######## block 1 ########
Fig. 1: block 1, routed clock nets over the placement
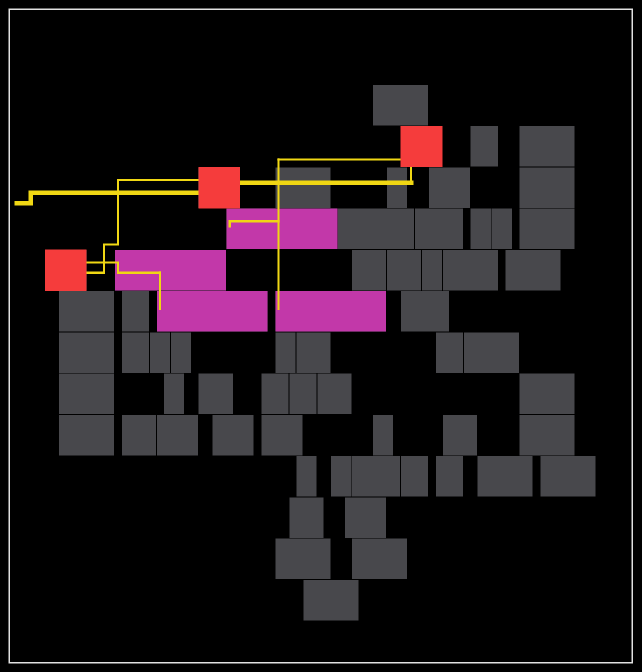

## src/rtl/mc_main_fsm.sv

```systemverilog
// Main control FSM for the multicycle ARM core: steps each instruction through
// fetch/decode/execute/memory/writeback and drives Moore-decoded datapath controls.
module mc_main_fsm (
    input  logic       clk,
    input  logic       reset,
    input  logic [1:0] Op,
    input  logic [5:0] Funct,
    output logic       IRWrite,
    output logic       AdrSrc,
    output logic       ALUSrcA,
    output logic [1:0] ALUSrcB,
    output logic [1:0] ResultSrc,
    output logic       ALUOp,
    output logic       NextPC,
    output logic       RegW,
    output logic       MemW,
    output logic       Branch,
    output logic       Illegal
);

    typedef enum logic [3:0] {
        FETCH  = 4'd0,
        DECODE = 4'd1,
        MEMADR = 4'd2,
        MEMRD  = 4'd3,
        MEMWB  = 4'd4,
        MEMWR  = 4'd5,
        EXECR  = 4'd6,
        EXECI  = 4'd7,
        ALUWB  = 4'd8,
        BRANCH = 4'd9,
        TRAP   = 4'd10
    } state_e;

    state_e state_q, state_d;

    // NOTE: sequential state uses non-blocking assignment so every register
    // samples pre-edge values; reset is synchronous and checked first.
    always_ff @(posedge clk) begin
        if (reset) state_q <= FETCH;
        else       state_q <= state_d;
    end

    // NOTE: every output and state_d gets a default before the case, so no
    // path through this block can infer a latch.
    always_comb begin
        state_d   = TRAP;
        IRWrite   = 1'b0;
        AdrSrc    = 1'b0;
        ALUSrcA   = 1'b0;
        ALUSrcB   = 2'b00;
        ResultSrc = 2'b00;
        ALUOp     = 1'b0;
        NextPC    = 1'b0;
        RegW      = 1'b0;
        MemW      = 1'b0;
        Branch    = 1'b0;
        Illegal   = 1'b0;

        case (state_q)
            FETCH: begin
                IRWrite   = 1'b1;
                ALUSrcA   = 1'b1;
                ALUSrcB   = 2'b10;
                ResultSrc = 2'b10;
                NextPC    = 1'b1;
                state_d   = DECODE;
            end
            DECODE: begin
                ALUSrcA   = 1'b1;
                ALUSrcB   = 2'b10;
                ResultSrc = 2'b10;
                case (Op)
                    2'b00:   state_d = Funct[5] ? EXECI : EXECR;
                    2'b01:   state_d = MEMADR;
                    2'b10:   state_d = BRANCH;
                    default: state_d = TRAP;
                endcase
            end
            MEMADR: begin
                ALUSrcB = 2'b01;
                state_d = Funct[0] ? MEMRD : MEMWR;
            end
            MEMRD: begin
                AdrSrc  = 1'b1;
                state_d = MEMWB;
            end
            MEMWB: begin
                ResultSrc = 2'b01;
                RegW      = 1'b1;
                state_d   = FETCH;
            end
            MEMWR: begin
                AdrSrc  = 1'b1;
                MemW    = 1'b1;
                state_d = FETCH;
            end
            EXECR: begin
                ALUOp   = 1'b1;
                state_d = ALUWB;
            end
            EXECI: begin
                ALUSrcB = 2'b01;
                ALUOp   = 1'b1;
                state_d = ALUWB;
            end
            ALUWB: begin
                RegW    = 1'b1;
                state_d = FETCH;
            end
            BRANCH: begin
                ALUSrcB   = 2'b01;
                ResultSrc = 2'b10;
                Branch    = 1'b1;
                state_d   = FETCH;
            end
            // TRAP and any unused encoding park in TRAP until reset.
            default: begin
                Illegal = 1'b1;
                state_d = TRAP;
            end
        endcase
    end

endmodule

```

## config.mk

```make
export PLATFORM = sky130hd
export DESIGN_NAME = mc_main_fsm
export DESIGN_NICKNAME = d
export VERILOG_FILES = /design/src/rtl/mc_main_fsm.sv
export SDC_FILE = /design/constraint.sdc
export NUM_CORES = 1
export LEC_CHECK = 0
export CORE_AREA = 2 2 39 41
export CTS_CLUSTER_DIAMETER = 50
export DETAILED_ROUTE_END_ITERATION = 16
export DIE_AREA = 0 0 41 43
export PLACE_DENSITY = 0.71
export SETUP_SLACK_MARGIN = 0.3
export SYNTH_ARGS = -nofsm -noshare
export SYNTH_HDL_FRONTEND = slang
export SYNTH_SLANG_ARGS = --single-unit
```

## constraint.sdc

```tcl
create_clock -name clk -period 3.6 [get_ports clk]
set_input_delay 0.72 -clock clk [delete_from_list [all_inputs] [get_ports clk]]
set_output_delay 0.72 -clock clk [all_outputs]
set_load 0.01 [all_outputs]
```

######## block 2 ########
===== config.mk =====
export PLATFORM = sky130hd
export DESIGN_NAME = peridot_config_trigger
export DESIGN_NICKNAME = d
export VERILOG_FILES = /design/src/rtl/peridot_config_trigger.sv
export SDC_FILE = /design/constraint.sdc
export NUM_CORES = 1
export LEC_CHECK = 0
export CORE_MARGIN = 10
export CORE_UTILIZATION = 53
export DETAILED_ROUTE_END_ITERATION = 7
export PLACE_DENSITY = 0.85
export SETUP_SLACK_MARGIN = 0.5
export SYNTH_ARGS = -nofsm -noshare
export SYNTH_HDL_FRONTEND = slang
export SYNTH_SLANG_ARGS = --single-unit

===== constraint.sdc =====
create_clock -name clk -period 4.8 [get_ports clk]
set_clock_uncertainty 0.2 [all_clocks]
set_input_delay 0.96 -clock clk [delete_from_list [all_inputs] [get_ports clk]]
set_output_delay 0.96 -clock clk [all_outputs]
set_load 0.03 [all_outputs]

===== src/rtl/peridot_config_trigger.sv =====
// peridot_config_trigger: Avalon-MM trigger that pulses ru_nconfig low and watches for the ru_ready acknowledge; define PERIDOT_CFGTRIG_KEY_EN to require key 8'hA5 in CTRL[15:8] for a start
module peridot_config_trigger #(
  parameter int PULSE_DEFAULT     = 100,
  parameter int ACK_TIMEOUT_CYCLE = 1000
) (
  input  logic        clk,
  input  logic        reset_n,
  input  logic        avs_address,
  input  logic        avs_read,
  output logic [31:0] avs_readdata,
  input  logic        avs_write,
  input  logic [31:0] avs_writedata,
  input  logic        ru_ready,
  input  logic        ru_bootsel,
  input  logic        ru_nstatus,
  output logic        ru_nconfig
);
  typedef enum logic [1:0] {IDLE, ASSERT, WAITACK, DONE} state_t;
  state_t      state_q, state_d;
  logic [2:0]  meta_q, sync_q;
  logic [15:0] pulse_q, pulse_d;
  logic [19:0] cnt_q, cnt_d;
  logic        err_q, err_d;
  logic        nconfig_q, nconfig_d;
  logic        busy, ctrl_wr, key_ok, start, unused_wd;
  assign busy    = state_q != IDLE;
  assign ctrl_wr = avs_write & ~avs_address;
`ifdef PERIDOT_CFGTRIG_KEY_EN
  assign key_ok = avs_writedata[15:8] == 8'hA5;
`else
  assign key_ok = 1'b1;
`endif
  assign start        = ctrl_wr & avs_writedata[0] & key_ok;
  assign unused_wd    = &{1'b0, avs_writedata[31:16]};
  assign ru_nconfig   = nconfig_q;
  assign avs_readdata = ~avs_read ? 32'd0 : avs_address ? {16'd0, pulse_q} : {27'd0, err_q, busy, sync_q};
  // synchronisers and all state registers; nconfig releases asynchronously on reset
  always_ff @(posedge clk or negedge reset_n) begin
    if (!reset_n) begin
      meta_q    <= '0;
      sync_q    <= '0;
      state_q   <= IDLE;
      pulse_q   <= 16'(PULSE_DEFAULT);
      cnt_q     <= '0;
      err_q     <= 1'b0;
      nconfig_q <= 1'b1;
    end else begin
      meta_q    <= {ru_nstatus, ru_bootsel, ru_ready};
      sync_q    <= meta_q;
      state_q   <= state_d;
      pulse_q   <= pulse_d;
      cnt_q     <= cnt_d;
      err_q     <= err_d;
      nconfig_q <= nconfig_d;
    end
  end
  // next state: err clear is applied before any set from the FSM in the same cycle
  always_comb begin
    state_d   = state_q;
    cnt_d     = cnt_q;
    nconfig_d = nconfig_q;
    err_d     = err_q & ~(ctrl_wr & avs_writedata[4]);
    pulse_d   = (avs_write & avs_address & ~busy) ? (avs_writedata[15:0] == 16'd0 ? 16'd1 : avs_writedata[15:0]) : pulse_q;
    case (state_q)
      IDLE:
        if (start) begin
          if (sync_q[0]) begin
            state_d   = ASSERT;
            cnt_d     = {4'd0, pulse_q};
            err_d     = 1'b0;
            nconfig_d = 1'b0;
          end else begin
            err_d = 1'b1;
          end
        end
      ASSERT:
        if (cnt_q == 20'd1) begin
          state_d   = WAITACK;
          cnt_d     = 20'(ACK_TIMEOUT_CYCLE);
          nconfig_d = 1'b1;
        end else begin
          cnt_d = cnt_q - 20'd1;
        end
      WAITACK:
        if (!sync_q[0]) begin
          state_d = DONE;
        end else if (cnt_q == 20'd0) begin
          state_d = IDLE;
          err_d   = 1'b1;
        end else begin
          cnt_d = cnt_q - 20'd1;
        end
      default: state_d = state_q;
    endcase
  end
endmodule


######## block 3 ########
<file path="src/rtl/lampfpu_sqrt_seq.sv">
// Sequencer around an external fractional square-root core: classifies the operand,
// prepares the core mantissa and exponent, then normalises and rounds the core result.
`timescale 1ns/1ps

module lampfpu_sqrt_seq #(
    parameter int F_DW    = 7,
    parameter int E_DW    = 8,
    parameter int TIMEOUT = 31
) (
    input  logic                clk,
    input  logic                rst,
    input  logic                doSqrt_i,
    input  logic                doInvSqrt_i,
    input  logic [E_DW+F_DW:0]  op_i,
    output logic [E_DW+F_DW:0]  result_o,
    output logic                valid_o,
    output logic                busy_o,
    output logic                invalid_o,
    output logic                divByZero_o,
    output logic                core_doSqrt_o,
    output logic                core_doInvSqrt_o,
    output logic [F_DW:0]       core_s_o,
    input  logic [2*F_DW+1:0]   core_result_i,
    input  logic                core_valid_i
);

    localparam int W    = 1 + E_DW + F_DW;
    localparam int RW   = 2*F_DW + 2;
    localparam int XW   = E_DW + 2;
    localparam int BIAS = (1 << (E_DW-1)) - 1;

    localparam logic [4:0]   TO_CNT = 5'(TIMEOUT);
    localparam logic [W-1:0] QNAN   = {1'b0, {E_DW{1'b1}}, 1'b1, {(F_DW-1){1'b0}}};
    localparam logic [W-1:0] PINF   = {1'b0, {E_DW{1'b1}}, {F_DW{1'b0}}};

    typedef enum logic [2:0] {IDLE, ISSUE, WAIT, ROUND, SPEC} state_t;

    state_t            state_reg, state_next;
    logic              inv_reg, inv_next;
    logic [F_DW:0]     core_s_reg, core_s_next;
    logic [E_DW-1:0]   exp_reg, exp_next;
    logic [RW-1:0]     res_reg, res_next;
    logic [4:0]        cnt_reg, cnt_next;
    logic [W-1:0]      result_reg, result_next;
    logic              valid_reg, valid_next;
    logic              invalid_reg, invalid_next;
    logic              dbz_reg, dbz_next;

    // Operand classification
    logic              op_sign;
    logic [E_DW-1:0]   op_exp;
    logic [F_DW-1:0]   op_frac;
    logic              exp_ones, exp_zero, is_nan, is_special;
    logic              req_any, req_inv;

    assign op_sign    = op_i[W-1];
    assign op_exp     = op_i[W-2 -: E_DW];
    assign op_frac    = op_i[F_DW-1:0];
    assign exp_ones   = &op_exp;
    assign exp_zero   = ~|op_exp;
    assign is_nan     = exp_ones & (|op_frac);
    assign is_special = exp_ones | exp_zero | op_sign;
    assign req_any    = doSqrt_i | doInvSqrt_i;
    assign req_inv    = ~doSqrt_i & doInvSqrt_i;

    logic [W-1:0] spec_result;
    logic         spec_invalid, spec_dbz;

    always_comb begin
        spec_result  = '0;
        spec_invalid = 1'b0;
        spec_dbz     = 1'b0;
        if (is_nan) begin
            spec_result  = QNAN;
            spec_invalid = 1'b1;
        end else if (exp_zero) begin
            // Denormals are flushed, so they behave exactly like a signed zero
            if (req_inv) begin
                spec_result = PINF;
                spec_dbz    = 1'b1;
            end else begin
                spec_result = {op_sign, {(W-1){1'b0}}};
            end
        end else if (op_sign) begin
            spec_result  = QNAN;
            spec_invalid = 1'b1;
        end else begin
            spec_result = req_inv ? '0 : PINF;
        end
    end

    // Odd biased exponent means an even unbiased one, so the mantissa goes in as 1.M;
    // otherwise it is pre-halved to 0.1M so the exponent halves exactly.
    logic [XW-1:0]   exp_ext, sqrt_sum, inv_diff;
    logic [E_DW-1:0] exp_init;
    logic [F_DW:0]   core_s_init;

    assign exp_ext     = XW'(op_exp);
    assign sqrt_sum    = exp_ext + XW'(op_exp[0] ? BIAS : BIAS + 1);
    assign inv_diff    = XW'(op_exp[0] ? 3*BIAS : 3*BIAS - 1) - exp_ext;
    assign exp_init    = req_inv ? inv_diff[E_DW:1] : sqrt_sum[E_DW:1];
    assign core_s_init = op_exp[0] ? {1'b1, op_frac} : {2'b01, op_frac[F_DW-1:1]};

    // Normalisation and round-to-nearest-even of the captured core result
    logic            hi, guard, sticky, round_up, carry;
    logic [F_DW-1:0] mant_pre, mant_rnd;
    logic [E_DW-1:0] exp_adj, exp_fin;

    assign hi       = res_reg[RW-1];
    assign mant_pre = hi ? res_reg[RW-2 -: F_DW] : res_reg[RW-3 -: F_DW];
    assign guard    = hi ? res_reg[RW-2-F_DW] : res_reg[RW-3-F_DW];
    assign sticky   = hi ? (|res_reg[RW-3-F_DW:0]) : (|res_reg[RW-4-F_DW:0]);
    assign round_up = guard & (sticky | mant_pre[0]);
    assign {carry, mant_rnd} = {1'b0, mant_pre} + {{F_DW{1'b0}}, round_up};
    assign exp_adj  = hi ? exp_reg : exp_reg - E_DW'(1);
    assign exp_fin  = exp_adj + {{(E_DW-1){1'b0}}, carry};

    always_comb begin
        state_next   = state_reg;
        inv_next     = inv_reg;
        core_s_next  = core_s_reg;
        exp_next     = exp_reg;
        res_next     = res_reg;
        cnt_next     = cnt_reg;
        result_next  = result_reg;
        valid_next   = 1'b0;
        invalid_next = invalid_reg;
        dbz_next     = dbz_reg;
        unique case (state_reg)
            IDLE: begin
                if (req_any) begin
                    if (is_special) begin
                        state_next   = SPEC;
                        result_next  = spec_result;
                        invalid_next = spec_invalid;
                        dbz_next     = spec_dbz;
                        valid_next   = 1'b1;
                    end else begin
                        state_next  = ISSUE;
                        inv_next    = req_inv;
                        core_s_next = core_s_init;
                        exp_next    = exp_init;
                    end
                end
            end
            SPEC: begin
                state_next = IDLE;
            end
            ISSUE: begin
                state_next = WAIT;
                cnt_next   = '0;
            end
            WAIT: begin
                cnt_next = cnt_reg + 5'd1;
                if (core_valid_i) begin
                    state_next = ROUND;
                    res_next   = core_result_i;
                end else if (cnt_reg + 5'd1 == TO_CNT) begin
                    state_next   = IDLE;
                    result_next  = QNAN;
                    invalid_next = 1'b1;
                    dbz_next     = 1'b0;
                    valid_next   = 1'b1;
                end
            end
            ROUND: begin
                state_next   = IDLE;
                result_next  = {1'b0, exp_fin, mant_rnd};
                invalid_next = 1'b0;
                dbz_next     = 1'b0;
                valid_next   = 1'b1;
            end
            default: begin
                state_next = IDLE;
            end
        endcase
    end

    always_ff @(posedge clk or negedge rst) begin
        if (!rst) begin
            state_reg   <= IDLE;
            inv_reg     <= 1'b0;
            core_s_reg  <= '0;
            exp_reg     <= '0;
            res_reg     <= '0;
            cnt_reg     <= '0;
            result_reg  <= '0;
            valid_reg   <= 1'b0;
            invalid_reg <= 1'b0;
            dbz_reg     <= 1'b0;
        end else begin
            state_reg   <= state_next;
            inv_reg     <= inv_next;
            core_s_reg  <= core_s_next;
            exp_reg     <= exp_next;
            res_reg     <= res_next;
            cnt_reg     <= cnt_next;
            result_reg  <= result_next;
            valid_reg   <= valid_next;
            invalid_reg <= invalid_next;
            dbz_reg     <= dbz_next;
        end
    end

    assign result_o         = result_reg;
    assign valid_o          = valid_reg;
    assign invalid_o        = invalid_reg;
    assign divByZero_o      = dbz_reg;
    assign busy_o           = (state_reg != IDLE);
    assign core_doSqrt_o    = (state_reg == ISSUE) & ~inv_reg;
    assign core_doInvSqrt_o = (state_reg == ISSUE) & inv_reg;
    assign core_s_o         = core_s_reg;

endmodule

</file>
<file path="config.mk">
export PLATFORM = sky130hd
export DESIGN_NAME = lampfpu_sqrt_seq
export DESIGN_NICKNAME = d
export VERILOG_FILES = /design/src/rtl/lampfpu_sqrt_seq.sv
export SDC_FILE = /design/constraint.sdc
export NUM_CORES = 1
export LEC_CHECK = 0
export CAP_MARGIN = 40
export CORE_AREA = 3 3 87 89
export CTS_BUF_LIST = sky130_fd_sc_hd__clkbuf_4
export DETAILED_ROUTE_END_ITERATION = 16
export DIE_AREA = 0 0 90 92
export GPL_TIMING_DRIVEN = 0
export PLACE_DENSITY_LB_ADDON = 0.1
export RECOVER_POWER = 100
export SLEW_MARGIN = 0
export SYNTH_ARGS = -nofsm -noshare
export SYNTH_HDL_FRONTEND = slang
export SYNTH_SLANG_ARGS = --single-unit
</file>
<file path="constraint.sdc">
create_clock -name clk -period 5.3 [get_ports clk]
set_input_delay 0.53 -clock clk [delete_from_list [all_inputs] [get_ports clk]]
set_output_delay 0.53 -clock clk [all_outputs]
set_load 0.01 [all_outputs]
</file>
######## block 4 ########
<file path="config.mk">
export PLATFORM = sky130hd
export DESIGN_NAME = nes_phase_gen
export DESIGN_NICKNAME = d
export VERILOG_FILES = /design/src/rtl/nes_phase_gen.sv
export SDC_FILE = /design/constraint.sdc
export NUM_CORES = 1
export LEC_CHECK = 0
export ABC_AREA = 0
export CAP_MARGIN = 10
export CELL_PAD_IN_SITES_DETAIL_PLACEMENT = 0
export CELL_PAD_IN_SITES_GLOBAL_PLACEMENT = 1
export CORE_MARGIN = 10
export CORE_UTILIZATION = 40
export DETAILED_ROUTE_END_ITERATION = 10
export PLACE_DENSITY = 0.87
export SYNTH_ARGS = -nofsm -noshare
export SYNTH_HDL_FRONTEND = slang
export SYNTH_SLANG_ARGS = --single-unit
export TNS_END_PERCENT = 20
</file>
<file path="constraint.sdc">
create_clock -name clk_i -period 3 [get_ports clk_i]
set_input_delay 0.45 -clock clk_i [delete_from_list [all_inputs] [get_ports clk_i]]
set_output_delay 0.45 -clock clk_i [all_outputs]
set_load 0.01 [all_outputs]
</file>
<file path="src/rtl/nes_phase_gen.sv">
// nes_phase_gen: NES CPU phase-2 and PPU clock-enable generator.
// Divides the system clock into CPU cycles (ph2 rise/fall pulses and
// level) and PPU clock enables, with NTSC/PAL ratios, halt and cycle count.
//
// Ports:
//   clk_i          system clock
//   rst_i          asynchronous active-high reset
//   en_i           run enable; low freezes counters, suppresses pulses
//   mode_i         requested timing mode (0 NTSC, 1 PAL)
//   halt_req_i     level request to stop at next CPU cycle boundary
//   clr_cycles_i   synchronous clear of cpu_cycles_o
//   ph2_rising_o   one-clock pulse at start of CPU phase 2
//   ph2_falling_o  one-clock pulse at end of CPU cycle
//   ph2_o          phase-2 level
//   ppu_ce_o       one-clock PPU clock-enable pulse
//   halt_ack_o     high while halted
//   active_mode_o  timing mode currently in effect
//   cpu_cycles_o   completed CPU cycles, wrapping
module nes_phase_gen #(
    parameter int CPU_DIV0 = 12,
    parameter int CPU_DIV1 = 16,
    parameter int RISE0    = 6,
    parameter int RISE1    = 8,
    parameter int PPU_DIV0 = 4,
    parameter int PPU_DIV1 = 5,
    parameter int CYC_W    = 32
) (
    input  logic             clk_i,
    input  logic             rst_i,
    input  logic             en_i,
    input  logic             mode_i,
    input  logic             halt_req_i,
    input  logic             clr_cycles_i,
    output logic             ph2_rising_o,
    output logic             ph2_falling_o,
    output logic             ph2_o,
    output logic             ppu_ce_o,
    output logic             halt_ack_o,
    output logic             active_mode_o,
    output logic [CYC_W-1:0] cpu_cycles_o
);

    localparam int CPU_MAX = (CPU_DIV0 > CPU_DIV1) ? CPU_DIV0 : CPU_DIV1;
    localparam int PPU_MAX = (PPU_DIV0 > PPU_DIV1) ? PPU_DIV0 : PPU_DIV1;
    localparam int CW      = (CPU_MAX > 2) ? $clog2(CPU_MAX) : 1;
    localparam int PW      = (PPU_MAX > 2) ? $clog2(PPU_MAX) : 1;

    localparam logic [CW-1:0] DIV0_M1 = CW'(CPU_DIV0 - 1);
    localparam logic [CW-1:0] DIV1_M1 = CW'(CPU_DIV1 - 1);
    localparam logic [CW-1:0] RISE0_V = CW'(RISE0);
    localparam logic [CW-1:0] RISE1_V = CW'(RISE1);
    localparam logic [PW-1:0] PPU0_M1 = PW'(PPU_DIV0 - 1);
    localparam logic [PW-1:0] PPU1_M1 = PW'(PPU_DIV1 - 1);

    typedef enum logic {
        S_RUN    = 1'b0,
        S_HALTED = 1'b1
    } state_t;

    state_t state_q, state_d;

    logic [CW-1:0]    cpu_cnt_q, cpu_cnt_d;
    logic [PW-1:0]    ppu_cnt_q, ppu_cnt_d;
    logic             rise_q, rise_d;
    logic             fall_q, fall_d;
    logic             ph2_q, ph2_d;
    logic             ppu_ce_q, ppu_ce_d;
    logic             mode_q, mode_d;
    logic [CYC_W-1:0] cyc_q, cyc_d;

    logic          run;
    logic [CW-1:0] div_m1;
    logic [CW-1:0] rise_v;
    logic [PW-1:0] ppu_m1;
    logic          at_rise;
    logic          at_bnd;
    logic          at_ppu;
    logic          bnd_edge;
    logic          mode_load;
    logic          mode_chg;
    logic          zero_cnt;

    // Timing constants follow the mode in effect, not the requested one.
    always_comb begin
        run      = en_i && (state_q == S_RUN);
        div_m1   = mode_q ? DIV1_M1 : DIV0_M1;
        rise_v   = mode_q ? RISE1_V : RISE0_V;
        ppu_m1   = mode_q ? PPU1_M1 : PPU0_M1;
        at_rise  = (cpu_cnt_q == rise_v);
        at_bnd   = (cpu_cnt_q == div_m1);
        at_ppu   = (ppu_cnt_q == ppu_m1);
        bnd_edge = run && at_bnd;
    end

    // Mode switches only on a clean cycle boundary or while stopped,
    // so a CPU cycle never mixes two timings.
    always_comb begin
        mode_load = bnd_edge || (state_q == S_HALTED);
        mode_chg  = mode_load && (mode_i != mode_q);
    end

    // FSM: state register
    always_ff @(posedge clk_i or posedge rst_i) begin
        if (rst_i) begin
            state_q <= S_RUN;
        end else begin
            state_q <= state_d;
        end
    end

    // FSM: next state; halt is only honoured at a boundary reached
    // while enabled, so a disabled block never halts mid-cycle.
    always_comb begin
        state_d = state_q;
        unique case (state_q)
            S_RUN: begin
                if (bnd_edge && halt_req_i) begin
                    state_d = S_HALTED;
                end
            end
            S_HALTED: begin
                if (!halt_req_i) begin
                    state_d = S_RUN;
                end
            end
        endcase
    end

    // FSM: outputs
    always_comb begin
        halt_ack_o = (state_q == S_HALTED);
    end

    // Counters restart from zero on a mode change and are parked at
    // zero while halted, so resume timing matches post-reset timing.
    always_comb begin
        zero_cnt  = mode_chg || (state_d == S_HALTED);

        cpu_cnt_d = cpu_cnt_q;
        if (run) begin
            cpu_cnt_d = at_bnd ? '0 : cpu_cnt_q + CW'(1);
        end
        if (zero_cnt) begin
            cpu_cnt_d = '0;
        end

        ppu_cnt_d = ppu_cnt_q;
        if (run) begin
            ppu_cnt_d = at_ppu ? '0 : ppu_cnt_q + PW'(1);
        end
        if (zero_cnt) begin
            ppu_cnt_d = '0;
        end
    end

    // Pulses are one clock wide and only produced on running edges.
    // ph2 drops on the first running edge after the boundary, which
    // keeps it high through the ph2_falling clock and holds it while
    // disabled or halted.
    always_comb begin
        rise_d   = run && at_rise;
        fall_d   = bnd_edge;
        ppu_ce_d = run && at_ppu;

        ph2_d = ph2_q;
        if (run) begin
            if (at_rise) begin
                ph2_d = 1'b1;
            end else if (cpu_cnt_q == '0) begin
                ph2_d = 1'b0;
            end
        end

        mode_d = mode_load ? mode_i : mode_q;

        cyc_d = cyc_q;
        if (clr_cycles_i) begin
            cyc_d = '0;
        end else if (bnd_edge) begin
            cyc_d = cyc_q + CYC_W'(1);
        end
    end

    always_ff @(posedge clk_i or posedge rst_i) begin
        if (rst_i) begin
            cpu_cnt_q <= '0;
            ppu_cnt_q <= '0;
            rise_q    <= 1'b0;
            fall_q    <= 1'b0;
            ph2_q     <= 1'b0;
            ppu_ce_q  <= 1'b0;
            mode_q    <= 1'b0;
            cyc_q     <= '0;
        end else begin
            cpu_cnt_q <= cpu_cnt_d;
            ppu_cnt_q <= ppu_cnt_d;
            rise_q    <= rise_d;
            fall_q    <= fall_d;
            ph2_q     <= ph2_d;
            ppu_ce_q  <= ppu_ce_d;
            mode_q    <= mode_d;
            cyc_q     <= cyc_d;
        end
    end

    always_comb begin
        ph2_rising_o  = rise_q;
        ph2_falling_o = fall_q;
        ph2_o         = ph2_q;
        ppu_ce_o      = ppu_ce_q;
        active_mode_o = mode_q;
        cpu_cycles_o  = cyc_q;
    end

endmodule

</file>

## Gallery

Clock nets.
shot_01.png
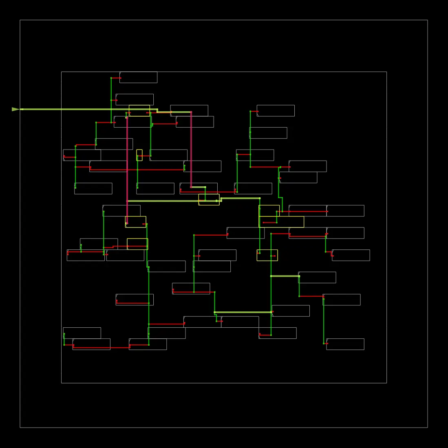
shot_02.png
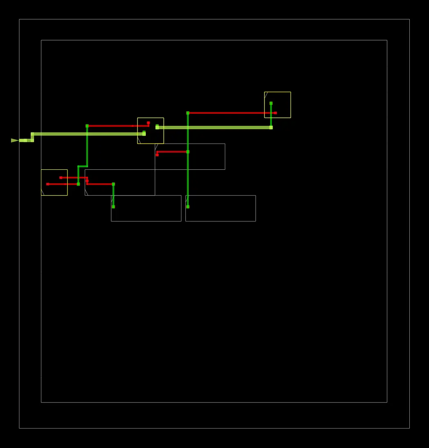
shot_03.png
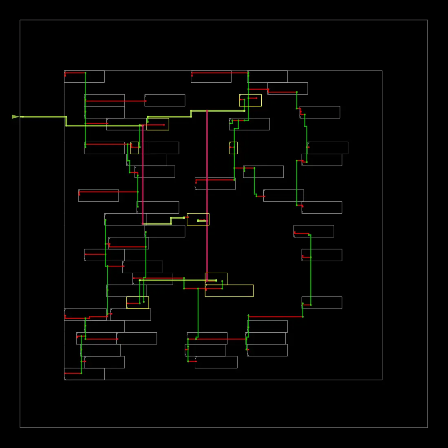
shot_04.png
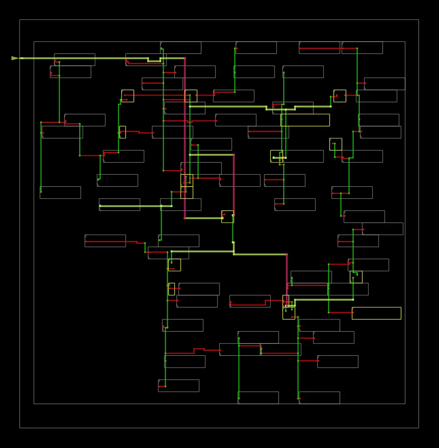
The one with the most sequential cells is shot_04.png.
shot_02.png -> block 1
shot_01.png -> block 4
shot_03.png -> block 2
shot_04.png -> block 3

Fig. 2: block 4, the metal 1 layer
The bar under the picture is 20 um long.
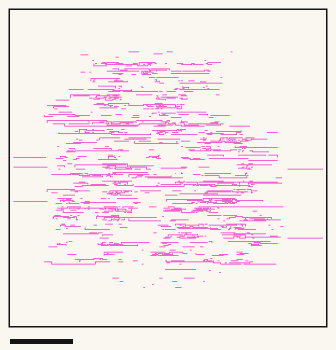
The layer holds 44% of the routed length. The layer carries 2500 um of wire. The longest straight run is 26.7 um.

==> flow_metrics.tcl, block 4 <==
# place-and-route summary
set metrics [dict create \
    status "completed" \
    layout.nonclk_buf_share_pct 15.04 \
    finalHoldViolCount 0 \
    r2r_start "cpu_cycles_o[0]$_DFFE_PP0P_" \
    final.clkbuf_count 7 \
    ys_seq_share_pct 44.31 \
    finalMaxSlewViolations 0 \
    required_ns 3.19 \
    tool_warnings 27 \
    drc 0 \
    seq_area_share_pct 36.19 \
    cts-root-buf "clkbuf_8" \
    dr_wl_met3_um 483 \
    swShare_pct 31.10 \
    fp-utilization_pct 41.93 \
    wl_per_cell_um 15.08 \
    dieArea_um2 9941 \
    coreArea_um2 6061 \
    top_cell "dfrtp_1" \
    finalWorstSetupSlack_ns 0.6036 \
    io_pins 44 \
    worstHoldPathType "reg -> reg" \
    path_cells "ha_1, nand2_1, or4_1, nor4b_1, mux2_2" \
    p_total_mw 1.608 \
    startpoint "cpu_cycles_o[0]$_DFFE_PP0P_" \
    synthTopLogicFamily "simple AND/OR/NAND/NOR gates" \
    endpoint "cpu_cycles_o[24]$_DFFE_PP0P_" \
    synth_chip_area_um2 2541 \
    drive_gt1_share_pct 10.49 \
    ys_warn_count 0 \
    worstSetupPathType "reg -> reg" \
    crit_cells 5 \
    num-nets-final 314 \
    post_cts_resized 0 \
    fin_crit_sh_pct 79.88 \
    top_area_cell "dfrtp_1" \
    p_clk_share_pct 29.9 \
    grt_max_degree 48 \
    area_leaders "dfrtp_1 44%, mux2_2 7.1%, nor2b_1 4.2%" \
    cts.path.max_buffers 2 \
    ys_async_sr_fraction_pct 100.0 \
    clkTransAtPathRegs_ns 0.09 \
    post-place-ws_ns 0.5292 \
    m1WireLength_um 2503 \
    grt_pass1_vias 2060 \
    flop-count 45 \
    synth_area_per_cell_um2 9.553 \
    drt.antenna.violating_nets 0 \
    critPathSlowestCell "or4_1" \
    hp-start "ph2_o$_DFFE_PP0P_" \
    fin_crit_ns 2.396 \
    logic_gate_count 198 \
    met2_usage_pct 18.47 \
    grt_busiest_layer "met2" \
    whs_ns 0.4917 \
    dp_hpwl_um 4187 \
    fp-row-count 28 \
]
-- block 4: stage by stage --
step | instances | util (%) | instance area [um2]
floorplan | 266 | - | 2541
global placement | 372 | 49.42 | 2995
detailed placement | 372 | 49.42 | 2995
CTS | 380 | 51.34 | 3112
global route | 380 | 51.34 | 3112
finish | 380 | 51.34 | 3112
-- block 4: power by group through the flow --
stage,logic [mW],clock network [mW],registers (mW)
final,0.350,0.480,0.778
after global routing,0.400,0.511,0.796
after CTS,0.357,0.488,0.779
after detailed placement,0.355,0,0.792
after global placement,0.347,0,0.790
after floorplan,0.316,0,0.740
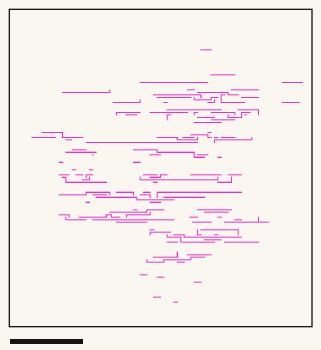
Fig. 3. The metal 1 layer (block 1).
The bar under the picture is 10 um long.
The longest straight run is 15.2 um. The layer carries 367 um of wire. The layer holds 48% of the routed length.

About Fig. 1:
Red is clock-net drivers, count 3. Magenta is flip-flops, count 4. Yellow is clock wires, length 76.4 um.
There are 4 routed clock nets.

==> flow_metrics.tcl, block 1 <==
# place-and-route summary
set metrics [dict create \
    largest-register "state_q" \
    met3_usage_pct 6.283 \
    ys_warn_count 0 \
    syn-num-nets 56 \
    place_congestion 0.7496 \
    met2_usage_pct 13.13 \
    final_cells 78 \
    max-slew-margin-rel_pct 72.48 \
    status "completed" \
    synth_chip_area_um2 331.6 \
    regArea_um2 80.08 \
    ys_async_sr_fraction_pct 0 \
    cts_tree "built" \
    netlist_area_um2 331.6 \
    grt-ovfl-total 0 \
    endpoint "RegW" \
    dr.first_iter.drc_count 2 \
    setup_viol_count_final 0 \
    wl_met2_um 321 \
    mostFrequentLayoutCells "18 x clkdlybuf4s50_1, 8 x nor2_1, 5 x nor3_1" \
    grt_pass1_vias 279 \
    largest_reg_flops 4 \
    worst_hold_path.num_cells 1 \
    startpoint_type "flop" \
    die_h_um 43 \
    clk_latency_ns 0.24 \
    vdd_drop_max_v 0.0002094 \
    top_cell "nor2_1" \
    grt_max_degree 15 \
    numSynthFlops 4 \
    fmax_mhz 399.7 \
    fp-row-count 14 \
    flop_cell "dfxtp_1" \
    area_leaders "dfxtp_1 24%, nor2_1 9.1%, nor3_1 7.5%" \
    required_ns 2.88 \
    top_power_group "combinational cells" \
    use_met1_pct 13.46 \
    dieArea_um2 1763 \
    final.clkbuf_count 3 \
    edf_count 0 \
    combPwrFrac_pct 44.4 \
    grt_usage_pct 9.930 \
    internal_power_mw 0.1473 \
    num-nets-final 74 \
    grt_busiest_layer "met1" \
    switchingPower_mw 0.07323 \
    port_buffers 18 \
    cts_sinks 4 \
    worstSetupPathType "reg -> out" \
    synth_area_per_cell_um2 7.208 \
    powerDensity_nw_per_um2 422.7 \
]
[block 1: worst max-delay path: stages, from the launching register on]
cell and delay [ns]:
dfxtp_1 0.56, nand2b_1 0.18, a211oi_1 0.24, clkdlybuf4s50_1 0.57
[block 1: cells by family (layout without fill, tap and decap cells)]
family | after synthesis | after routing | synth area share (%)
DFF | 4 | 4 | 24.15
AOI/OAI and AO/OA | 10 | 10 | 20.38
and+or+nand+nor | 23 | 23 | 38.11
xor gates and xnor gates | 2 | 2 | 5.284
buffers and inverters | 7 | 23 | 12.08
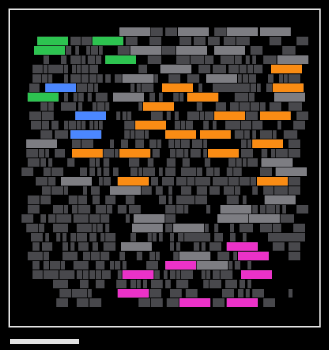
Fig. 4. Sequential cells coloured by netlist name (block 3).
The bar under the picture is 20 um long. Other sequential cells in the stronger grey, the rest of the logic in the fainter grey.
Orange is result_o, sequential cells 16. Blue is state_reg, sequential cells 3. Green is cnt_reg, sequential cells 5, where upper left. Magenta is core_s_o, sequential cells 8.
Another 28 sequential cells are not coloured.

==> flow_metrics.tcl, block 3 <==
# place-and-route summary
set metrics [dict create \
    finalWorstSetupSlack_ns 1.401 \
    synth_area_per_cell_um2 9.248 \
    pg_comb_mw 1.02 \
    top_cell "dfrtp_1" \
    hold_buffers 0 \
    status "finished, violations left" \
    place_congestion 0.8602 \
    ys_seq_share_pct 40.19 \
    routed_wl_um 8736 \
    path_buffers 4 \
    critPathCaptureType "flop" \
    synthTopLogicFamily "simple AND/OR/NAND/NOR gates" \
    yosys-top-cells-count "60 x dfrtp_1, 45 x nand2_1, 33 x nor2_1" \
    fin_crit_sh_pct 73.57 \
    drt.antenna.violating_nets 0 \
    dpl.cell_count 567 \
    r2r_end "res_reg[10]$_DFFE_PN0P_" \
    flop_cell "dfrtp_1" \
    area_delta_synth_final_pct 24.11 \
    fin_crit_ns 3.899 \
    regArea_um2 1501 \
    numSynthFlops 60 \
    worst_hold_path.num_cells 2 \
    required_ns 5.58 \
    seq_area_share_pct 32.38 \
    port_buffers 66 \
    clk_latency_ns 0.40 \
    vias_per_cell 5.652 \
    finalHoldViolCount 0 \
    grt_usage_pct 22.20 \
    fin_tns_setup_ns 0 \
    cts-root-buf "clkbuf_4" \
    cap_violations 1 \
    finalMaxSlewViolations 36 \
    powerClk_mw 0.358 \
    violations "max-capacitance violations, max-slew violations" \
    path_cells "dlygate4sd3_1, clkbuf_1, inv_1, ha_1, nor4b_1, nand2_1, or3b_1, or3_1, clkbuf_1, a211oi_1, a21oi_1" \
    antennaDiodeCount 0 \
    fmax_mhz 256.5 \
    p_total_mw 2.188 \
    critPathArrivalTime_ns 4.18 \
    cts_sinks 60 \
    utilization_pct 67.88 \
    grt-ovfl-total 0 \
    skew_ns 0.01328 \
    grt_pass1_wl_um 15030 \
    vdd_drop_max_v 0.0002370 \
    die_x_um 90 \
    ys_warn_count 0 \
    top_power_group "combinational cells" \
    cts.path.max_buffers 2 \
    syn_inst 404 \
    clkTransAtPathRegs_ns 0.10 \
    grt_pass1_vias 3179 \
    n_fill_cell 596 \
    worstSetupPathType "in -> reg" \
    synth_chip_area_um2 3736 \
    synth-xor-area-share_pct 5.392 \
    post-place-ws_ns 1.643 \
    worstHoldPathType "reg -> reg" \
    p_seq_share_pct 37.1 \
    setup_viol_count_final 0 \
    cts_buffers 9 \
    io_pins 67 \
    switchingPower_mw 0.8731 \
    taps 96 \
    sh_comb_area_pct 44.98 \
    top_area_share_pct 40.19 \
]
-- block 3: worst register-to-register path, delay by kind of cell (launching register included) --
kind / cells / cell delay (ns)
flip-flops: 1 / 0.39
AND/OR/NAND/NOR: 2 / 0.80
multiplexers: 1 / 0.39
buffers and inverters: 3 / 1.02
-- block 3: per-layer routing --
layer  track usage (%)  share of wire (%)  vias to the layer above
met1             27.83                 44                     1576
li1                  -                  -                     1617
met5                 0                  0                        -
met4             6.250                1.1                        0
met3             6.809                5.8                       10
met2             37.15                 49                       92
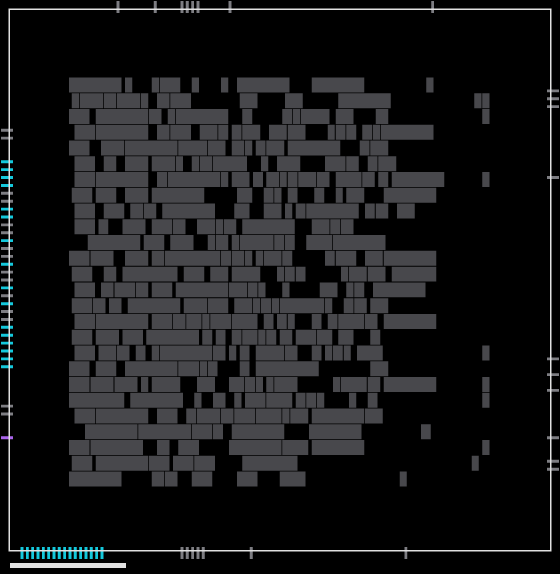
Fig. 5. Ports around the boundary (block 2).
The bar under the picture is 20 um long. Pins as bars across the die edge, other pins in grey.
Cyan is avs_writedata, pins 32, direction input, edge 16 left, 16 bottom. Purple is ru_ready, pins 1, direction input, edge left.
All pins by edge: 32 left, 23 bottom, 10 right, 8 top.

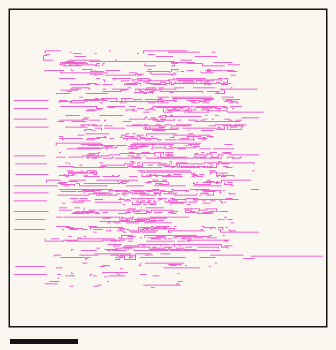
Fig. 6. The metal 1 layer (block 2).
The bar under the picture is 20 um long.
The wires run mostly horizontal. The layer carries 2970 um of wire. The longest straight run is 25.1 um. 310 nets have wire on it.

==> flow_metrics.tcl, block 2 <==
# place-and-route summary
set metrics [dict create \
    status "completed" \
    finalHoldViolCount 0 \
    sh_comb_area_pct 45.50 \
    syn_inst 290 \
    netlist_area_um2 2838 \
    hp-start "meta_q[1]$_DFF_PN0_" \
    drt.antenna.violating_nets 0 \
    finalMaxSlewViolations 0 \
    pg_comb_mw 0.0602 \
    powerClk_mw 0.290 \
    cts_buffers 5 \
    critPathArrivalTime_ns 2.91 \
    required_ns 3.64 \
    synth_chip_area_um2 2838 \
    dp_hpwl_um 5062 \
    swShare_pct 23.84 \
    finalWorstSetupSlack_ns 0.7324 \
    rsz0062_at_grt "false" \
    place_congestion 0.8394 \
    wl_per_cell_um 17.70 \
    dieArea_um2 8681 \
    antennaDiodeCount 0 \
    cpMostUsedCell "clkdlybuf4s50_1" \
    dr.first_iter.drc_count 335 \
    h-tree-depth 2 \
    p_clk_share_pct 39.1 \
    n_all_buffers 40 \
    cts_setup_buffers 0 \
    worstSetupPathType "in -> out" \
    final_area_um2 3297 \
    synth-simple-area-share_pct 20.24 \
    synthTopLogicFamily "simple AND/OR/NAND/NOR gates" \
    fp-row-count 26 \
    ys_warn_count 0 \
    powerSeq_mw 0.391 \
    top_power_group "registers" \
    path_cells "clkdlybuf4s50_1, mux2i_1, nor2b_1, clkdlybuf4s50_1" \
    combPwrFrac_pct 8.1 \
]
==> block 2: per-layer routing <==
layer	global-route usage [%]	vias to the layer above	share of wire (%)
met2	25.64	112	46
met5	0	-	0
met4	5.013	0	1.8
met3	6.155	13	9.6
li1	-	1105	-
met1	19.65	1157	43
==> block 2: state kept, by name, summed over array words and instances, names as in the netlist <==
| register | count |
|---|---|
| cnt_q | 20 |
| err_q | 1 |
| meta_q | 3 |
| pulse_q | 16 |
| ru_nconfig | 1 |
| state_q | 2 |
| sync_q | 3 |

######## block 5 ########
Fig. 7: block 5, clock nets
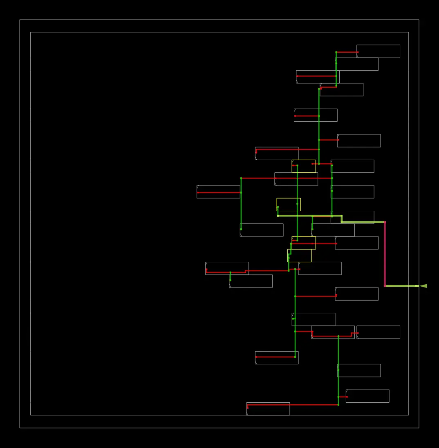

<file path="src/rtl/alu_arb_pkg.sv">
// alu_arb_pkg: shared types and constants for the two-port ALU arbiter.
//   arb_state_e : sequencer states (ARB_IDLE, ARB_EXEC, ARB_RESP)
//   FLG_*       : bit positions of the ALU flags inside rs_flg {az,an,ac,av}
//   HC_W, SC_W  : opcode field widths, identical to the ALU's ps_alu_hc/sc
package alu_arb_pkg;

  typedef enum logic [1:0] {
    ARB_IDLE = 2'd0,
    ARB_EXEC = 2'd1,
    ARB_RESP = 2'd2
  } arb_state_e;

  localparam int FLG_AZ = 3;
  localparam int FLG_AN = 2;
  localparam int FLG_AC = 1;
  localparam int FLG_AV = 0;
  localparam int FLG_W  = 4;

  localparam int HC_W = 2;
  localparam int SC_W = 3;

endpackage

</file>
<file path="src/rtl/alu_arb_if.sv">
// alu_arb_if: bundle of every non-clock/reset signal around the arbiter.
//   rq0_* / rq1_* : request channels (valid/ready, opcode fields, operands, lock)
//   ps_alu_* / xb_dt* : issue bus towards the ALU
//   alu_xb_dt / alu_ps_a* : ALU result word and flags
//   rs_* : response channel (valid/ready, id, data, flags)
// Modports:
//   slave  - the arbiter itself
//   master - everything around it (requesters, ALU, response consumer)
interface alu_arb_if #(
  parameter int DATA_WIDTH = 16
);
  import alu_arb_pkg::*;

  logic                  rq0_vld,  rq1_vld;
  logic                  rq0_rdy,  rq1_rdy;
  logic                  rq0_log,  rq1_log;
  logic [HC_W-1:0]       rq0_hc,   rq1_hc;
  logic [SC_W-1:0]       rq0_sc,   rq1_sc;
  logic                  rq0_sat,  rq1_sat;
  logic                  rq0_ci,   rq1_ci;
  logic [DATA_WIDTH-1:0] rq0_dtx,  rq1_dtx;
  logic [DATA_WIDTH-1:0] rq0_dty,  rq1_dty;
  logic                  rq0_lock, rq1_lock;

  logic                  ps_alu_en;
  logic                  ps_alu_log;
  logic [HC_W-1:0]       ps_alu_hc;
  logic [SC_W-1:0]       ps_alu_sc;
  logic                  ps_alu_sat;
  logic                  ps_alu_ci;
  logic [DATA_WIDTH-1:0] xb_dtx, xb_dty;

  logic [DATA_WIDTH-1:0] alu_xb_dt;
  logic                  alu_ps_az, alu_ps_an, alu_ps_ac, alu_ps_av;

  logic                  rs_vld;
  logic                  rs_rdy;
  logic                  rs_id;
  logic [DATA_WIDTH-1:0] rs_dt;
  logic [FLG_W-1:0]      rs_flg;

  modport slave (
    input  rq0_vld, rq1_vld, rq0_log, rq1_log, rq0_hc, rq1_hc,
           rq0_sc, rq1_sc, rq0_sat, rq1_sat, rq0_ci, rq1_ci,
           rq0_dtx, rq1_dtx, rq0_dty, rq1_dty, rq0_lock, rq1_lock,
           alu_xb_dt, alu_ps_az, alu_ps_an, alu_ps_ac, alu_ps_av, rs_rdy,
    output rq0_rdy, rq1_rdy,
           ps_alu_en, ps_alu_log, ps_alu_hc, ps_alu_sc, ps_alu_sat, ps_alu_ci,
           xb_dtx, xb_dty,
           rs_vld, rs_id, rs_dt, rs_flg
  );

  modport master (
    output rq0_vld, rq1_vld, rq0_log, rq1_log, rq0_hc, rq1_hc,
           rq0_sc, rq1_sc, rq0_sat, rq1_sat, rq0_ci, rq1_ci,
           rq0_dtx, rq1_dtx, rq0_dty, rq1_dty, rq0_lock, rq1_lock,
           alu_xb_dt, alu_ps_az, alu_ps_an, alu_ps_ac, alu_ps_av, rs_rdy,
    input  rq0_rdy, rq1_rdy,
           ps_alu_en, ps_alu_log, ps_alu_hc, ps_alu_sc, ps_alu_sat, ps_alu_ci,
           xb_dtx, xb_dty,
           rs_vld, rs_id, rs_dt, rs_flg
  );

endinterface

</file>
<file path="src/rtl/alu_arb_rr_arb2.sv">
// rr_arb2: two-way round-robin grant with a preference pointer.
//   clk, reset : clock, asynchronous active-low reset (pointer -> 0)
//   en         : an issue opportunity exists this cycle
//   req[1:0]   : request valids
//   lock       : lock bit of the requester being granted this cycle
//   gnt[1:0]   : one-hot (or zero) grant, combinational
//   gnt_id     : index of the granted requester (meaningful when |gnt)
module rr_arb2 (
  input  logic       clk,
  input  logic       reset,
  input  logic       en,
  input  logic [1:0] req,
  input  logic       lock,
  output logic [1:0] gnt,
  output logic       gnt_id
);

  logic rr_ptr;

  always_comb begin
    gnt    = 2'b00;
    gnt_id = rr_ptr;
    if (en) begin
      if (req[rr_ptr]) begin
        gnt[rr_ptr] = 1'b1;
        gnt_id      = rr_ptr;
      end else if (req[~rr_ptr]) begin
        gnt[~rr_ptr] = 1'b1;
        gnt_id       = ~rr_ptr;
      end
    end
  end

  // A locked grant parks the pointer on the winner so it is preferred next
  // time, even if it only won because the other port was idle.
  always_ff @(posedge clk or negedge reset) begin
    if (!reset) begin
      rr_ptr <= 1'b0;
    end else if (|gnt) begin
      rr_ptr <= lock ? gnt_id : ~gnt_id;
    end
  end

endmodule

</file>
<file path="src/rtl/alu_arb.sv">
// alu_arb: two-port arbiter/sequencer in front of the shared ALU.
// Grants rq0/rq1 round-robin, issues the op to the ALU, captures result and
// flags one cycle later and presents them on the rs_* channel with backpressure.
//   clk   : system clock, rising edge
//   reset : asynchronous, active-low
//   bus   : alu_arb_if.slave (request, ALU and response channels)
// Build option: ALU_ARB_LOCK_EN honours rqN_lock (grant hold for carry chains);
// without it the lock inputs are ignored and arbitration is strict round robin.
//
// state    | meaning
// ARB_IDLE | nothing in flight, may issue
// ARB_EXEC | ALU evaluating, result/flags captured at cycle end
// ARB_RESP | rs_vld high; on rs_rdy may issue the next op in the same cycle
module alu_arb
  import alu_arb_pkg::*;
#(
  parameter int DATA_WIDTH = 16
) (
  input  logic       clk,
  input  logic       reset,
  alu_arb_if.slave   bus
);

  arb_state_e            state_q, state_d;
  logic                  ci_q;
  logic                  id_q;
  logic                  rs_id_q;
  logic [DATA_WIDTH-1:0] rs_dt_q;
  logic [FLG_W-1:0]      rs_flg_q;

  logic                  issue_ok;
  logic                  issue;
  logic [1:0]            gnt;
  logic                  gnt_id;
  logic                  lock_sel;

  // Held in reset, no grant may be shown even though the state reads IDLE.
  assign issue_ok = reset &&
                    ((state_q == ARB_IDLE) || ((state_q == ARB_RESP) && bus.rs_rdy));

  rr_arb2 u_rr_arb2 (
    .clk    (clk),
    .reset  (reset),
    .en     (issue_ok),
    .req    ({bus.rq1_vld, bus.rq0_vld}),
    .lock   (lock_sel),
    .gnt    (gnt),
    .gnt_id (gnt_id)
  );

`ifdef ALU_ARB_LOCK_EN
  assign lock_sel = gnt_id ? bus.rq1_lock : bus.rq0_lock;
`else
  logic unused_lock;
  assign unused_lock = bus.rq0_lock ^ bus.rq1_lock;
  assign lock_sel    = 1'b0;
`endif

  assign issue       = |gnt;
  assign bus.rq0_rdy = gnt[0];
  assign bus.rq1_rdy = gnt[1];

  // Issue mux. Carry-in stays on ci_q after issue because the ALU reads it
  // combinationally while evaluating in EXEC.
  always_comb begin
    bus.ps_alu_en  = 1'b0;
    bus.ps_alu_log = 1'b0;
    bus.ps_alu_hc  = '0;
    bus.ps_alu_sc  = '0;
    bus.ps_alu_sat = 1'b0;
    bus.ps_alu_ci  = ci_q;
    bus.xb_dtx     = '0;
    bus.xb_dty     = '0;
    if (issue) begin
      bus.ps_alu_en = 1'b1;
      if (gnt_id) begin
        bus.ps_alu_log = bus.rq1_log;
        bus.ps_alu_hc  = bus.rq1_hc;
        bus.ps_alu_sc  = bus.rq1_sc;
        bus.ps_alu_sat = bus.rq1_sat;
        bus.ps_alu_ci  = bus.rq1_ci;
        bus.xb_dtx     = bus.rq1_dtx;
        bus.xb_dty     = bus.rq1_dty;
      end else begin
        bus.ps_alu_log = bus.rq0_log;
        bus.ps_alu_hc  = bus.rq0_hc;
        bus.ps_alu_sc  = bus.rq0_sc;
        bus.ps_alu_sat = bus.rq0_sat;
        bus.ps_alu_ci  = bus.rq0_ci;
        bus.xb_dtx     = bus.rq0_dtx;
        bus.xb_dty     = bus.rq0_dty;
      end
    end
  end

  always_comb begin
    state_d = state_q;
    case (state_q)
      ARB_IDLE: if (issue) state_d = ARB_EXEC;
      ARB_EXEC: state_d = ARB_RESP;
      ARB_RESP: begin
        if (bus.rs_rdy) state_d = issue ? ARB_EXEC : ARB_IDLE;
      end
      default:  state_d = ARB_IDLE;
    endcase
  end

  always_ff @(posedge clk or negedge reset) begin
    if (!reset) begin
      state_q  <= ARB_IDLE;
      ci_q     <= 1'b0;
      id_q     <= 1'b0;
      rs_id_q  <= 1'b0;
      rs_dt_q  <= '0;
      rs_flg_q <= '0;
    end else begin
      state_q <= state_d;
      if (issue) begin
        ci_q <= bus.ps_alu_ci;
        id_q <= gnt_id;
      end
      if (state_q == ARB_EXEC) begin
        rs_id_q          <= id_q;
        rs_dt_q          <= bus.alu_xb_dt;
        rs_flg_q[FLG_AZ] <= bus.alu_ps_az;
        rs_flg_q[FLG_AN] <= bus.alu_ps_an;
        rs_flg_q[FLG_AC] <= bus.alu_ps_ac;
        rs_flg_q[FLG_AV] <= bus.alu_ps_av;
      end
    end
  end

  assign bus.rs_vld = (state_q == ARB_RESP);
  assign bus.rs_id  = rs_id_q;
  assign bus.rs_dt  = rs_dt_q;
  assign bus.rs_flg = rs_flg_q;

endmodule

</file>
<file path="src/flat_wrapper.sv">
// flat-port wrapper written by rule: the top's interface ports become plain ports
module alu_arb_flat import alu_arb_pkg::*;
#(
  parameter int DATA_WIDTH = 16
)
  (clk, reset, bus_rq0_vld, bus_rq1_vld, bus_rq0_log, bus_rq1_log, bus_rq0_hc, bus_rq1_hc, bus_rq0_sc, bus_rq1_sc, bus_rq0_sat, bus_rq1_sat, bus_rq0_ci, bus_rq1_ci, bus_rq0_dtx, bus_rq1_dtx, bus_rq0_dty, bus_rq1_dty, bus_rq0_lock, bus_rq1_lock, bus_alu_xb_dt, bus_alu_ps_az, bus_alu_ps_an, bus_alu_ps_ac, bus_alu_ps_av, bus_rs_rdy, bus_rq0_rdy, bus_rq1_rdy, bus_ps_alu_en, bus_ps_alu_log, bus_ps_alu_hc, bus_ps_alu_sc, bus_ps_alu_sat, bus_ps_alu_ci, bus_xb_dtx, bus_xb_dty, bus_rs_vld, bus_rs_id, bus_rs_dt, bus_rs_flg);
  alu_arb_if #(.DATA_WIDTH(DATA_WIDTH)) bus_i ();
  input  logic clk;
  input  logic reset;
  input wire logic [$bits(bus_i.rq0_vld)-1:0] bus_rq0_vld;
  input wire logic [$bits(bus_i.rq1_vld)-1:0] bus_rq1_vld;
  input wire logic [$bits(bus_i.rq0_log)-1:0] bus_rq0_log;
  input wire logic [$bits(bus_i.rq1_log)-1:0] bus_rq1_log;
  input wire logic [$bits(bus_i.rq0_hc)-1:0] bus_rq0_hc;
  input wire logic [$bits(bus_i.rq1_hc)-1:0] bus_rq1_hc;
  input wire logic [$bits(bus_i.rq0_sc)-1:0] bus_rq0_sc;
  input wire logic [$bits(bus_i.rq1_sc)-1:0] bus_rq1_sc;
  input wire logic [$bits(bus_i.rq0_sat)-1:0] bus_rq0_sat;
  input wire logic [$bits(bus_i.rq1_sat)-1:0] bus_rq1_sat;
  input wire logic [$bits(bus_i.rq0_ci)-1:0] bus_rq0_ci;
  input wire logic [$bits(bus_i.rq1_ci)-1:0] bus_rq1_ci;
  input wire logic [$bits(bus_i.rq0_dtx)-1:0] bus_rq0_dtx;
  input wire logic [$bits(bus_i.rq1_dtx)-1:0] bus_rq1_dtx;
  input wire logic [$bits(bus_i.rq0_dty)-1:0] bus_rq0_dty;
  input wire logic [$bits(bus_i.rq1_dty)-1:0] bus_rq1_dty;
  input wire logic [$bits(bus_i.rq0_lock)-1:0] bus_rq0_lock;
  input wire logic [$bits(bus_i.rq1_lock)-1:0] bus_rq1_lock;
  input wire logic [$bits(bus_i.alu_xb_dt)-1:0] bus_alu_xb_dt;
  input wire logic [$bits(bus_i.alu_ps_az)-1:0] bus_alu_ps_az;
  input wire logic [$bits(bus_i.alu_ps_an)-1:0] bus_alu_ps_an;
  input wire logic [$bits(bus_i.alu_ps_ac)-1:0] bus_alu_ps_ac;
  input wire logic [$bits(bus_i.alu_ps_av)-1:0] bus_alu_ps_av;
  input wire logic [$bits(bus_i.rs_rdy)-1:0] bus_rs_rdy;
  output wire logic [$bits(bus_i.rq0_rdy)-1:0] bus_rq0_rdy;
  output wire logic [$bits(bus_i.rq1_rdy)-1:0] bus_rq1_rdy;
  output wire logic [$bits(bus_i.ps_alu_en)-1:0] bus_ps_alu_en;
  output wire logic [$bits(bus_i.ps_alu_log)-1:0] bus_ps_alu_log;
  output wire logic [$bits(bus_i.ps_alu_hc)-1:0] bus_ps_alu_hc;
  output wire logic [$bits(bus_i.ps_alu_sc)-1:0] bus_ps_alu_sc;
  output wire logic [$bits(bus_i.ps_alu_sat)-1:0] bus_ps_alu_sat;
  output wire logic [$bits(bus_i.ps_alu_ci)-1:0] bus_ps_alu_ci;
  output wire logic [$bits(bus_i.xb_dtx)-1:0] bus_xb_dtx;
  output wire logic [$bits(bus_i.xb_dty)-1:0] bus_xb_dty;
  output wire logic [$bits(bus_i.rs_vld)-1:0] bus_rs_vld;
  output wire logic [$bits(bus_i.rs_id)-1:0] bus_rs_id;
  output wire logic [$bits(bus_i.rs_dt)-1:0] bus_rs_dt;
  output wire logic [$bits(bus_i.rs_flg)-1:0] bus_rs_flg;
  assign bus_i.rq0_vld = bus_rq0_vld;
  assign bus_i.rq1_vld = bus_rq1_vld;
  assign bus_i.rq0_log = bus_rq0_log;
  assign bus_i.rq1_log = bus_rq1_log;
  assign bus_i.rq0_hc = bus_rq0_hc;
  assign bus_i.rq1_hc = bus_rq1_hc;
  assign bus_i.rq0_sc = bus_rq0_sc;
  assign bus_i.rq1_sc = bus_rq1_sc;
  assign bus_i.rq0_sat = bus_rq0_sat;
  assign bus_i.rq1_sat = bus_rq1_sat;
  assign bus_i.rq0_ci = bus_rq0_ci;
  assign bus_i.rq1_ci = bus_rq1_ci;
  assign bus_i.rq0_dtx = bus_rq0_dtx;
  assign bus_i.rq1_dtx = bus_rq1_dtx;
  assign bus_i.rq0_dty = bus_rq0_dty;
  assign bus_i.rq1_dty = bus_rq1_dty;
  assign bus_i.rq0_lock = bus_rq0_lock;
  assign bus_i.rq1_lock = bus_rq1_lock;
  assign bus_i.alu_xb_dt = bus_alu_xb_dt;
  assign bus_i.alu_ps_az = bus_alu_ps_az;
  assign bus_i.alu_ps_an = bus_alu_ps_an;
  assign bus_i.alu_ps_ac = bus_alu_ps_ac;
  assign bus_i.alu_ps_av = bus_alu_ps_av;
  assign bus_i.rs_rdy = bus_rs_rdy;
  assign bus_rq0_rdy = bus_i.rq0_rdy;
  assign bus_rq1_rdy = bus_i.rq1_rdy;
  assign bus_ps_alu_en = bus_i.ps_alu_en;
  assign bus_ps_alu_log = bus_i.ps_alu_log;
  assign bus_ps_alu_hc = bus_i.ps_alu_hc;
  assign bus_ps_alu_sc = bus_i.ps_alu_sc;
  assign bus_ps_alu_sat = bus_i.ps_alu_sat;
  assign bus_ps_alu_ci = bus_i.ps_alu_ci;
  assign bus_xb_dtx = bus_i.xb_dtx;
  assign bus_xb_dty = bus_i.xb_dty;
  assign bus_rs_vld = bus_i.rs_vld;
  assign bus_rs_id = bus_i.rs_id;
  assign bus_rs_dt = bus_i.rs_dt;
  assign bus_rs_flg = bus_i.rs_flg;
  alu_arb #(.DATA_WIDTH(DATA_WIDTH)) u_core (.clk(clk), .reset(reset), .bus(bus_i));
endmodule
</file>
<file path="config.mk">
export PLATFORM = sky130hd
export DESIGN_NAME = alu_arb_flat
export DESIGN_NICKNAME = d
export VERILOG_FILES = /design/src/rtl/alu_arb_pkg.sv /design/src/rtl/alu_arb_if.sv /design/src/rtl/alu_arb_rr_arb2.sv /design/src/rtl/alu_arb.sv /design/src/flat_wrapper.sv
export SDC_FILE = /design/constraint.sdc
export NUM_CORES = 1
export LEC_CHECK = 0
export ABC_CLOCK_PERIOD_IN_PS = 3470
export CAP_MARGIN = 25
export CORE_AREA = 2 2 83 85
export DETAILED_ROUTE_END_ITERATION = 6
export DIE_AREA = 0 0 85 87
export PLACE_DENSITY = 0.74
export SKIP_LAST_GASP = 1
export SLEW_MARGIN = 25
export SYNTH_ARGS = -nofsm -noshare
export SYNTH_HDL_FRONTEND = slang
export SYNTH_SLANG_ARGS = --single-unit
</file>
<file path="constraint.sdc">
create_clock -name clk -period 3.47 [get_ports clk]
set_input_delay 1.041 -clock clk [delete_from_list [all_inputs] [get_ports clk]]
set_output_delay 1.041 -clock clk [all_outputs]
set_load 0.05 [all_outputs]
</file>
######## block 6 ########
### src/rtl/mem_1r1w_fifo_ctrl.sv
// rtl/mem_1r1w_fifo_ctrl.sv - FIFO controller for a 1R1W byte-masked memory macro with a first-word-fall-through dequeue
//
// Turns a valid/ready enqueue stream into W0 writes. Reads are prefetched into a
// 2-entry staging buffer that drives the dequeue stream. When memory and the read pipe
// are both empty, an enqueue bypasses memory and goes straight into staging.
//
// Ports:
//   clock, reset         single clock, synchronous active-high reset
//   enq_valid/ready/bits enqueue stream
//   deq_valid/ready/bits dequeue stream (staging head)
//   count                entries held: memory + in-flight read + staging
//   W0_addr/en/data/mask macro write port (tail pointer)
//   R0_addr/en           macro read port (head pointer)
//   R0_data              macro read data, valid the cycle after R0_en
module mem_1r1w_fifo_ctrl #(
  parameter int DEPTH     = 48,
  parameter int WIDTH     = 64,
  parameter int MASK_GRAN = 8,
  parameter int ADDR_W    = 6
) (
  input  logic                       clock,
  input  logic                       reset,
  input  logic                       enq_valid,
  output logic                       enq_ready,
  input  logic [WIDTH-1:0]           enq_bits,
  output logic                       deq_valid,
  input  logic                       deq_ready,
  output logic [WIDTH-1:0]           deq_bits,
  output logic [5:0]                 count,
  output logic [ADDR_W-1:0]          W0_addr,
  output logic                       W0_en,
  output logic [WIDTH-1:0]           W0_data,
  output logic [WIDTH/MASK_GRAN-1:0] W0_mask,
  output logic [ADDR_W-1:0]          R0_addr,
  output logic                       R0_en,
  input  logic [WIDTH-1:0]           R0_data
);

  localparam int MASK_W = WIDTH / MASK_GRAN;
  localparam int MC_W   = $clog2(DEPTH + 1);

  logic [ADDR_W-1:0] wptr_q, wptr_d;
  logic [ADDR_W-1:0] rptr_q, rptr_d;
  logic [MC_W-1:0]   mem_cnt_q, mem_cnt_d;
  logic              inflight_q, inflight_d;
  logic [1:0]        stg_cnt_q, stg_cnt_d;
  logic              stg_head_q, stg_head_d;
  logic [5:0]        count_q, count_d;
  logic [WIDTH-1:0]  stg_data_q [2];
  logic [WIDTH-1:0]  stg_data_d [2];

  logic              enq_fire;
  logic              deq_fire;
  logic              bypass;
  logic              stg_push;
  logic              stg_tail;
  logic [2:0]        stg_after_deq;
  logic [2:0]        pipe_after_deq;
  logic [WIDTH-1:0]  stg_push_data;

  // Handshakes and memory-port strobes
  always_comb begin
    enq_ready = !reset && (mem_cnt_q < MC_W'(DEPTH));
    deq_valid = !reset && (stg_cnt_q != 2'd0);
    deq_bits  = stg_data_q[stg_head_q];
    enq_fire  = enq_valid && enq_ready;
    deq_fire  = deq_valid && deq_ready;

    // Staging occupancy after this cycle's pop, with and without the pending read
    stg_after_deq  = {1'b0, stg_cnt_q} - {2'b00, deq_fire};
    pipe_after_deq = {1'b0, stg_cnt_q} + {2'b00, inflight_q} - {2'b00, deq_fire};

    // Bypass only when nothing older exists anywhere, so ordering is kept
    bypass = enq_fire && (mem_cnt_q == '0) && !inflight_q && (stg_after_deq < 3'd2);

    W0_en   = enq_fire && !bypass;
    W0_addr = wptr_q;
    W0_data = enq_bits;
    W0_mask = {MASK_W{W0_en}};

    R0_en   = !reset && (mem_cnt_q != '0) && (pipe_after_deq < 3'd2);
    R0_addr = rptr_q;

    count = reset ? 6'd0 : count_q;
  end

  // Next-state logic
  always_comb begin
    wptr_d     = wptr_q;
    rptr_d     = rptr_q;
    mem_cnt_d  = mem_cnt_q + MC_W'(W0_en) - MC_W'(R0_en);
    inflight_d = R0_en;
    count_d    = count_q + 6'(enq_fire) - 6'(deq_fire);

    if (W0_en) begin
      wptr_d = (wptr_q == ADDR_W'(DEPTH - 1)) ? '0 : wptr_q + ADDR_W'(1);
    end
    if (R0_en) begin
      rptr_d = (rptr_q == ADDR_W'(DEPTH - 1)) ? '0 : rptr_q + ADDR_W'(1);
    end

    // Bypass and read return are mutually exclusive (bypass needs !inflight)
    stg_push      = bypass || inflight_q;
    stg_push_data = bypass ? enq_bits : R0_data;
    // A push into a full buffer only happens alongside a pop, in which case the
    // freed head slot is the tail slot as well
    stg_tail      = stg_head_q ^ stg_cnt_q[0];
    stg_head_d    = stg_head_q ^ deq_fire;
    stg_cnt_d     = stg_cnt_q + 2'(stg_push) - 2'(deq_fire);

    stg_data_d[0] = stg_data_q[0];
    stg_data_d[1] = stg_data_q[1];
    if (stg_push) begin
      stg_data_d[stg_tail] = stg_push_data;
    end
  end

  always_ff @(posedge clock) begin
    if (reset) begin
      wptr_q     <= '0;
      rptr_q     <= '0;
      mem_cnt_q  <= '0;
      inflight_q <= 1'b0;
      stg_cnt_q  <= '0;
      stg_head_q <= 1'b0;
      count_q    <= '0;
    end else begin
      wptr_q     <= wptr_d;
      rptr_q     <= rptr_d;
      mem_cnt_q  <= mem_cnt_d;
      inflight_q <= inflight_d;
      stg_cnt_q  <= stg_cnt_d;
      stg_head_q <= stg_head_d;
      count_q    <= count_d;
    end
  end

  // Staging payload needs no reset; occupancy alone qualifies it
  always_ff @(posedge clock) begin
    stg_data_q[0] <= stg_data_d[0];
    stg_data_q[1] <= stg_data_d[1];
  end

endmodule
### config.mk
export PLATFORM = sky130hd
export DESIGN_NAME = mem_1r1w_fifo_ctrl
export DESIGN_NICKNAME = d
export VERILOG_FILES = /design/src/rtl/mem_1r1w_fifo_ctrl.sv
export SDC_FILE = /design/constraint.sdc
export NUM_CORES = 1
export LEC_CHECK = 0
export CAP_MARGIN = 20
export CORE_MARGIN = 8
export CORE_UTILIZATION = 45
export CTS_CLUSTER_SIZE = 16
export DETAILED_ROUTE_END_ITERATION = 12
export PLACE_DENSITY = 0.81
export SLEW_MARGIN = 40
export SYNTH_ARGS = -nofsm -noshare
export SYNTH_HDL_FRONTEND = slang
export SYNTH_SLANG_ARGS = --single-unit
export TNS_END_PERCENT = 30
### constraint.sdc
create_clock -name clock -period 10.6 [get_ports clock]
set_input_delay 2.12 -clock clock [delete_from_list [all_inputs] [get_ports clock]]
set_output_delay 2.12 -clock clock [all_outputs]
set_load 0.05 [all_outputs]
######## block 7 ########
### config.mk
export PLATFORM = sky130hd
export DESIGN_NAME = rll_key_loader
export DESIGN_NICKNAME = d
export VERILOG_FILES = /design/src/rtl/rll_key_pkg.sv /design/src/rtl/rll_key_timeout_ctr.sv /design/src/rtl/rll_key_loader.sv
export SDC_FILE = /design/constraint.sdc
export NUM_CORES = 1
export LEC_CHECK = 0
export CAP_MARGIN = 20
export CORE_MARGIN = 3
export CORE_UTILIZATION = 30
export CTS_CLUSTER_DIAMETER = 100
export CTS_CLUSTER_SIZE = 40
export DETAILED_ROUTE_END_ITERATION = 10
export HOLD_SLACK_MARGIN = 0.12
export PLACE_DENSITY = 0.5
export SLEW_MARGIN = 20
export SYNTH_ARGS = -nofsm -noshare
export SYNTH_HDL_FRONTEND = slang
export SYNTH_SLANG_ARGS = --single-unit
### constraint.sdc
create_clock -name clk -period 3.1 [get_ports clk]
set_input_delay 0.775 -clock clk [delete_from_list [all_inputs] [get_ports clk]]
set_output_delay 0.775 -clock clk [all_outputs]
set_load 0.01 [all_outputs]
### src/rtl/rll_key_pkg.sv
// Shared types and constants for the rll32 unlock-key loader.
// RLL_KEY_PARITY_EN (when defined) adds an even-parity bit to every load.
package rll_key_pkg;

    localparam int RLL_KEY_W           = 32;
    localparam int RLL_KEY_TIMEOUT_DEF = 1024;

    typedef enum logic [2:0] {
        IDLE,
        SHIFT,
        PARITY,
        LOCKED,
        ERROR
    } key_state_e;

    function automatic logic is_loading(key_state_e s);
        return (s == SHIFT) || (s == PARITY);
    endfunction

endpackage

### src/rtl/rll_key_timeout_ctr.sv
// Saturating idle counter: counts while inc is high, clears on clr,
// flags expired once it sits at LIMIT-1. Never wraps.
module rll_key_timeout_ctr
    import rll_key_pkg::*;
#(
    parameter int LIMIT = RLL_KEY_TIMEOUT_DEF
) (
    input  logic clk,
    input  logic rst,
    input  logic clr,
    input  logic inc,
    output logic expired
);

    localparam int W = (LIMIT > 1) ? $clog2(LIMIT) : 1;
    localparam logic [W-1:0] MAX = W'(LIMIT - 1);

    logic [W-1:0] count;

    always_ff @(posedge clk) begin
        if (rst || clr) begin
            count <= '0;
        end else if (inc && (count != MAX)) begin
            count <= count + 1'b1;
        end
    end

    assign expired = (count == MAX);

endmodule

### src/rtl/rll_key_loader.sv
// Serial-to-parallel unlock-key loader for the rll32 locked netlists.
// Define RLL_KEY_PARITY_EN to require a trailing even-parity bit per key.
module rll_key_loader
    import rll_key_pkg::*;
#(
    parameter int KEY_W       = RLL_KEY_W,
    parameter int TIMEOUT_CYC = RLL_KEY_TIMEOUT_DEF
) (
    input  logic             clk,
    input  logic             rst,
    input  logic             load_start,
    input  logic             key_bit_in,
    input  logic             key_bit_valid,
    output logic             key_bit_ready,
    output logic [KEY_W-1:0] key_out,
    output logic             key_valid,
    output logic             busy,
    output logic             err
);

    localparam int CNT_W = $clog2(KEY_W + 1);
    localparam int IDX_W = (KEY_W > 1) ? $clog2(KEY_W) : 1;
    localparam logic [CNT_W-1:0] LAST = CNT_W'(KEY_W - 1);

    key_state_e       state, state_d;
    logic [KEY_W-1:0] shreg, shreg_d;
    logic [CNT_W-1:0] cnt, cnt_d;
    logic             in_load, accept;
    logic             tmr_clr, tmr_expired;

    always_ff @(posedge clk) begin
        if (rst) state <= IDLE;
        else     state <= state_d;
    end

    // A restart request always wins; otherwise only a handshake or timeout moves the FSM.
    always_comb begin
        state_d = state;
        if (load_start) begin
            state_d = SHIFT;
        end else begin
            case (state)
                SHIFT: begin
                    if (accept) begin
                        if (cnt == LAST) begin
`ifdef RLL_KEY_PARITY_EN
                            state_d = PARITY;
`else
                            state_d = LOCKED;
`endif
                        end
                    end else if (tmr_expired) begin
                        state_d = ERROR;
                    end
                end
`ifdef RLL_KEY_PARITY_EN
                PARITY: begin
                    if (accept)           state_d = ((^shreg) ^ key_bit_in) ? ERROR : LOCKED;
                    else if (tmr_expired) state_d = ERROR;
                end
`endif
                default: ;
            endcase
        end
    end

    always_comb begin
        in_load       = is_loading(state);
        busy          = in_load;
        key_bit_ready = in_load && !load_start;
        accept        = key_bit_ready && key_bit_valid;
    end

    always_comb begin
        shreg_d = shreg;
        cnt_d   = cnt;
        if (load_start) begin
            shreg_d = '0;
            cnt_d   = '0;
        end else if (accept && (state == SHIFT)) begin
            shreg_d[cnt[IDX_W-1:0]] = key_bit_in;
            cnt_d                   = cnt + 1'b1;
        end
    end

    assign tmr_clr = !in_load || load_start || accept;

    rll_key_timeout_ctr #(
        .LIMIT (TIMEOUT_CYC)
    ) u_timeout (
        .clk     (clk),
        .rst     (rst),
        .clr     (tmr_clr),
        .inc     (in_load),
        .expired (tmr_expired)
    );

    // Outputs follow the next state so the key shows the cycle after the final accept.
    always_ff @(posedge clk) begin
        if (rst) begin
            shreg     <= '0;
            cnt       <= '0;
            key_out   <= '0;
            key_valid <= 1'b0;
            err       <= 1'b0;
        end else begin
            shreg     <= shreg_d;
            cnt       <= cnt_d;
            key_out   <= (state_d == LOCKED) ? shreg_d : '0;
            key_valid <= (state_d == LOCKED);
            err       <= (state_d == ERROR);
        end
    end

endmodule
######## block 8 ########
===== src/rtl/off_delay_timer.sv =====
// -----------------------------------------------------------------------------
// off_delay_timer
//
// Off-delay (falling-edge stretch) timer. delay_output follows signal_in high
// with one clk of latency. After signal_in falls, it stays high until cnt_size
// cnt_step ticks have been counted, then falls one clk later. A new high level
// on signal_in during the hold restarts the cycle.
//
// Optional feature macro: OFF_DELAY_CNT_OUT_EN
//   When defined, the hold_cnt port exists and mirrors the internal hold
//   counter. When undefined, the port is absent and behaviour is unchanged.
//
// Ports
//   clk           in   fast core clock
//   reset         in   asynchronous, active-high reset
//   signal_in     in   level to stretch (already synchronized / de-glitched)
//   cnt_step      in   one-clk tick that advances the hold count
//   cnt_size      in   [CNT_SIZE] number of ticks to hold after the drop
//   delay_output  out  signal_in with its falling edge delayed
//   busy          out  high while a hold countdown is running
//   expire_pulse  out  one-clk pulse when a hold completes
//   hold_cnt      out  [CNT_SIZE] current hold count (OFF_DELAY_CNT_OUT_EN only)
// -----------------------------------------------------------------------------
module off_delay_timer #(
  parameter int CNT_SIZE = 8
) (
  input  logic                clk,
  input  logic                reset,
  input  logic                signal_in,
  input  logic                cnt_step,
  input  logic [CNT_SIZE-1:0] cnt_size,
  output logic                delay_output,
  output logic                busy,
`ifdef OFF_DELAY_CNT_OUT_EN
  output logic                expire_pulse,
  output logic [CNT_SIZE-1:0] hold_cnt
`else
  output logic                expire_pulse
`endif
);

  typedef enum logic [1:0] {
    IDLE   = 2'd0,
    ACTIVE = 2'd1,
    HOLD   = 2'd2
  } state_t;

  localparam logic [CNT_SIZE-1:0] CNT_ZERO = {CNT_SIZE{1'b0}};
  localparam logic [CNT_SIZE-1:0] CNT_ONE  = {{(CNT_SIZE-1){1'b0}}, 1'b1};

  state_t              state_q, state_d;
  logic [CNT_SIZE-1:0] cnt_q, cnt_d;
  logic                delay_output_q, delay_output_d;
  logic                expire_pulse_q, expire_pulse_d;

  // Hold is complete once the count reaches the live (unlatched) size. Using
  // >= makes a size lowered below the current count expire on the next edge.
  logic                hold_done_s;
  assign hold_done_s = (cnt_q >= cnt_size);

  // Next-state, counter and output decode.
  always_comb begin
    state_d        = state_q;
    cnt_d          = cnt_q;
    delay_output_d = delay_output_q;
    expire_pulse_d = 1'b0;

    case (state_q)
      IDLE: begin
        cnt_d = CNT_ZERO;
        if (signal_in) begin
          state_d        = ACTIVE;
          delay_output_d = 1'b1;
        end else begin
          delay_output_d = 1'b0;
        end
      end

      ACTIVE: begin
        cnt_d          = CNT_ZERO;
        delay_output_d = 1'b1;
        if (signal_in) begin
          state_d = ACTIVE;
        end else if (cnt_size == CNT_ZERO) begin
          // Zero-length hold: drop straight out, still reporting expiry.
          state_d        = IDLE;
          delay_output_d = 1'b0;
          expire_pulse_d = 1'b1;
        end else begin
          state_d = HOLD;
        end
      end

      HOLD: begin
        delay_output_d = 1'b1;
        if (signal_in) begin
          // Retrigger wins over an expiry in the same cycle.
          state_d = ACTIVE;
          cnt_d   = CNT_ZERO;
        end else if (hold_done_s) begin
          state_d        = IDLE;
          cnt_d          = CNT_ZERO;
          delay_output_d = 1'b0;
          expire_pulse_d = 1'b1;
        end else if (cnt_step) begin
          // cnt < cnt_size here, so the increment can never pass the size
          // or wrap.
          cnt_d = cnt_q + CNT_ONE;
        end else begin
          cnt_d = cnt_q;
        end
      end

      default: begin
        state_d        = IDLE;
        cnt_d          = CNT_ZERO;
        delay_output_d = 1'b0;
        expire_pulse_d = 1'b0;
      end
    endcase
  end

  // State, counter and registered outputs; reset aborts any hold silently.
  always_ff @(posedge clk or posedge reset) begin
    if (reset) begin
      state_q        <= IDLE;
      cnt_q          <= CNT_ZERO;
      delay_output_q <= 1'b0;
      expire_pulse_q <= 1'b0;
    end else begin
      state_q        <= state_d;
      cnt_q          <= cnt_d;
      delay_output_q <= delay_output_d;
      expire_pulse_q <= expire_pulse_d;
    end
  end

  assign delay_output = delay_output_q;
  assign expire_pulse = expire_pulse_q;
  // Decoded straight from the state register so it tracks HOLD with no lag.
  assign busy         = (state_q == HOLD);

`ifdef OFF_DELAY_CNT_OUT_EN
  assign hold_cnt = cnt_q;
`endif

endmodule

===== config.mk =====
export PLATFORM = sky130hd
export DESIGN_NAME = off_delay_timer
export DESIGN_NICKNAME = d
export VERILOG_FILES = /design/src/rtl/off_delay_timer.sv
export SDC_FILE = /design/constraint.sdc
export NUM_CORES = 1
export LEC_CHECK = 0
export CAP_MARGIN = 20
export CORE_MARGIN = 2
export CORE_UTILIZATION = 38
export CTS_CLUSTER_DIAMETER = 200
export DETAILED_ROUTE_END_ITERATION = 8
export MAX_ROUTING_LAYER = met4
export PLACE_DENSITY = 0.65
export SETUP_SLACK_MARGIN = 0.4
export SLEW_MARGIN = 20
export SYNTH_ARGS = -nofsm -noshare
export SYNTH_HDL_FRONTEND = slang
export SYNTH_SLANG_ARGS = --single-unit
export TNS_END_PERCENT = 30

===== constraint.sdc =====
create_clock -name clk -period 2.9 [get_ports clk]
set_input_delay 0.29 -clock clk [delete_from_list [all_inputs] [get_ports clk]]
set_output_delay 0.29 -clock clk [all_outputs]
set_load 0.01 [all_outputs]

Fig. 8: block 7, sequential cells coloured by netlist name
The bar under the picture is 20 um long. Other sequential cells in the stronger grey, the rest of the logic in the fainter grey.
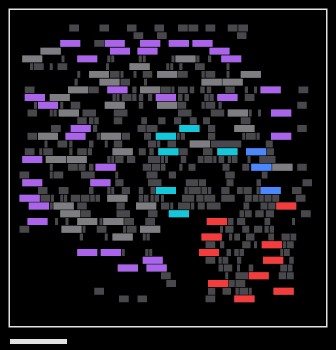
Cyan is cnt, sequential cells 6, where centre. Red is u_timeout.count, sequential cells 10, where lower right. Blue is state, sequential cells 3. Purple is key_out, sequential cells 32, where widely spread.

==> flow_metrics.tcl, block 7 <==
# place-and-route summary
set metrics [dict create \
    powerSeq_mw 1.09 \
    n_all_inverters 9 \
    grt_max_degree 29 \
    skew_ns 0.01064 \
    combPwrFrac_pct 3.6 \
    top_regs "key_out (32), shreg (32), u_timeout.count (10)" \
    placed_area_um2 3860 \
    antenna_found_initial 0 \
    fp-utilization_pct 31.48 \
    fp-row-count 37 \
    critPathSlowestCell "clkdlybuf4s50_1" \
    cts_buffers 9 \
    regArea_um2 1702 \
    grt_pass1_wl_um 12230 \
    hold_buffers 0 \
    critPathArrivalTime_ns 1.90 \
    p_clk_share_pct 41.7 \
    final-clk-cell-share_pct 5.135 \
    sh_comb_area_pct 35.98 \
    yosys-top-cells-count "85 x dfxtp_1, 75 x nor2_1, 30 x mux2i_1" \
    dpl.cell_count 514 \
    numSynthFlops 85 \
    dr_wl_met3_um 313 \
    vias 2532 \
    vdd_drop_max_v 0.0002319 \
    status "completed" \
    layout.nonclk_buf_share_pct 12.05 \
    p_total_mw 1.999 \
    top_signal_layer_used "met4" \
    largest_cell_class "flip-flops and latches" \
    cap_violations 0 \
]
==> block 7: layer usage <==
metal  track usage [%]  vias up
met5                 0        -
met4             3.244        0
met3             4.367        4
met2             18.77       40
met1             16.10     1198
li1                  -     1290
==> block 7: logic make-up (layout without fill, tap and decap cells) <==
family,count (synthesis),count (layout),share of synthesized area [%]
AOI/OAI and AO/OA,30,30,6.846
xor gates and xnor gates,7,7,2.080
adders and majority gates,5,5,1.891
buffers and inverters,34,77,4.311
DFF,85,85,51.44
muxes,30,30,9.077
and+or+nand+nor,160,160,24.36
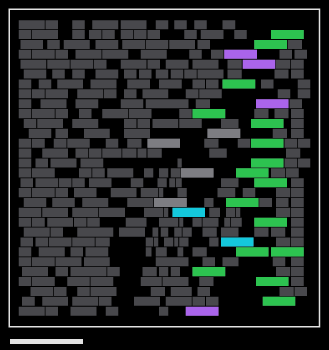
Fig. 9. Sequential cells coloured by netlist name (block 5).
The bar under the picture is 20 um long. Other sequential cells in the stronger grey, the rest of the logic in the fainter grey.
Cyan is u_core.state_q, sequential cells 2. Purple is u_core.bus.rs_flg, sequential cells 4. Green is u_core.bus.rs_dt, sequential cells 16.
Another 4 sequential cells are not coloured.

Notes on Fig. 7 above:
Num Clock Sinks: 26
flop count: 26
Latency at later pin: 0.26 ns
CTS buffer count: 3
Clock group: 0.193 mW

==> flow_metrics.tcl, block 5 <==
# place-and-route summary
set metrics [dict create \
    finalWorstSetupSlack_ns -0.3395 \
    reg2reg_slack_ns 1.30 \
    syn-num-nets 238 \
    fin_tns_setup_ns -12.39 \
    area_leaders "dfrtp_1 41%, a22o_2 23%, mux2_2 16%" \
    ys_sh_mux_pct 15.68 \
    status "finished, violations left" \
    yosysUniqueCellTypes 24 \
    hold_path_end "u_core.bus.rs_dt[11]$_DFFE_PN0N_" \
    vias 1895 \
    largest_cell_class "buffers" \
    clkTransAtPathRegs_ns 0.09 \
    grt_busiest_layer "met2" \
    ys_warn_count 0 \
    r2r_start "u_core.u_rr_arb2.rr_ptr$_DFFE_PN0P_" \
    met2_usage_pct 34.38 \
    fp-utilization_pct 24.06 \
    edf_count 0 \
    setup_viol_count_final 40 \
    port_buffers 169 \
    numSynthFlops 26 \
    critPathCaptureType "output port" \
    grt_usage_pct 17.36 \
    post_cts_resized 24 \
    ys_seq_share_pct 41.17 \
    flop_cell "dfrtp_1" \
    violations "negative setup slack" \
    io_pins 172 \
    regArea_um2 650.6 \
    endpoint "bus_ps_alu_sat" \
    sh_comb_area_pct 26.97 \
    dieArea_um2 7395 \
    synth-simple-area-share_pct 6.730 \
    placed_area_um2 4243 \
    antennaDiodeCount 0 \
]
[block 5: worst max-delay path, stage by stage]
cell and delay (ns):
buf_6 0.09, mux2_4 0.28, ha_4 0.28, nand2b_4 0.12, a21oi_2 0.05, o21a_4 0.22
buf_12 0.14, buf_12 0.14, a22o_4 0.25, buf_12 0.14
[block 5: report_power, final]
group | switching (mW) | leakage (nW) | internal (mW)
sequential | 0.0747 | 0.304 | 0.453
combinational | 1.49 | 1.60 | 1.38
clock | 0.0914 | 0.0288 | 0.101
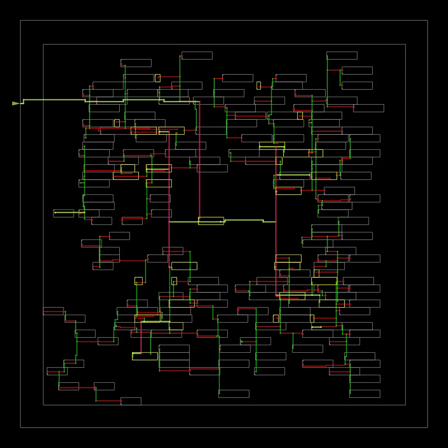
Fig. 10. Clock nets (block 6).
Latency at later pin: 0.41 ns
Num Clock Sinks: 156

==> flow_metrics.tcl, block 6 <==
# place-and-route summary
set metrics [dict create \
    vias 5040 \
    final_area_um2 10980 \
    fp-row-count 48 \
    ys_seq_share_pct 56.70 \
    cts-root-buf "clkbuf_16" \
    path_buffers 3 \
    r2r_start "stg_cnt_q[1]$_SDFF_PP0_" \
    die_h_um 147.4 \
    area_leaders "edfxtp_1 49%, mux2_2 15%, dfxtp_1 7.2%" \
    syn_inst 545 \
    fin_crit_sh_pct 75.35 \
    status "completed" \
    netlist_area_um2 7767 \
    synth-simple-area-share_pct 5.477 \
    reg2reg_slack_ns 6.72 \
    largest_cell_class "flip-flops and latches" \
]
-- block 6: flip-flops by register name (all words and copies together), names as in the netlist --
| register | cells |
|---|---|
| mem_cnt_q | 6 |
| stg_data_q | 128 |
| inflight_q | 1 |
| stg_cnt_q | 2 |
| count_q | 6 |
| stg_head_q | 1 |
| W0_addr | 6 |
| R0_addr | 6 |
-- block 6: power breakdown --
group	internal, mW	leakage [nW]	switching (mW)
combinational	0.506	2.29	0.843
clock	0.348	0.287	0.222
sequential	0.862	1.41	0.0573
total	1.72	3.99	1.12
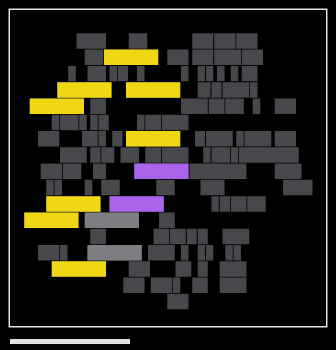
Fig. 11. Sequential cells coloured by netlist name (block 8).
The bar under the picture is 20 um long. Other sequential cells in the stronger grey, the rest of the logic in the fainter grey.
Purple is state_q, sequential cells 2. Yellow is cnt_q, sequential cells 8.
Another 2 sequential cells are not coloured.

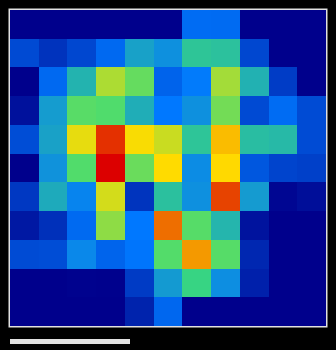
Fig. 12. Signal metal coverage by tile (block 8).
The bar under the picture is 20 um long. 11 x 11 tiles, from dark blue (low) to red (high), scaled to the fullest tile. Values are wire area over tile area, all layers added.
The emptiest ninth of the die: lower right. The densest ninth of the die: centre. The mean over all tiles is 0.099.

==> flow_metrics.tcl, block 8 <==
# place-and-route summary
set metrics [dict create \
    finalHoldViolCount 0 \
    synth-simple-area-share_pct 15.77 \
    routed_wl_um 1775 \
    vias 721 \
    cts-root-buf "clkbuf_4" \
    post_cts_resized 0 \
    ys_cells 94 \
    p_clk_share_pct 22.7 \
    critPathCaptureType "output port" \
    grt_max_degree 13 \
    powerDensity_nw_per_um2 533.1 \
    endpoint "busy" \
    clk_latency_ns 0.28 \
    drive_gt1_share_pct 9.009 \
    whs_ns 0.3064 \
    die_h_um 52.79 \
    ys_sh_mux_pct 1.107 \
    ys_sh_adder_pct 17.98 \
    cts_setup_buffers 0 \
    met2_usage_pct 22.92 \
    antenna_found_initial 0 \
    finalWorstSetupSlack_ns 0.8661 \
    numSynthFlops 12 \
    r2r_start "cnt_q[0]$_DFFE_PP0P_" \
    flop-count 12 \
    yosysUniqueCellTypes 29 \
    met3_usage_pct 1.714 \
    grt_usage_pct 14.83 \
    top_area_share_pct 33.20 \
    die_x_um 52.79 \
    clkTransAtPathRegs_ns 0.07 \
    regArea_um2 300.3 \
    setup_viol_count_final 0 \
    cap_violations 0 \
    largest_cell_class "logic gates" \
    cts_sinks 12 \
    reg2reg_depth 7 \
    syn-num-nets 119 \
    final-clk-cell-share_pct 3.262 \
    compound_area_share_pct 19.36 \
    fmax_mhz 491.7 \
    synthTopLogicFamily "AND-OR/OR-AND gates" \
    worstSetupPathType "reg -> out" \
    io_pins 15 \
    crit_cells 3 \
    fin_crit_sh_pct 70.13 \
    startpoint_type "flop" \
    grt_pass1_vias 656 \
    tool_warnings 29 \
    fp-row-count 17 \
    swShare_pct 34.26 \
    edf_count 0 \
    r2r_end "cnt_q[3]$_DFFE_PP0P_" \
    taps 28 \
    path_buffers 2 \
    status "completed" \
    p_total_mw 0.5930 \
    switchingPower_mw 0.2032 \
    internal_power_mw 0.3898 \
    fp-utilization_pct 40.50 \
    mostFrequentLayoutCells "14 x clkdlybuf4s50_1, 13 x inv_1, 13 x ha_1" \
    grt-ovfl-total 0 \
    cts.path.max_buffers 2 \
]
[block 8: state kept, by name (all words and copies together) (netlist names)]
register      count
state_q           2
delay_output      1
cnt_q             8
expire_pulse      1
[block 8: power groups by stage]
stage               sequential [mW]  clock (mW)  combinational (mW)
floorplan                     0.213           0               0.168
CTS                           0.212       0.133               0.249
detailed placement            0.216           0               0.246
finish                        0.212       0.135               0.246
global route                  0.216       0.142               0.275
global placement              0.214           0               0.240
[block 8: layer usage]
metal  share of wire [%]  vias to the layer above
met5                   0                        -
met4                 1.8                        0
met3                 2.6                        5
met2                  46                        8
met1                  50                      343
li1                    -                      365


## Gallery

Sequential cells coloured by netlist name.
Plate I
The bar under the picture is 20 um long. Other sequential cells in the stronger grey, the rest of the logic in the fainter grey.
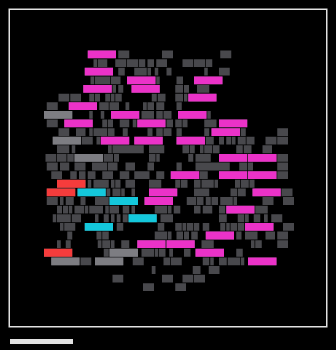
Plate II
The bar under the picture is 50 um long. Other sequential cells in the stronger grey, the rest of the logic in the fainter grey.
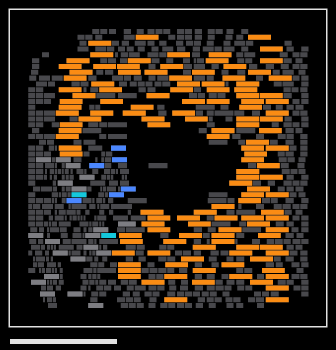
Plate III
The bar under the picture is 20 um long. Other sequential cells in the stronger grey, the rest of the logic in the fainter grey.
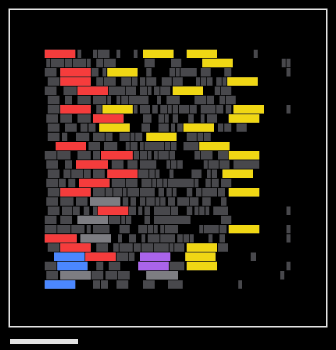
Of these, most cells: Plate II
Of these, largest die: Plate II
Block 4 is Plate I.
Block 2 is Plate III.
Block 6 is Plate II.


==> gallery <==
Close-up of the layout.
(a)
The bar under the picture is 20 um long. Region (18, 36) to (68, 86) um. Cells in grey, sequential cells in the stronger grey; small squares are vias.
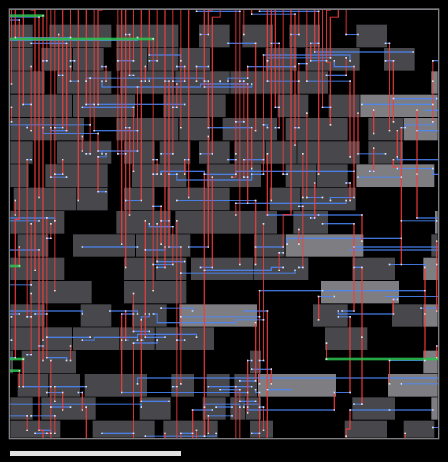
(b)
The bar under the picture is 20 um long. Region (20, 39) to (70, 89) um. Cells in grey, sequential cells in the stronger grey; small squares are vias.
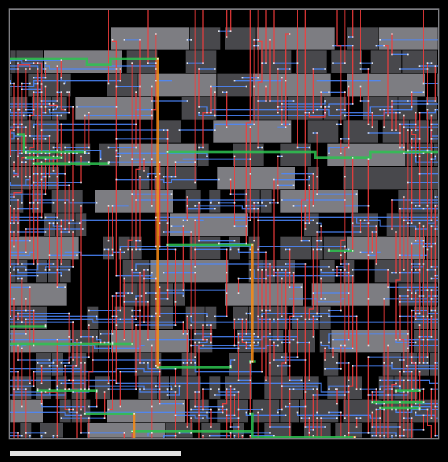
(c)
The bar under the picture is 20 um long. Region (31, 53) to (81, 103) um. Cells in grey, sequential cells in the stronger grey; small squares are vias.
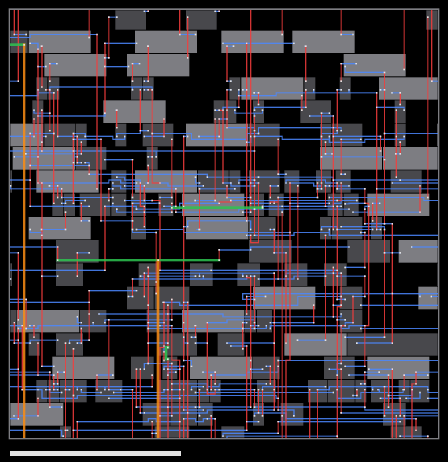
(d)
The bar under the picture is 20 um long. Region (22, 40) to (72, 90) um. Cells in grey, sequential cells in the stronger grey; small squares are vias.
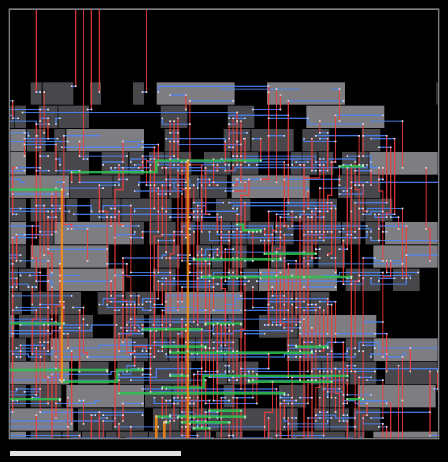
(e)
The bar under the picture is 20 um long. Region (25, 45) to (75, 95) um. Cells in grey, sequential cells in the stronger grey; small squares are vias.
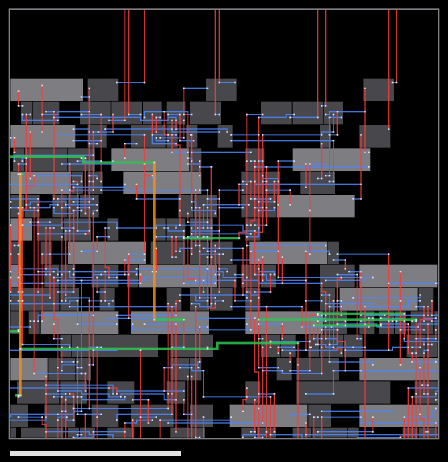
(f)
The bar under the picture is 20 um long. Region (49, 78) to (99, 128) um. Cells in grey, sequential cells in the stronger grey; small squares are vias.
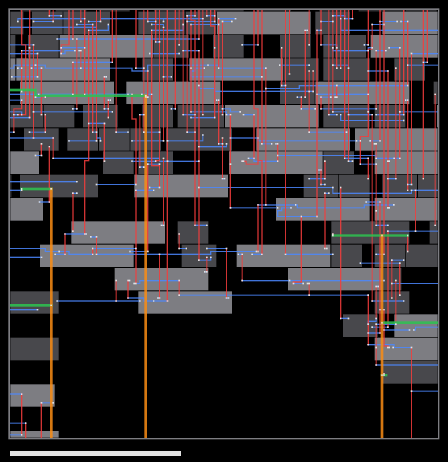
block 3: (b)
block 7: (c)
block 2: (d)
block 4: (e)
block 6: (f)
block 5: (a)
- largest die: (f)

Key to (d):
Blue is M1. Orange is M4. Red is M2. Green is M3.
154 logic cells have their middle in the window. Netlist names of flops here include cnt_q (15), pulse_q (6). Most frequent: dfrtp_1 (19), nor2_1 (11), a22o_1 (11). Sequential cells in the window: 21.

Power figures rest on the tool's default switching activity, not on a simulated workload.
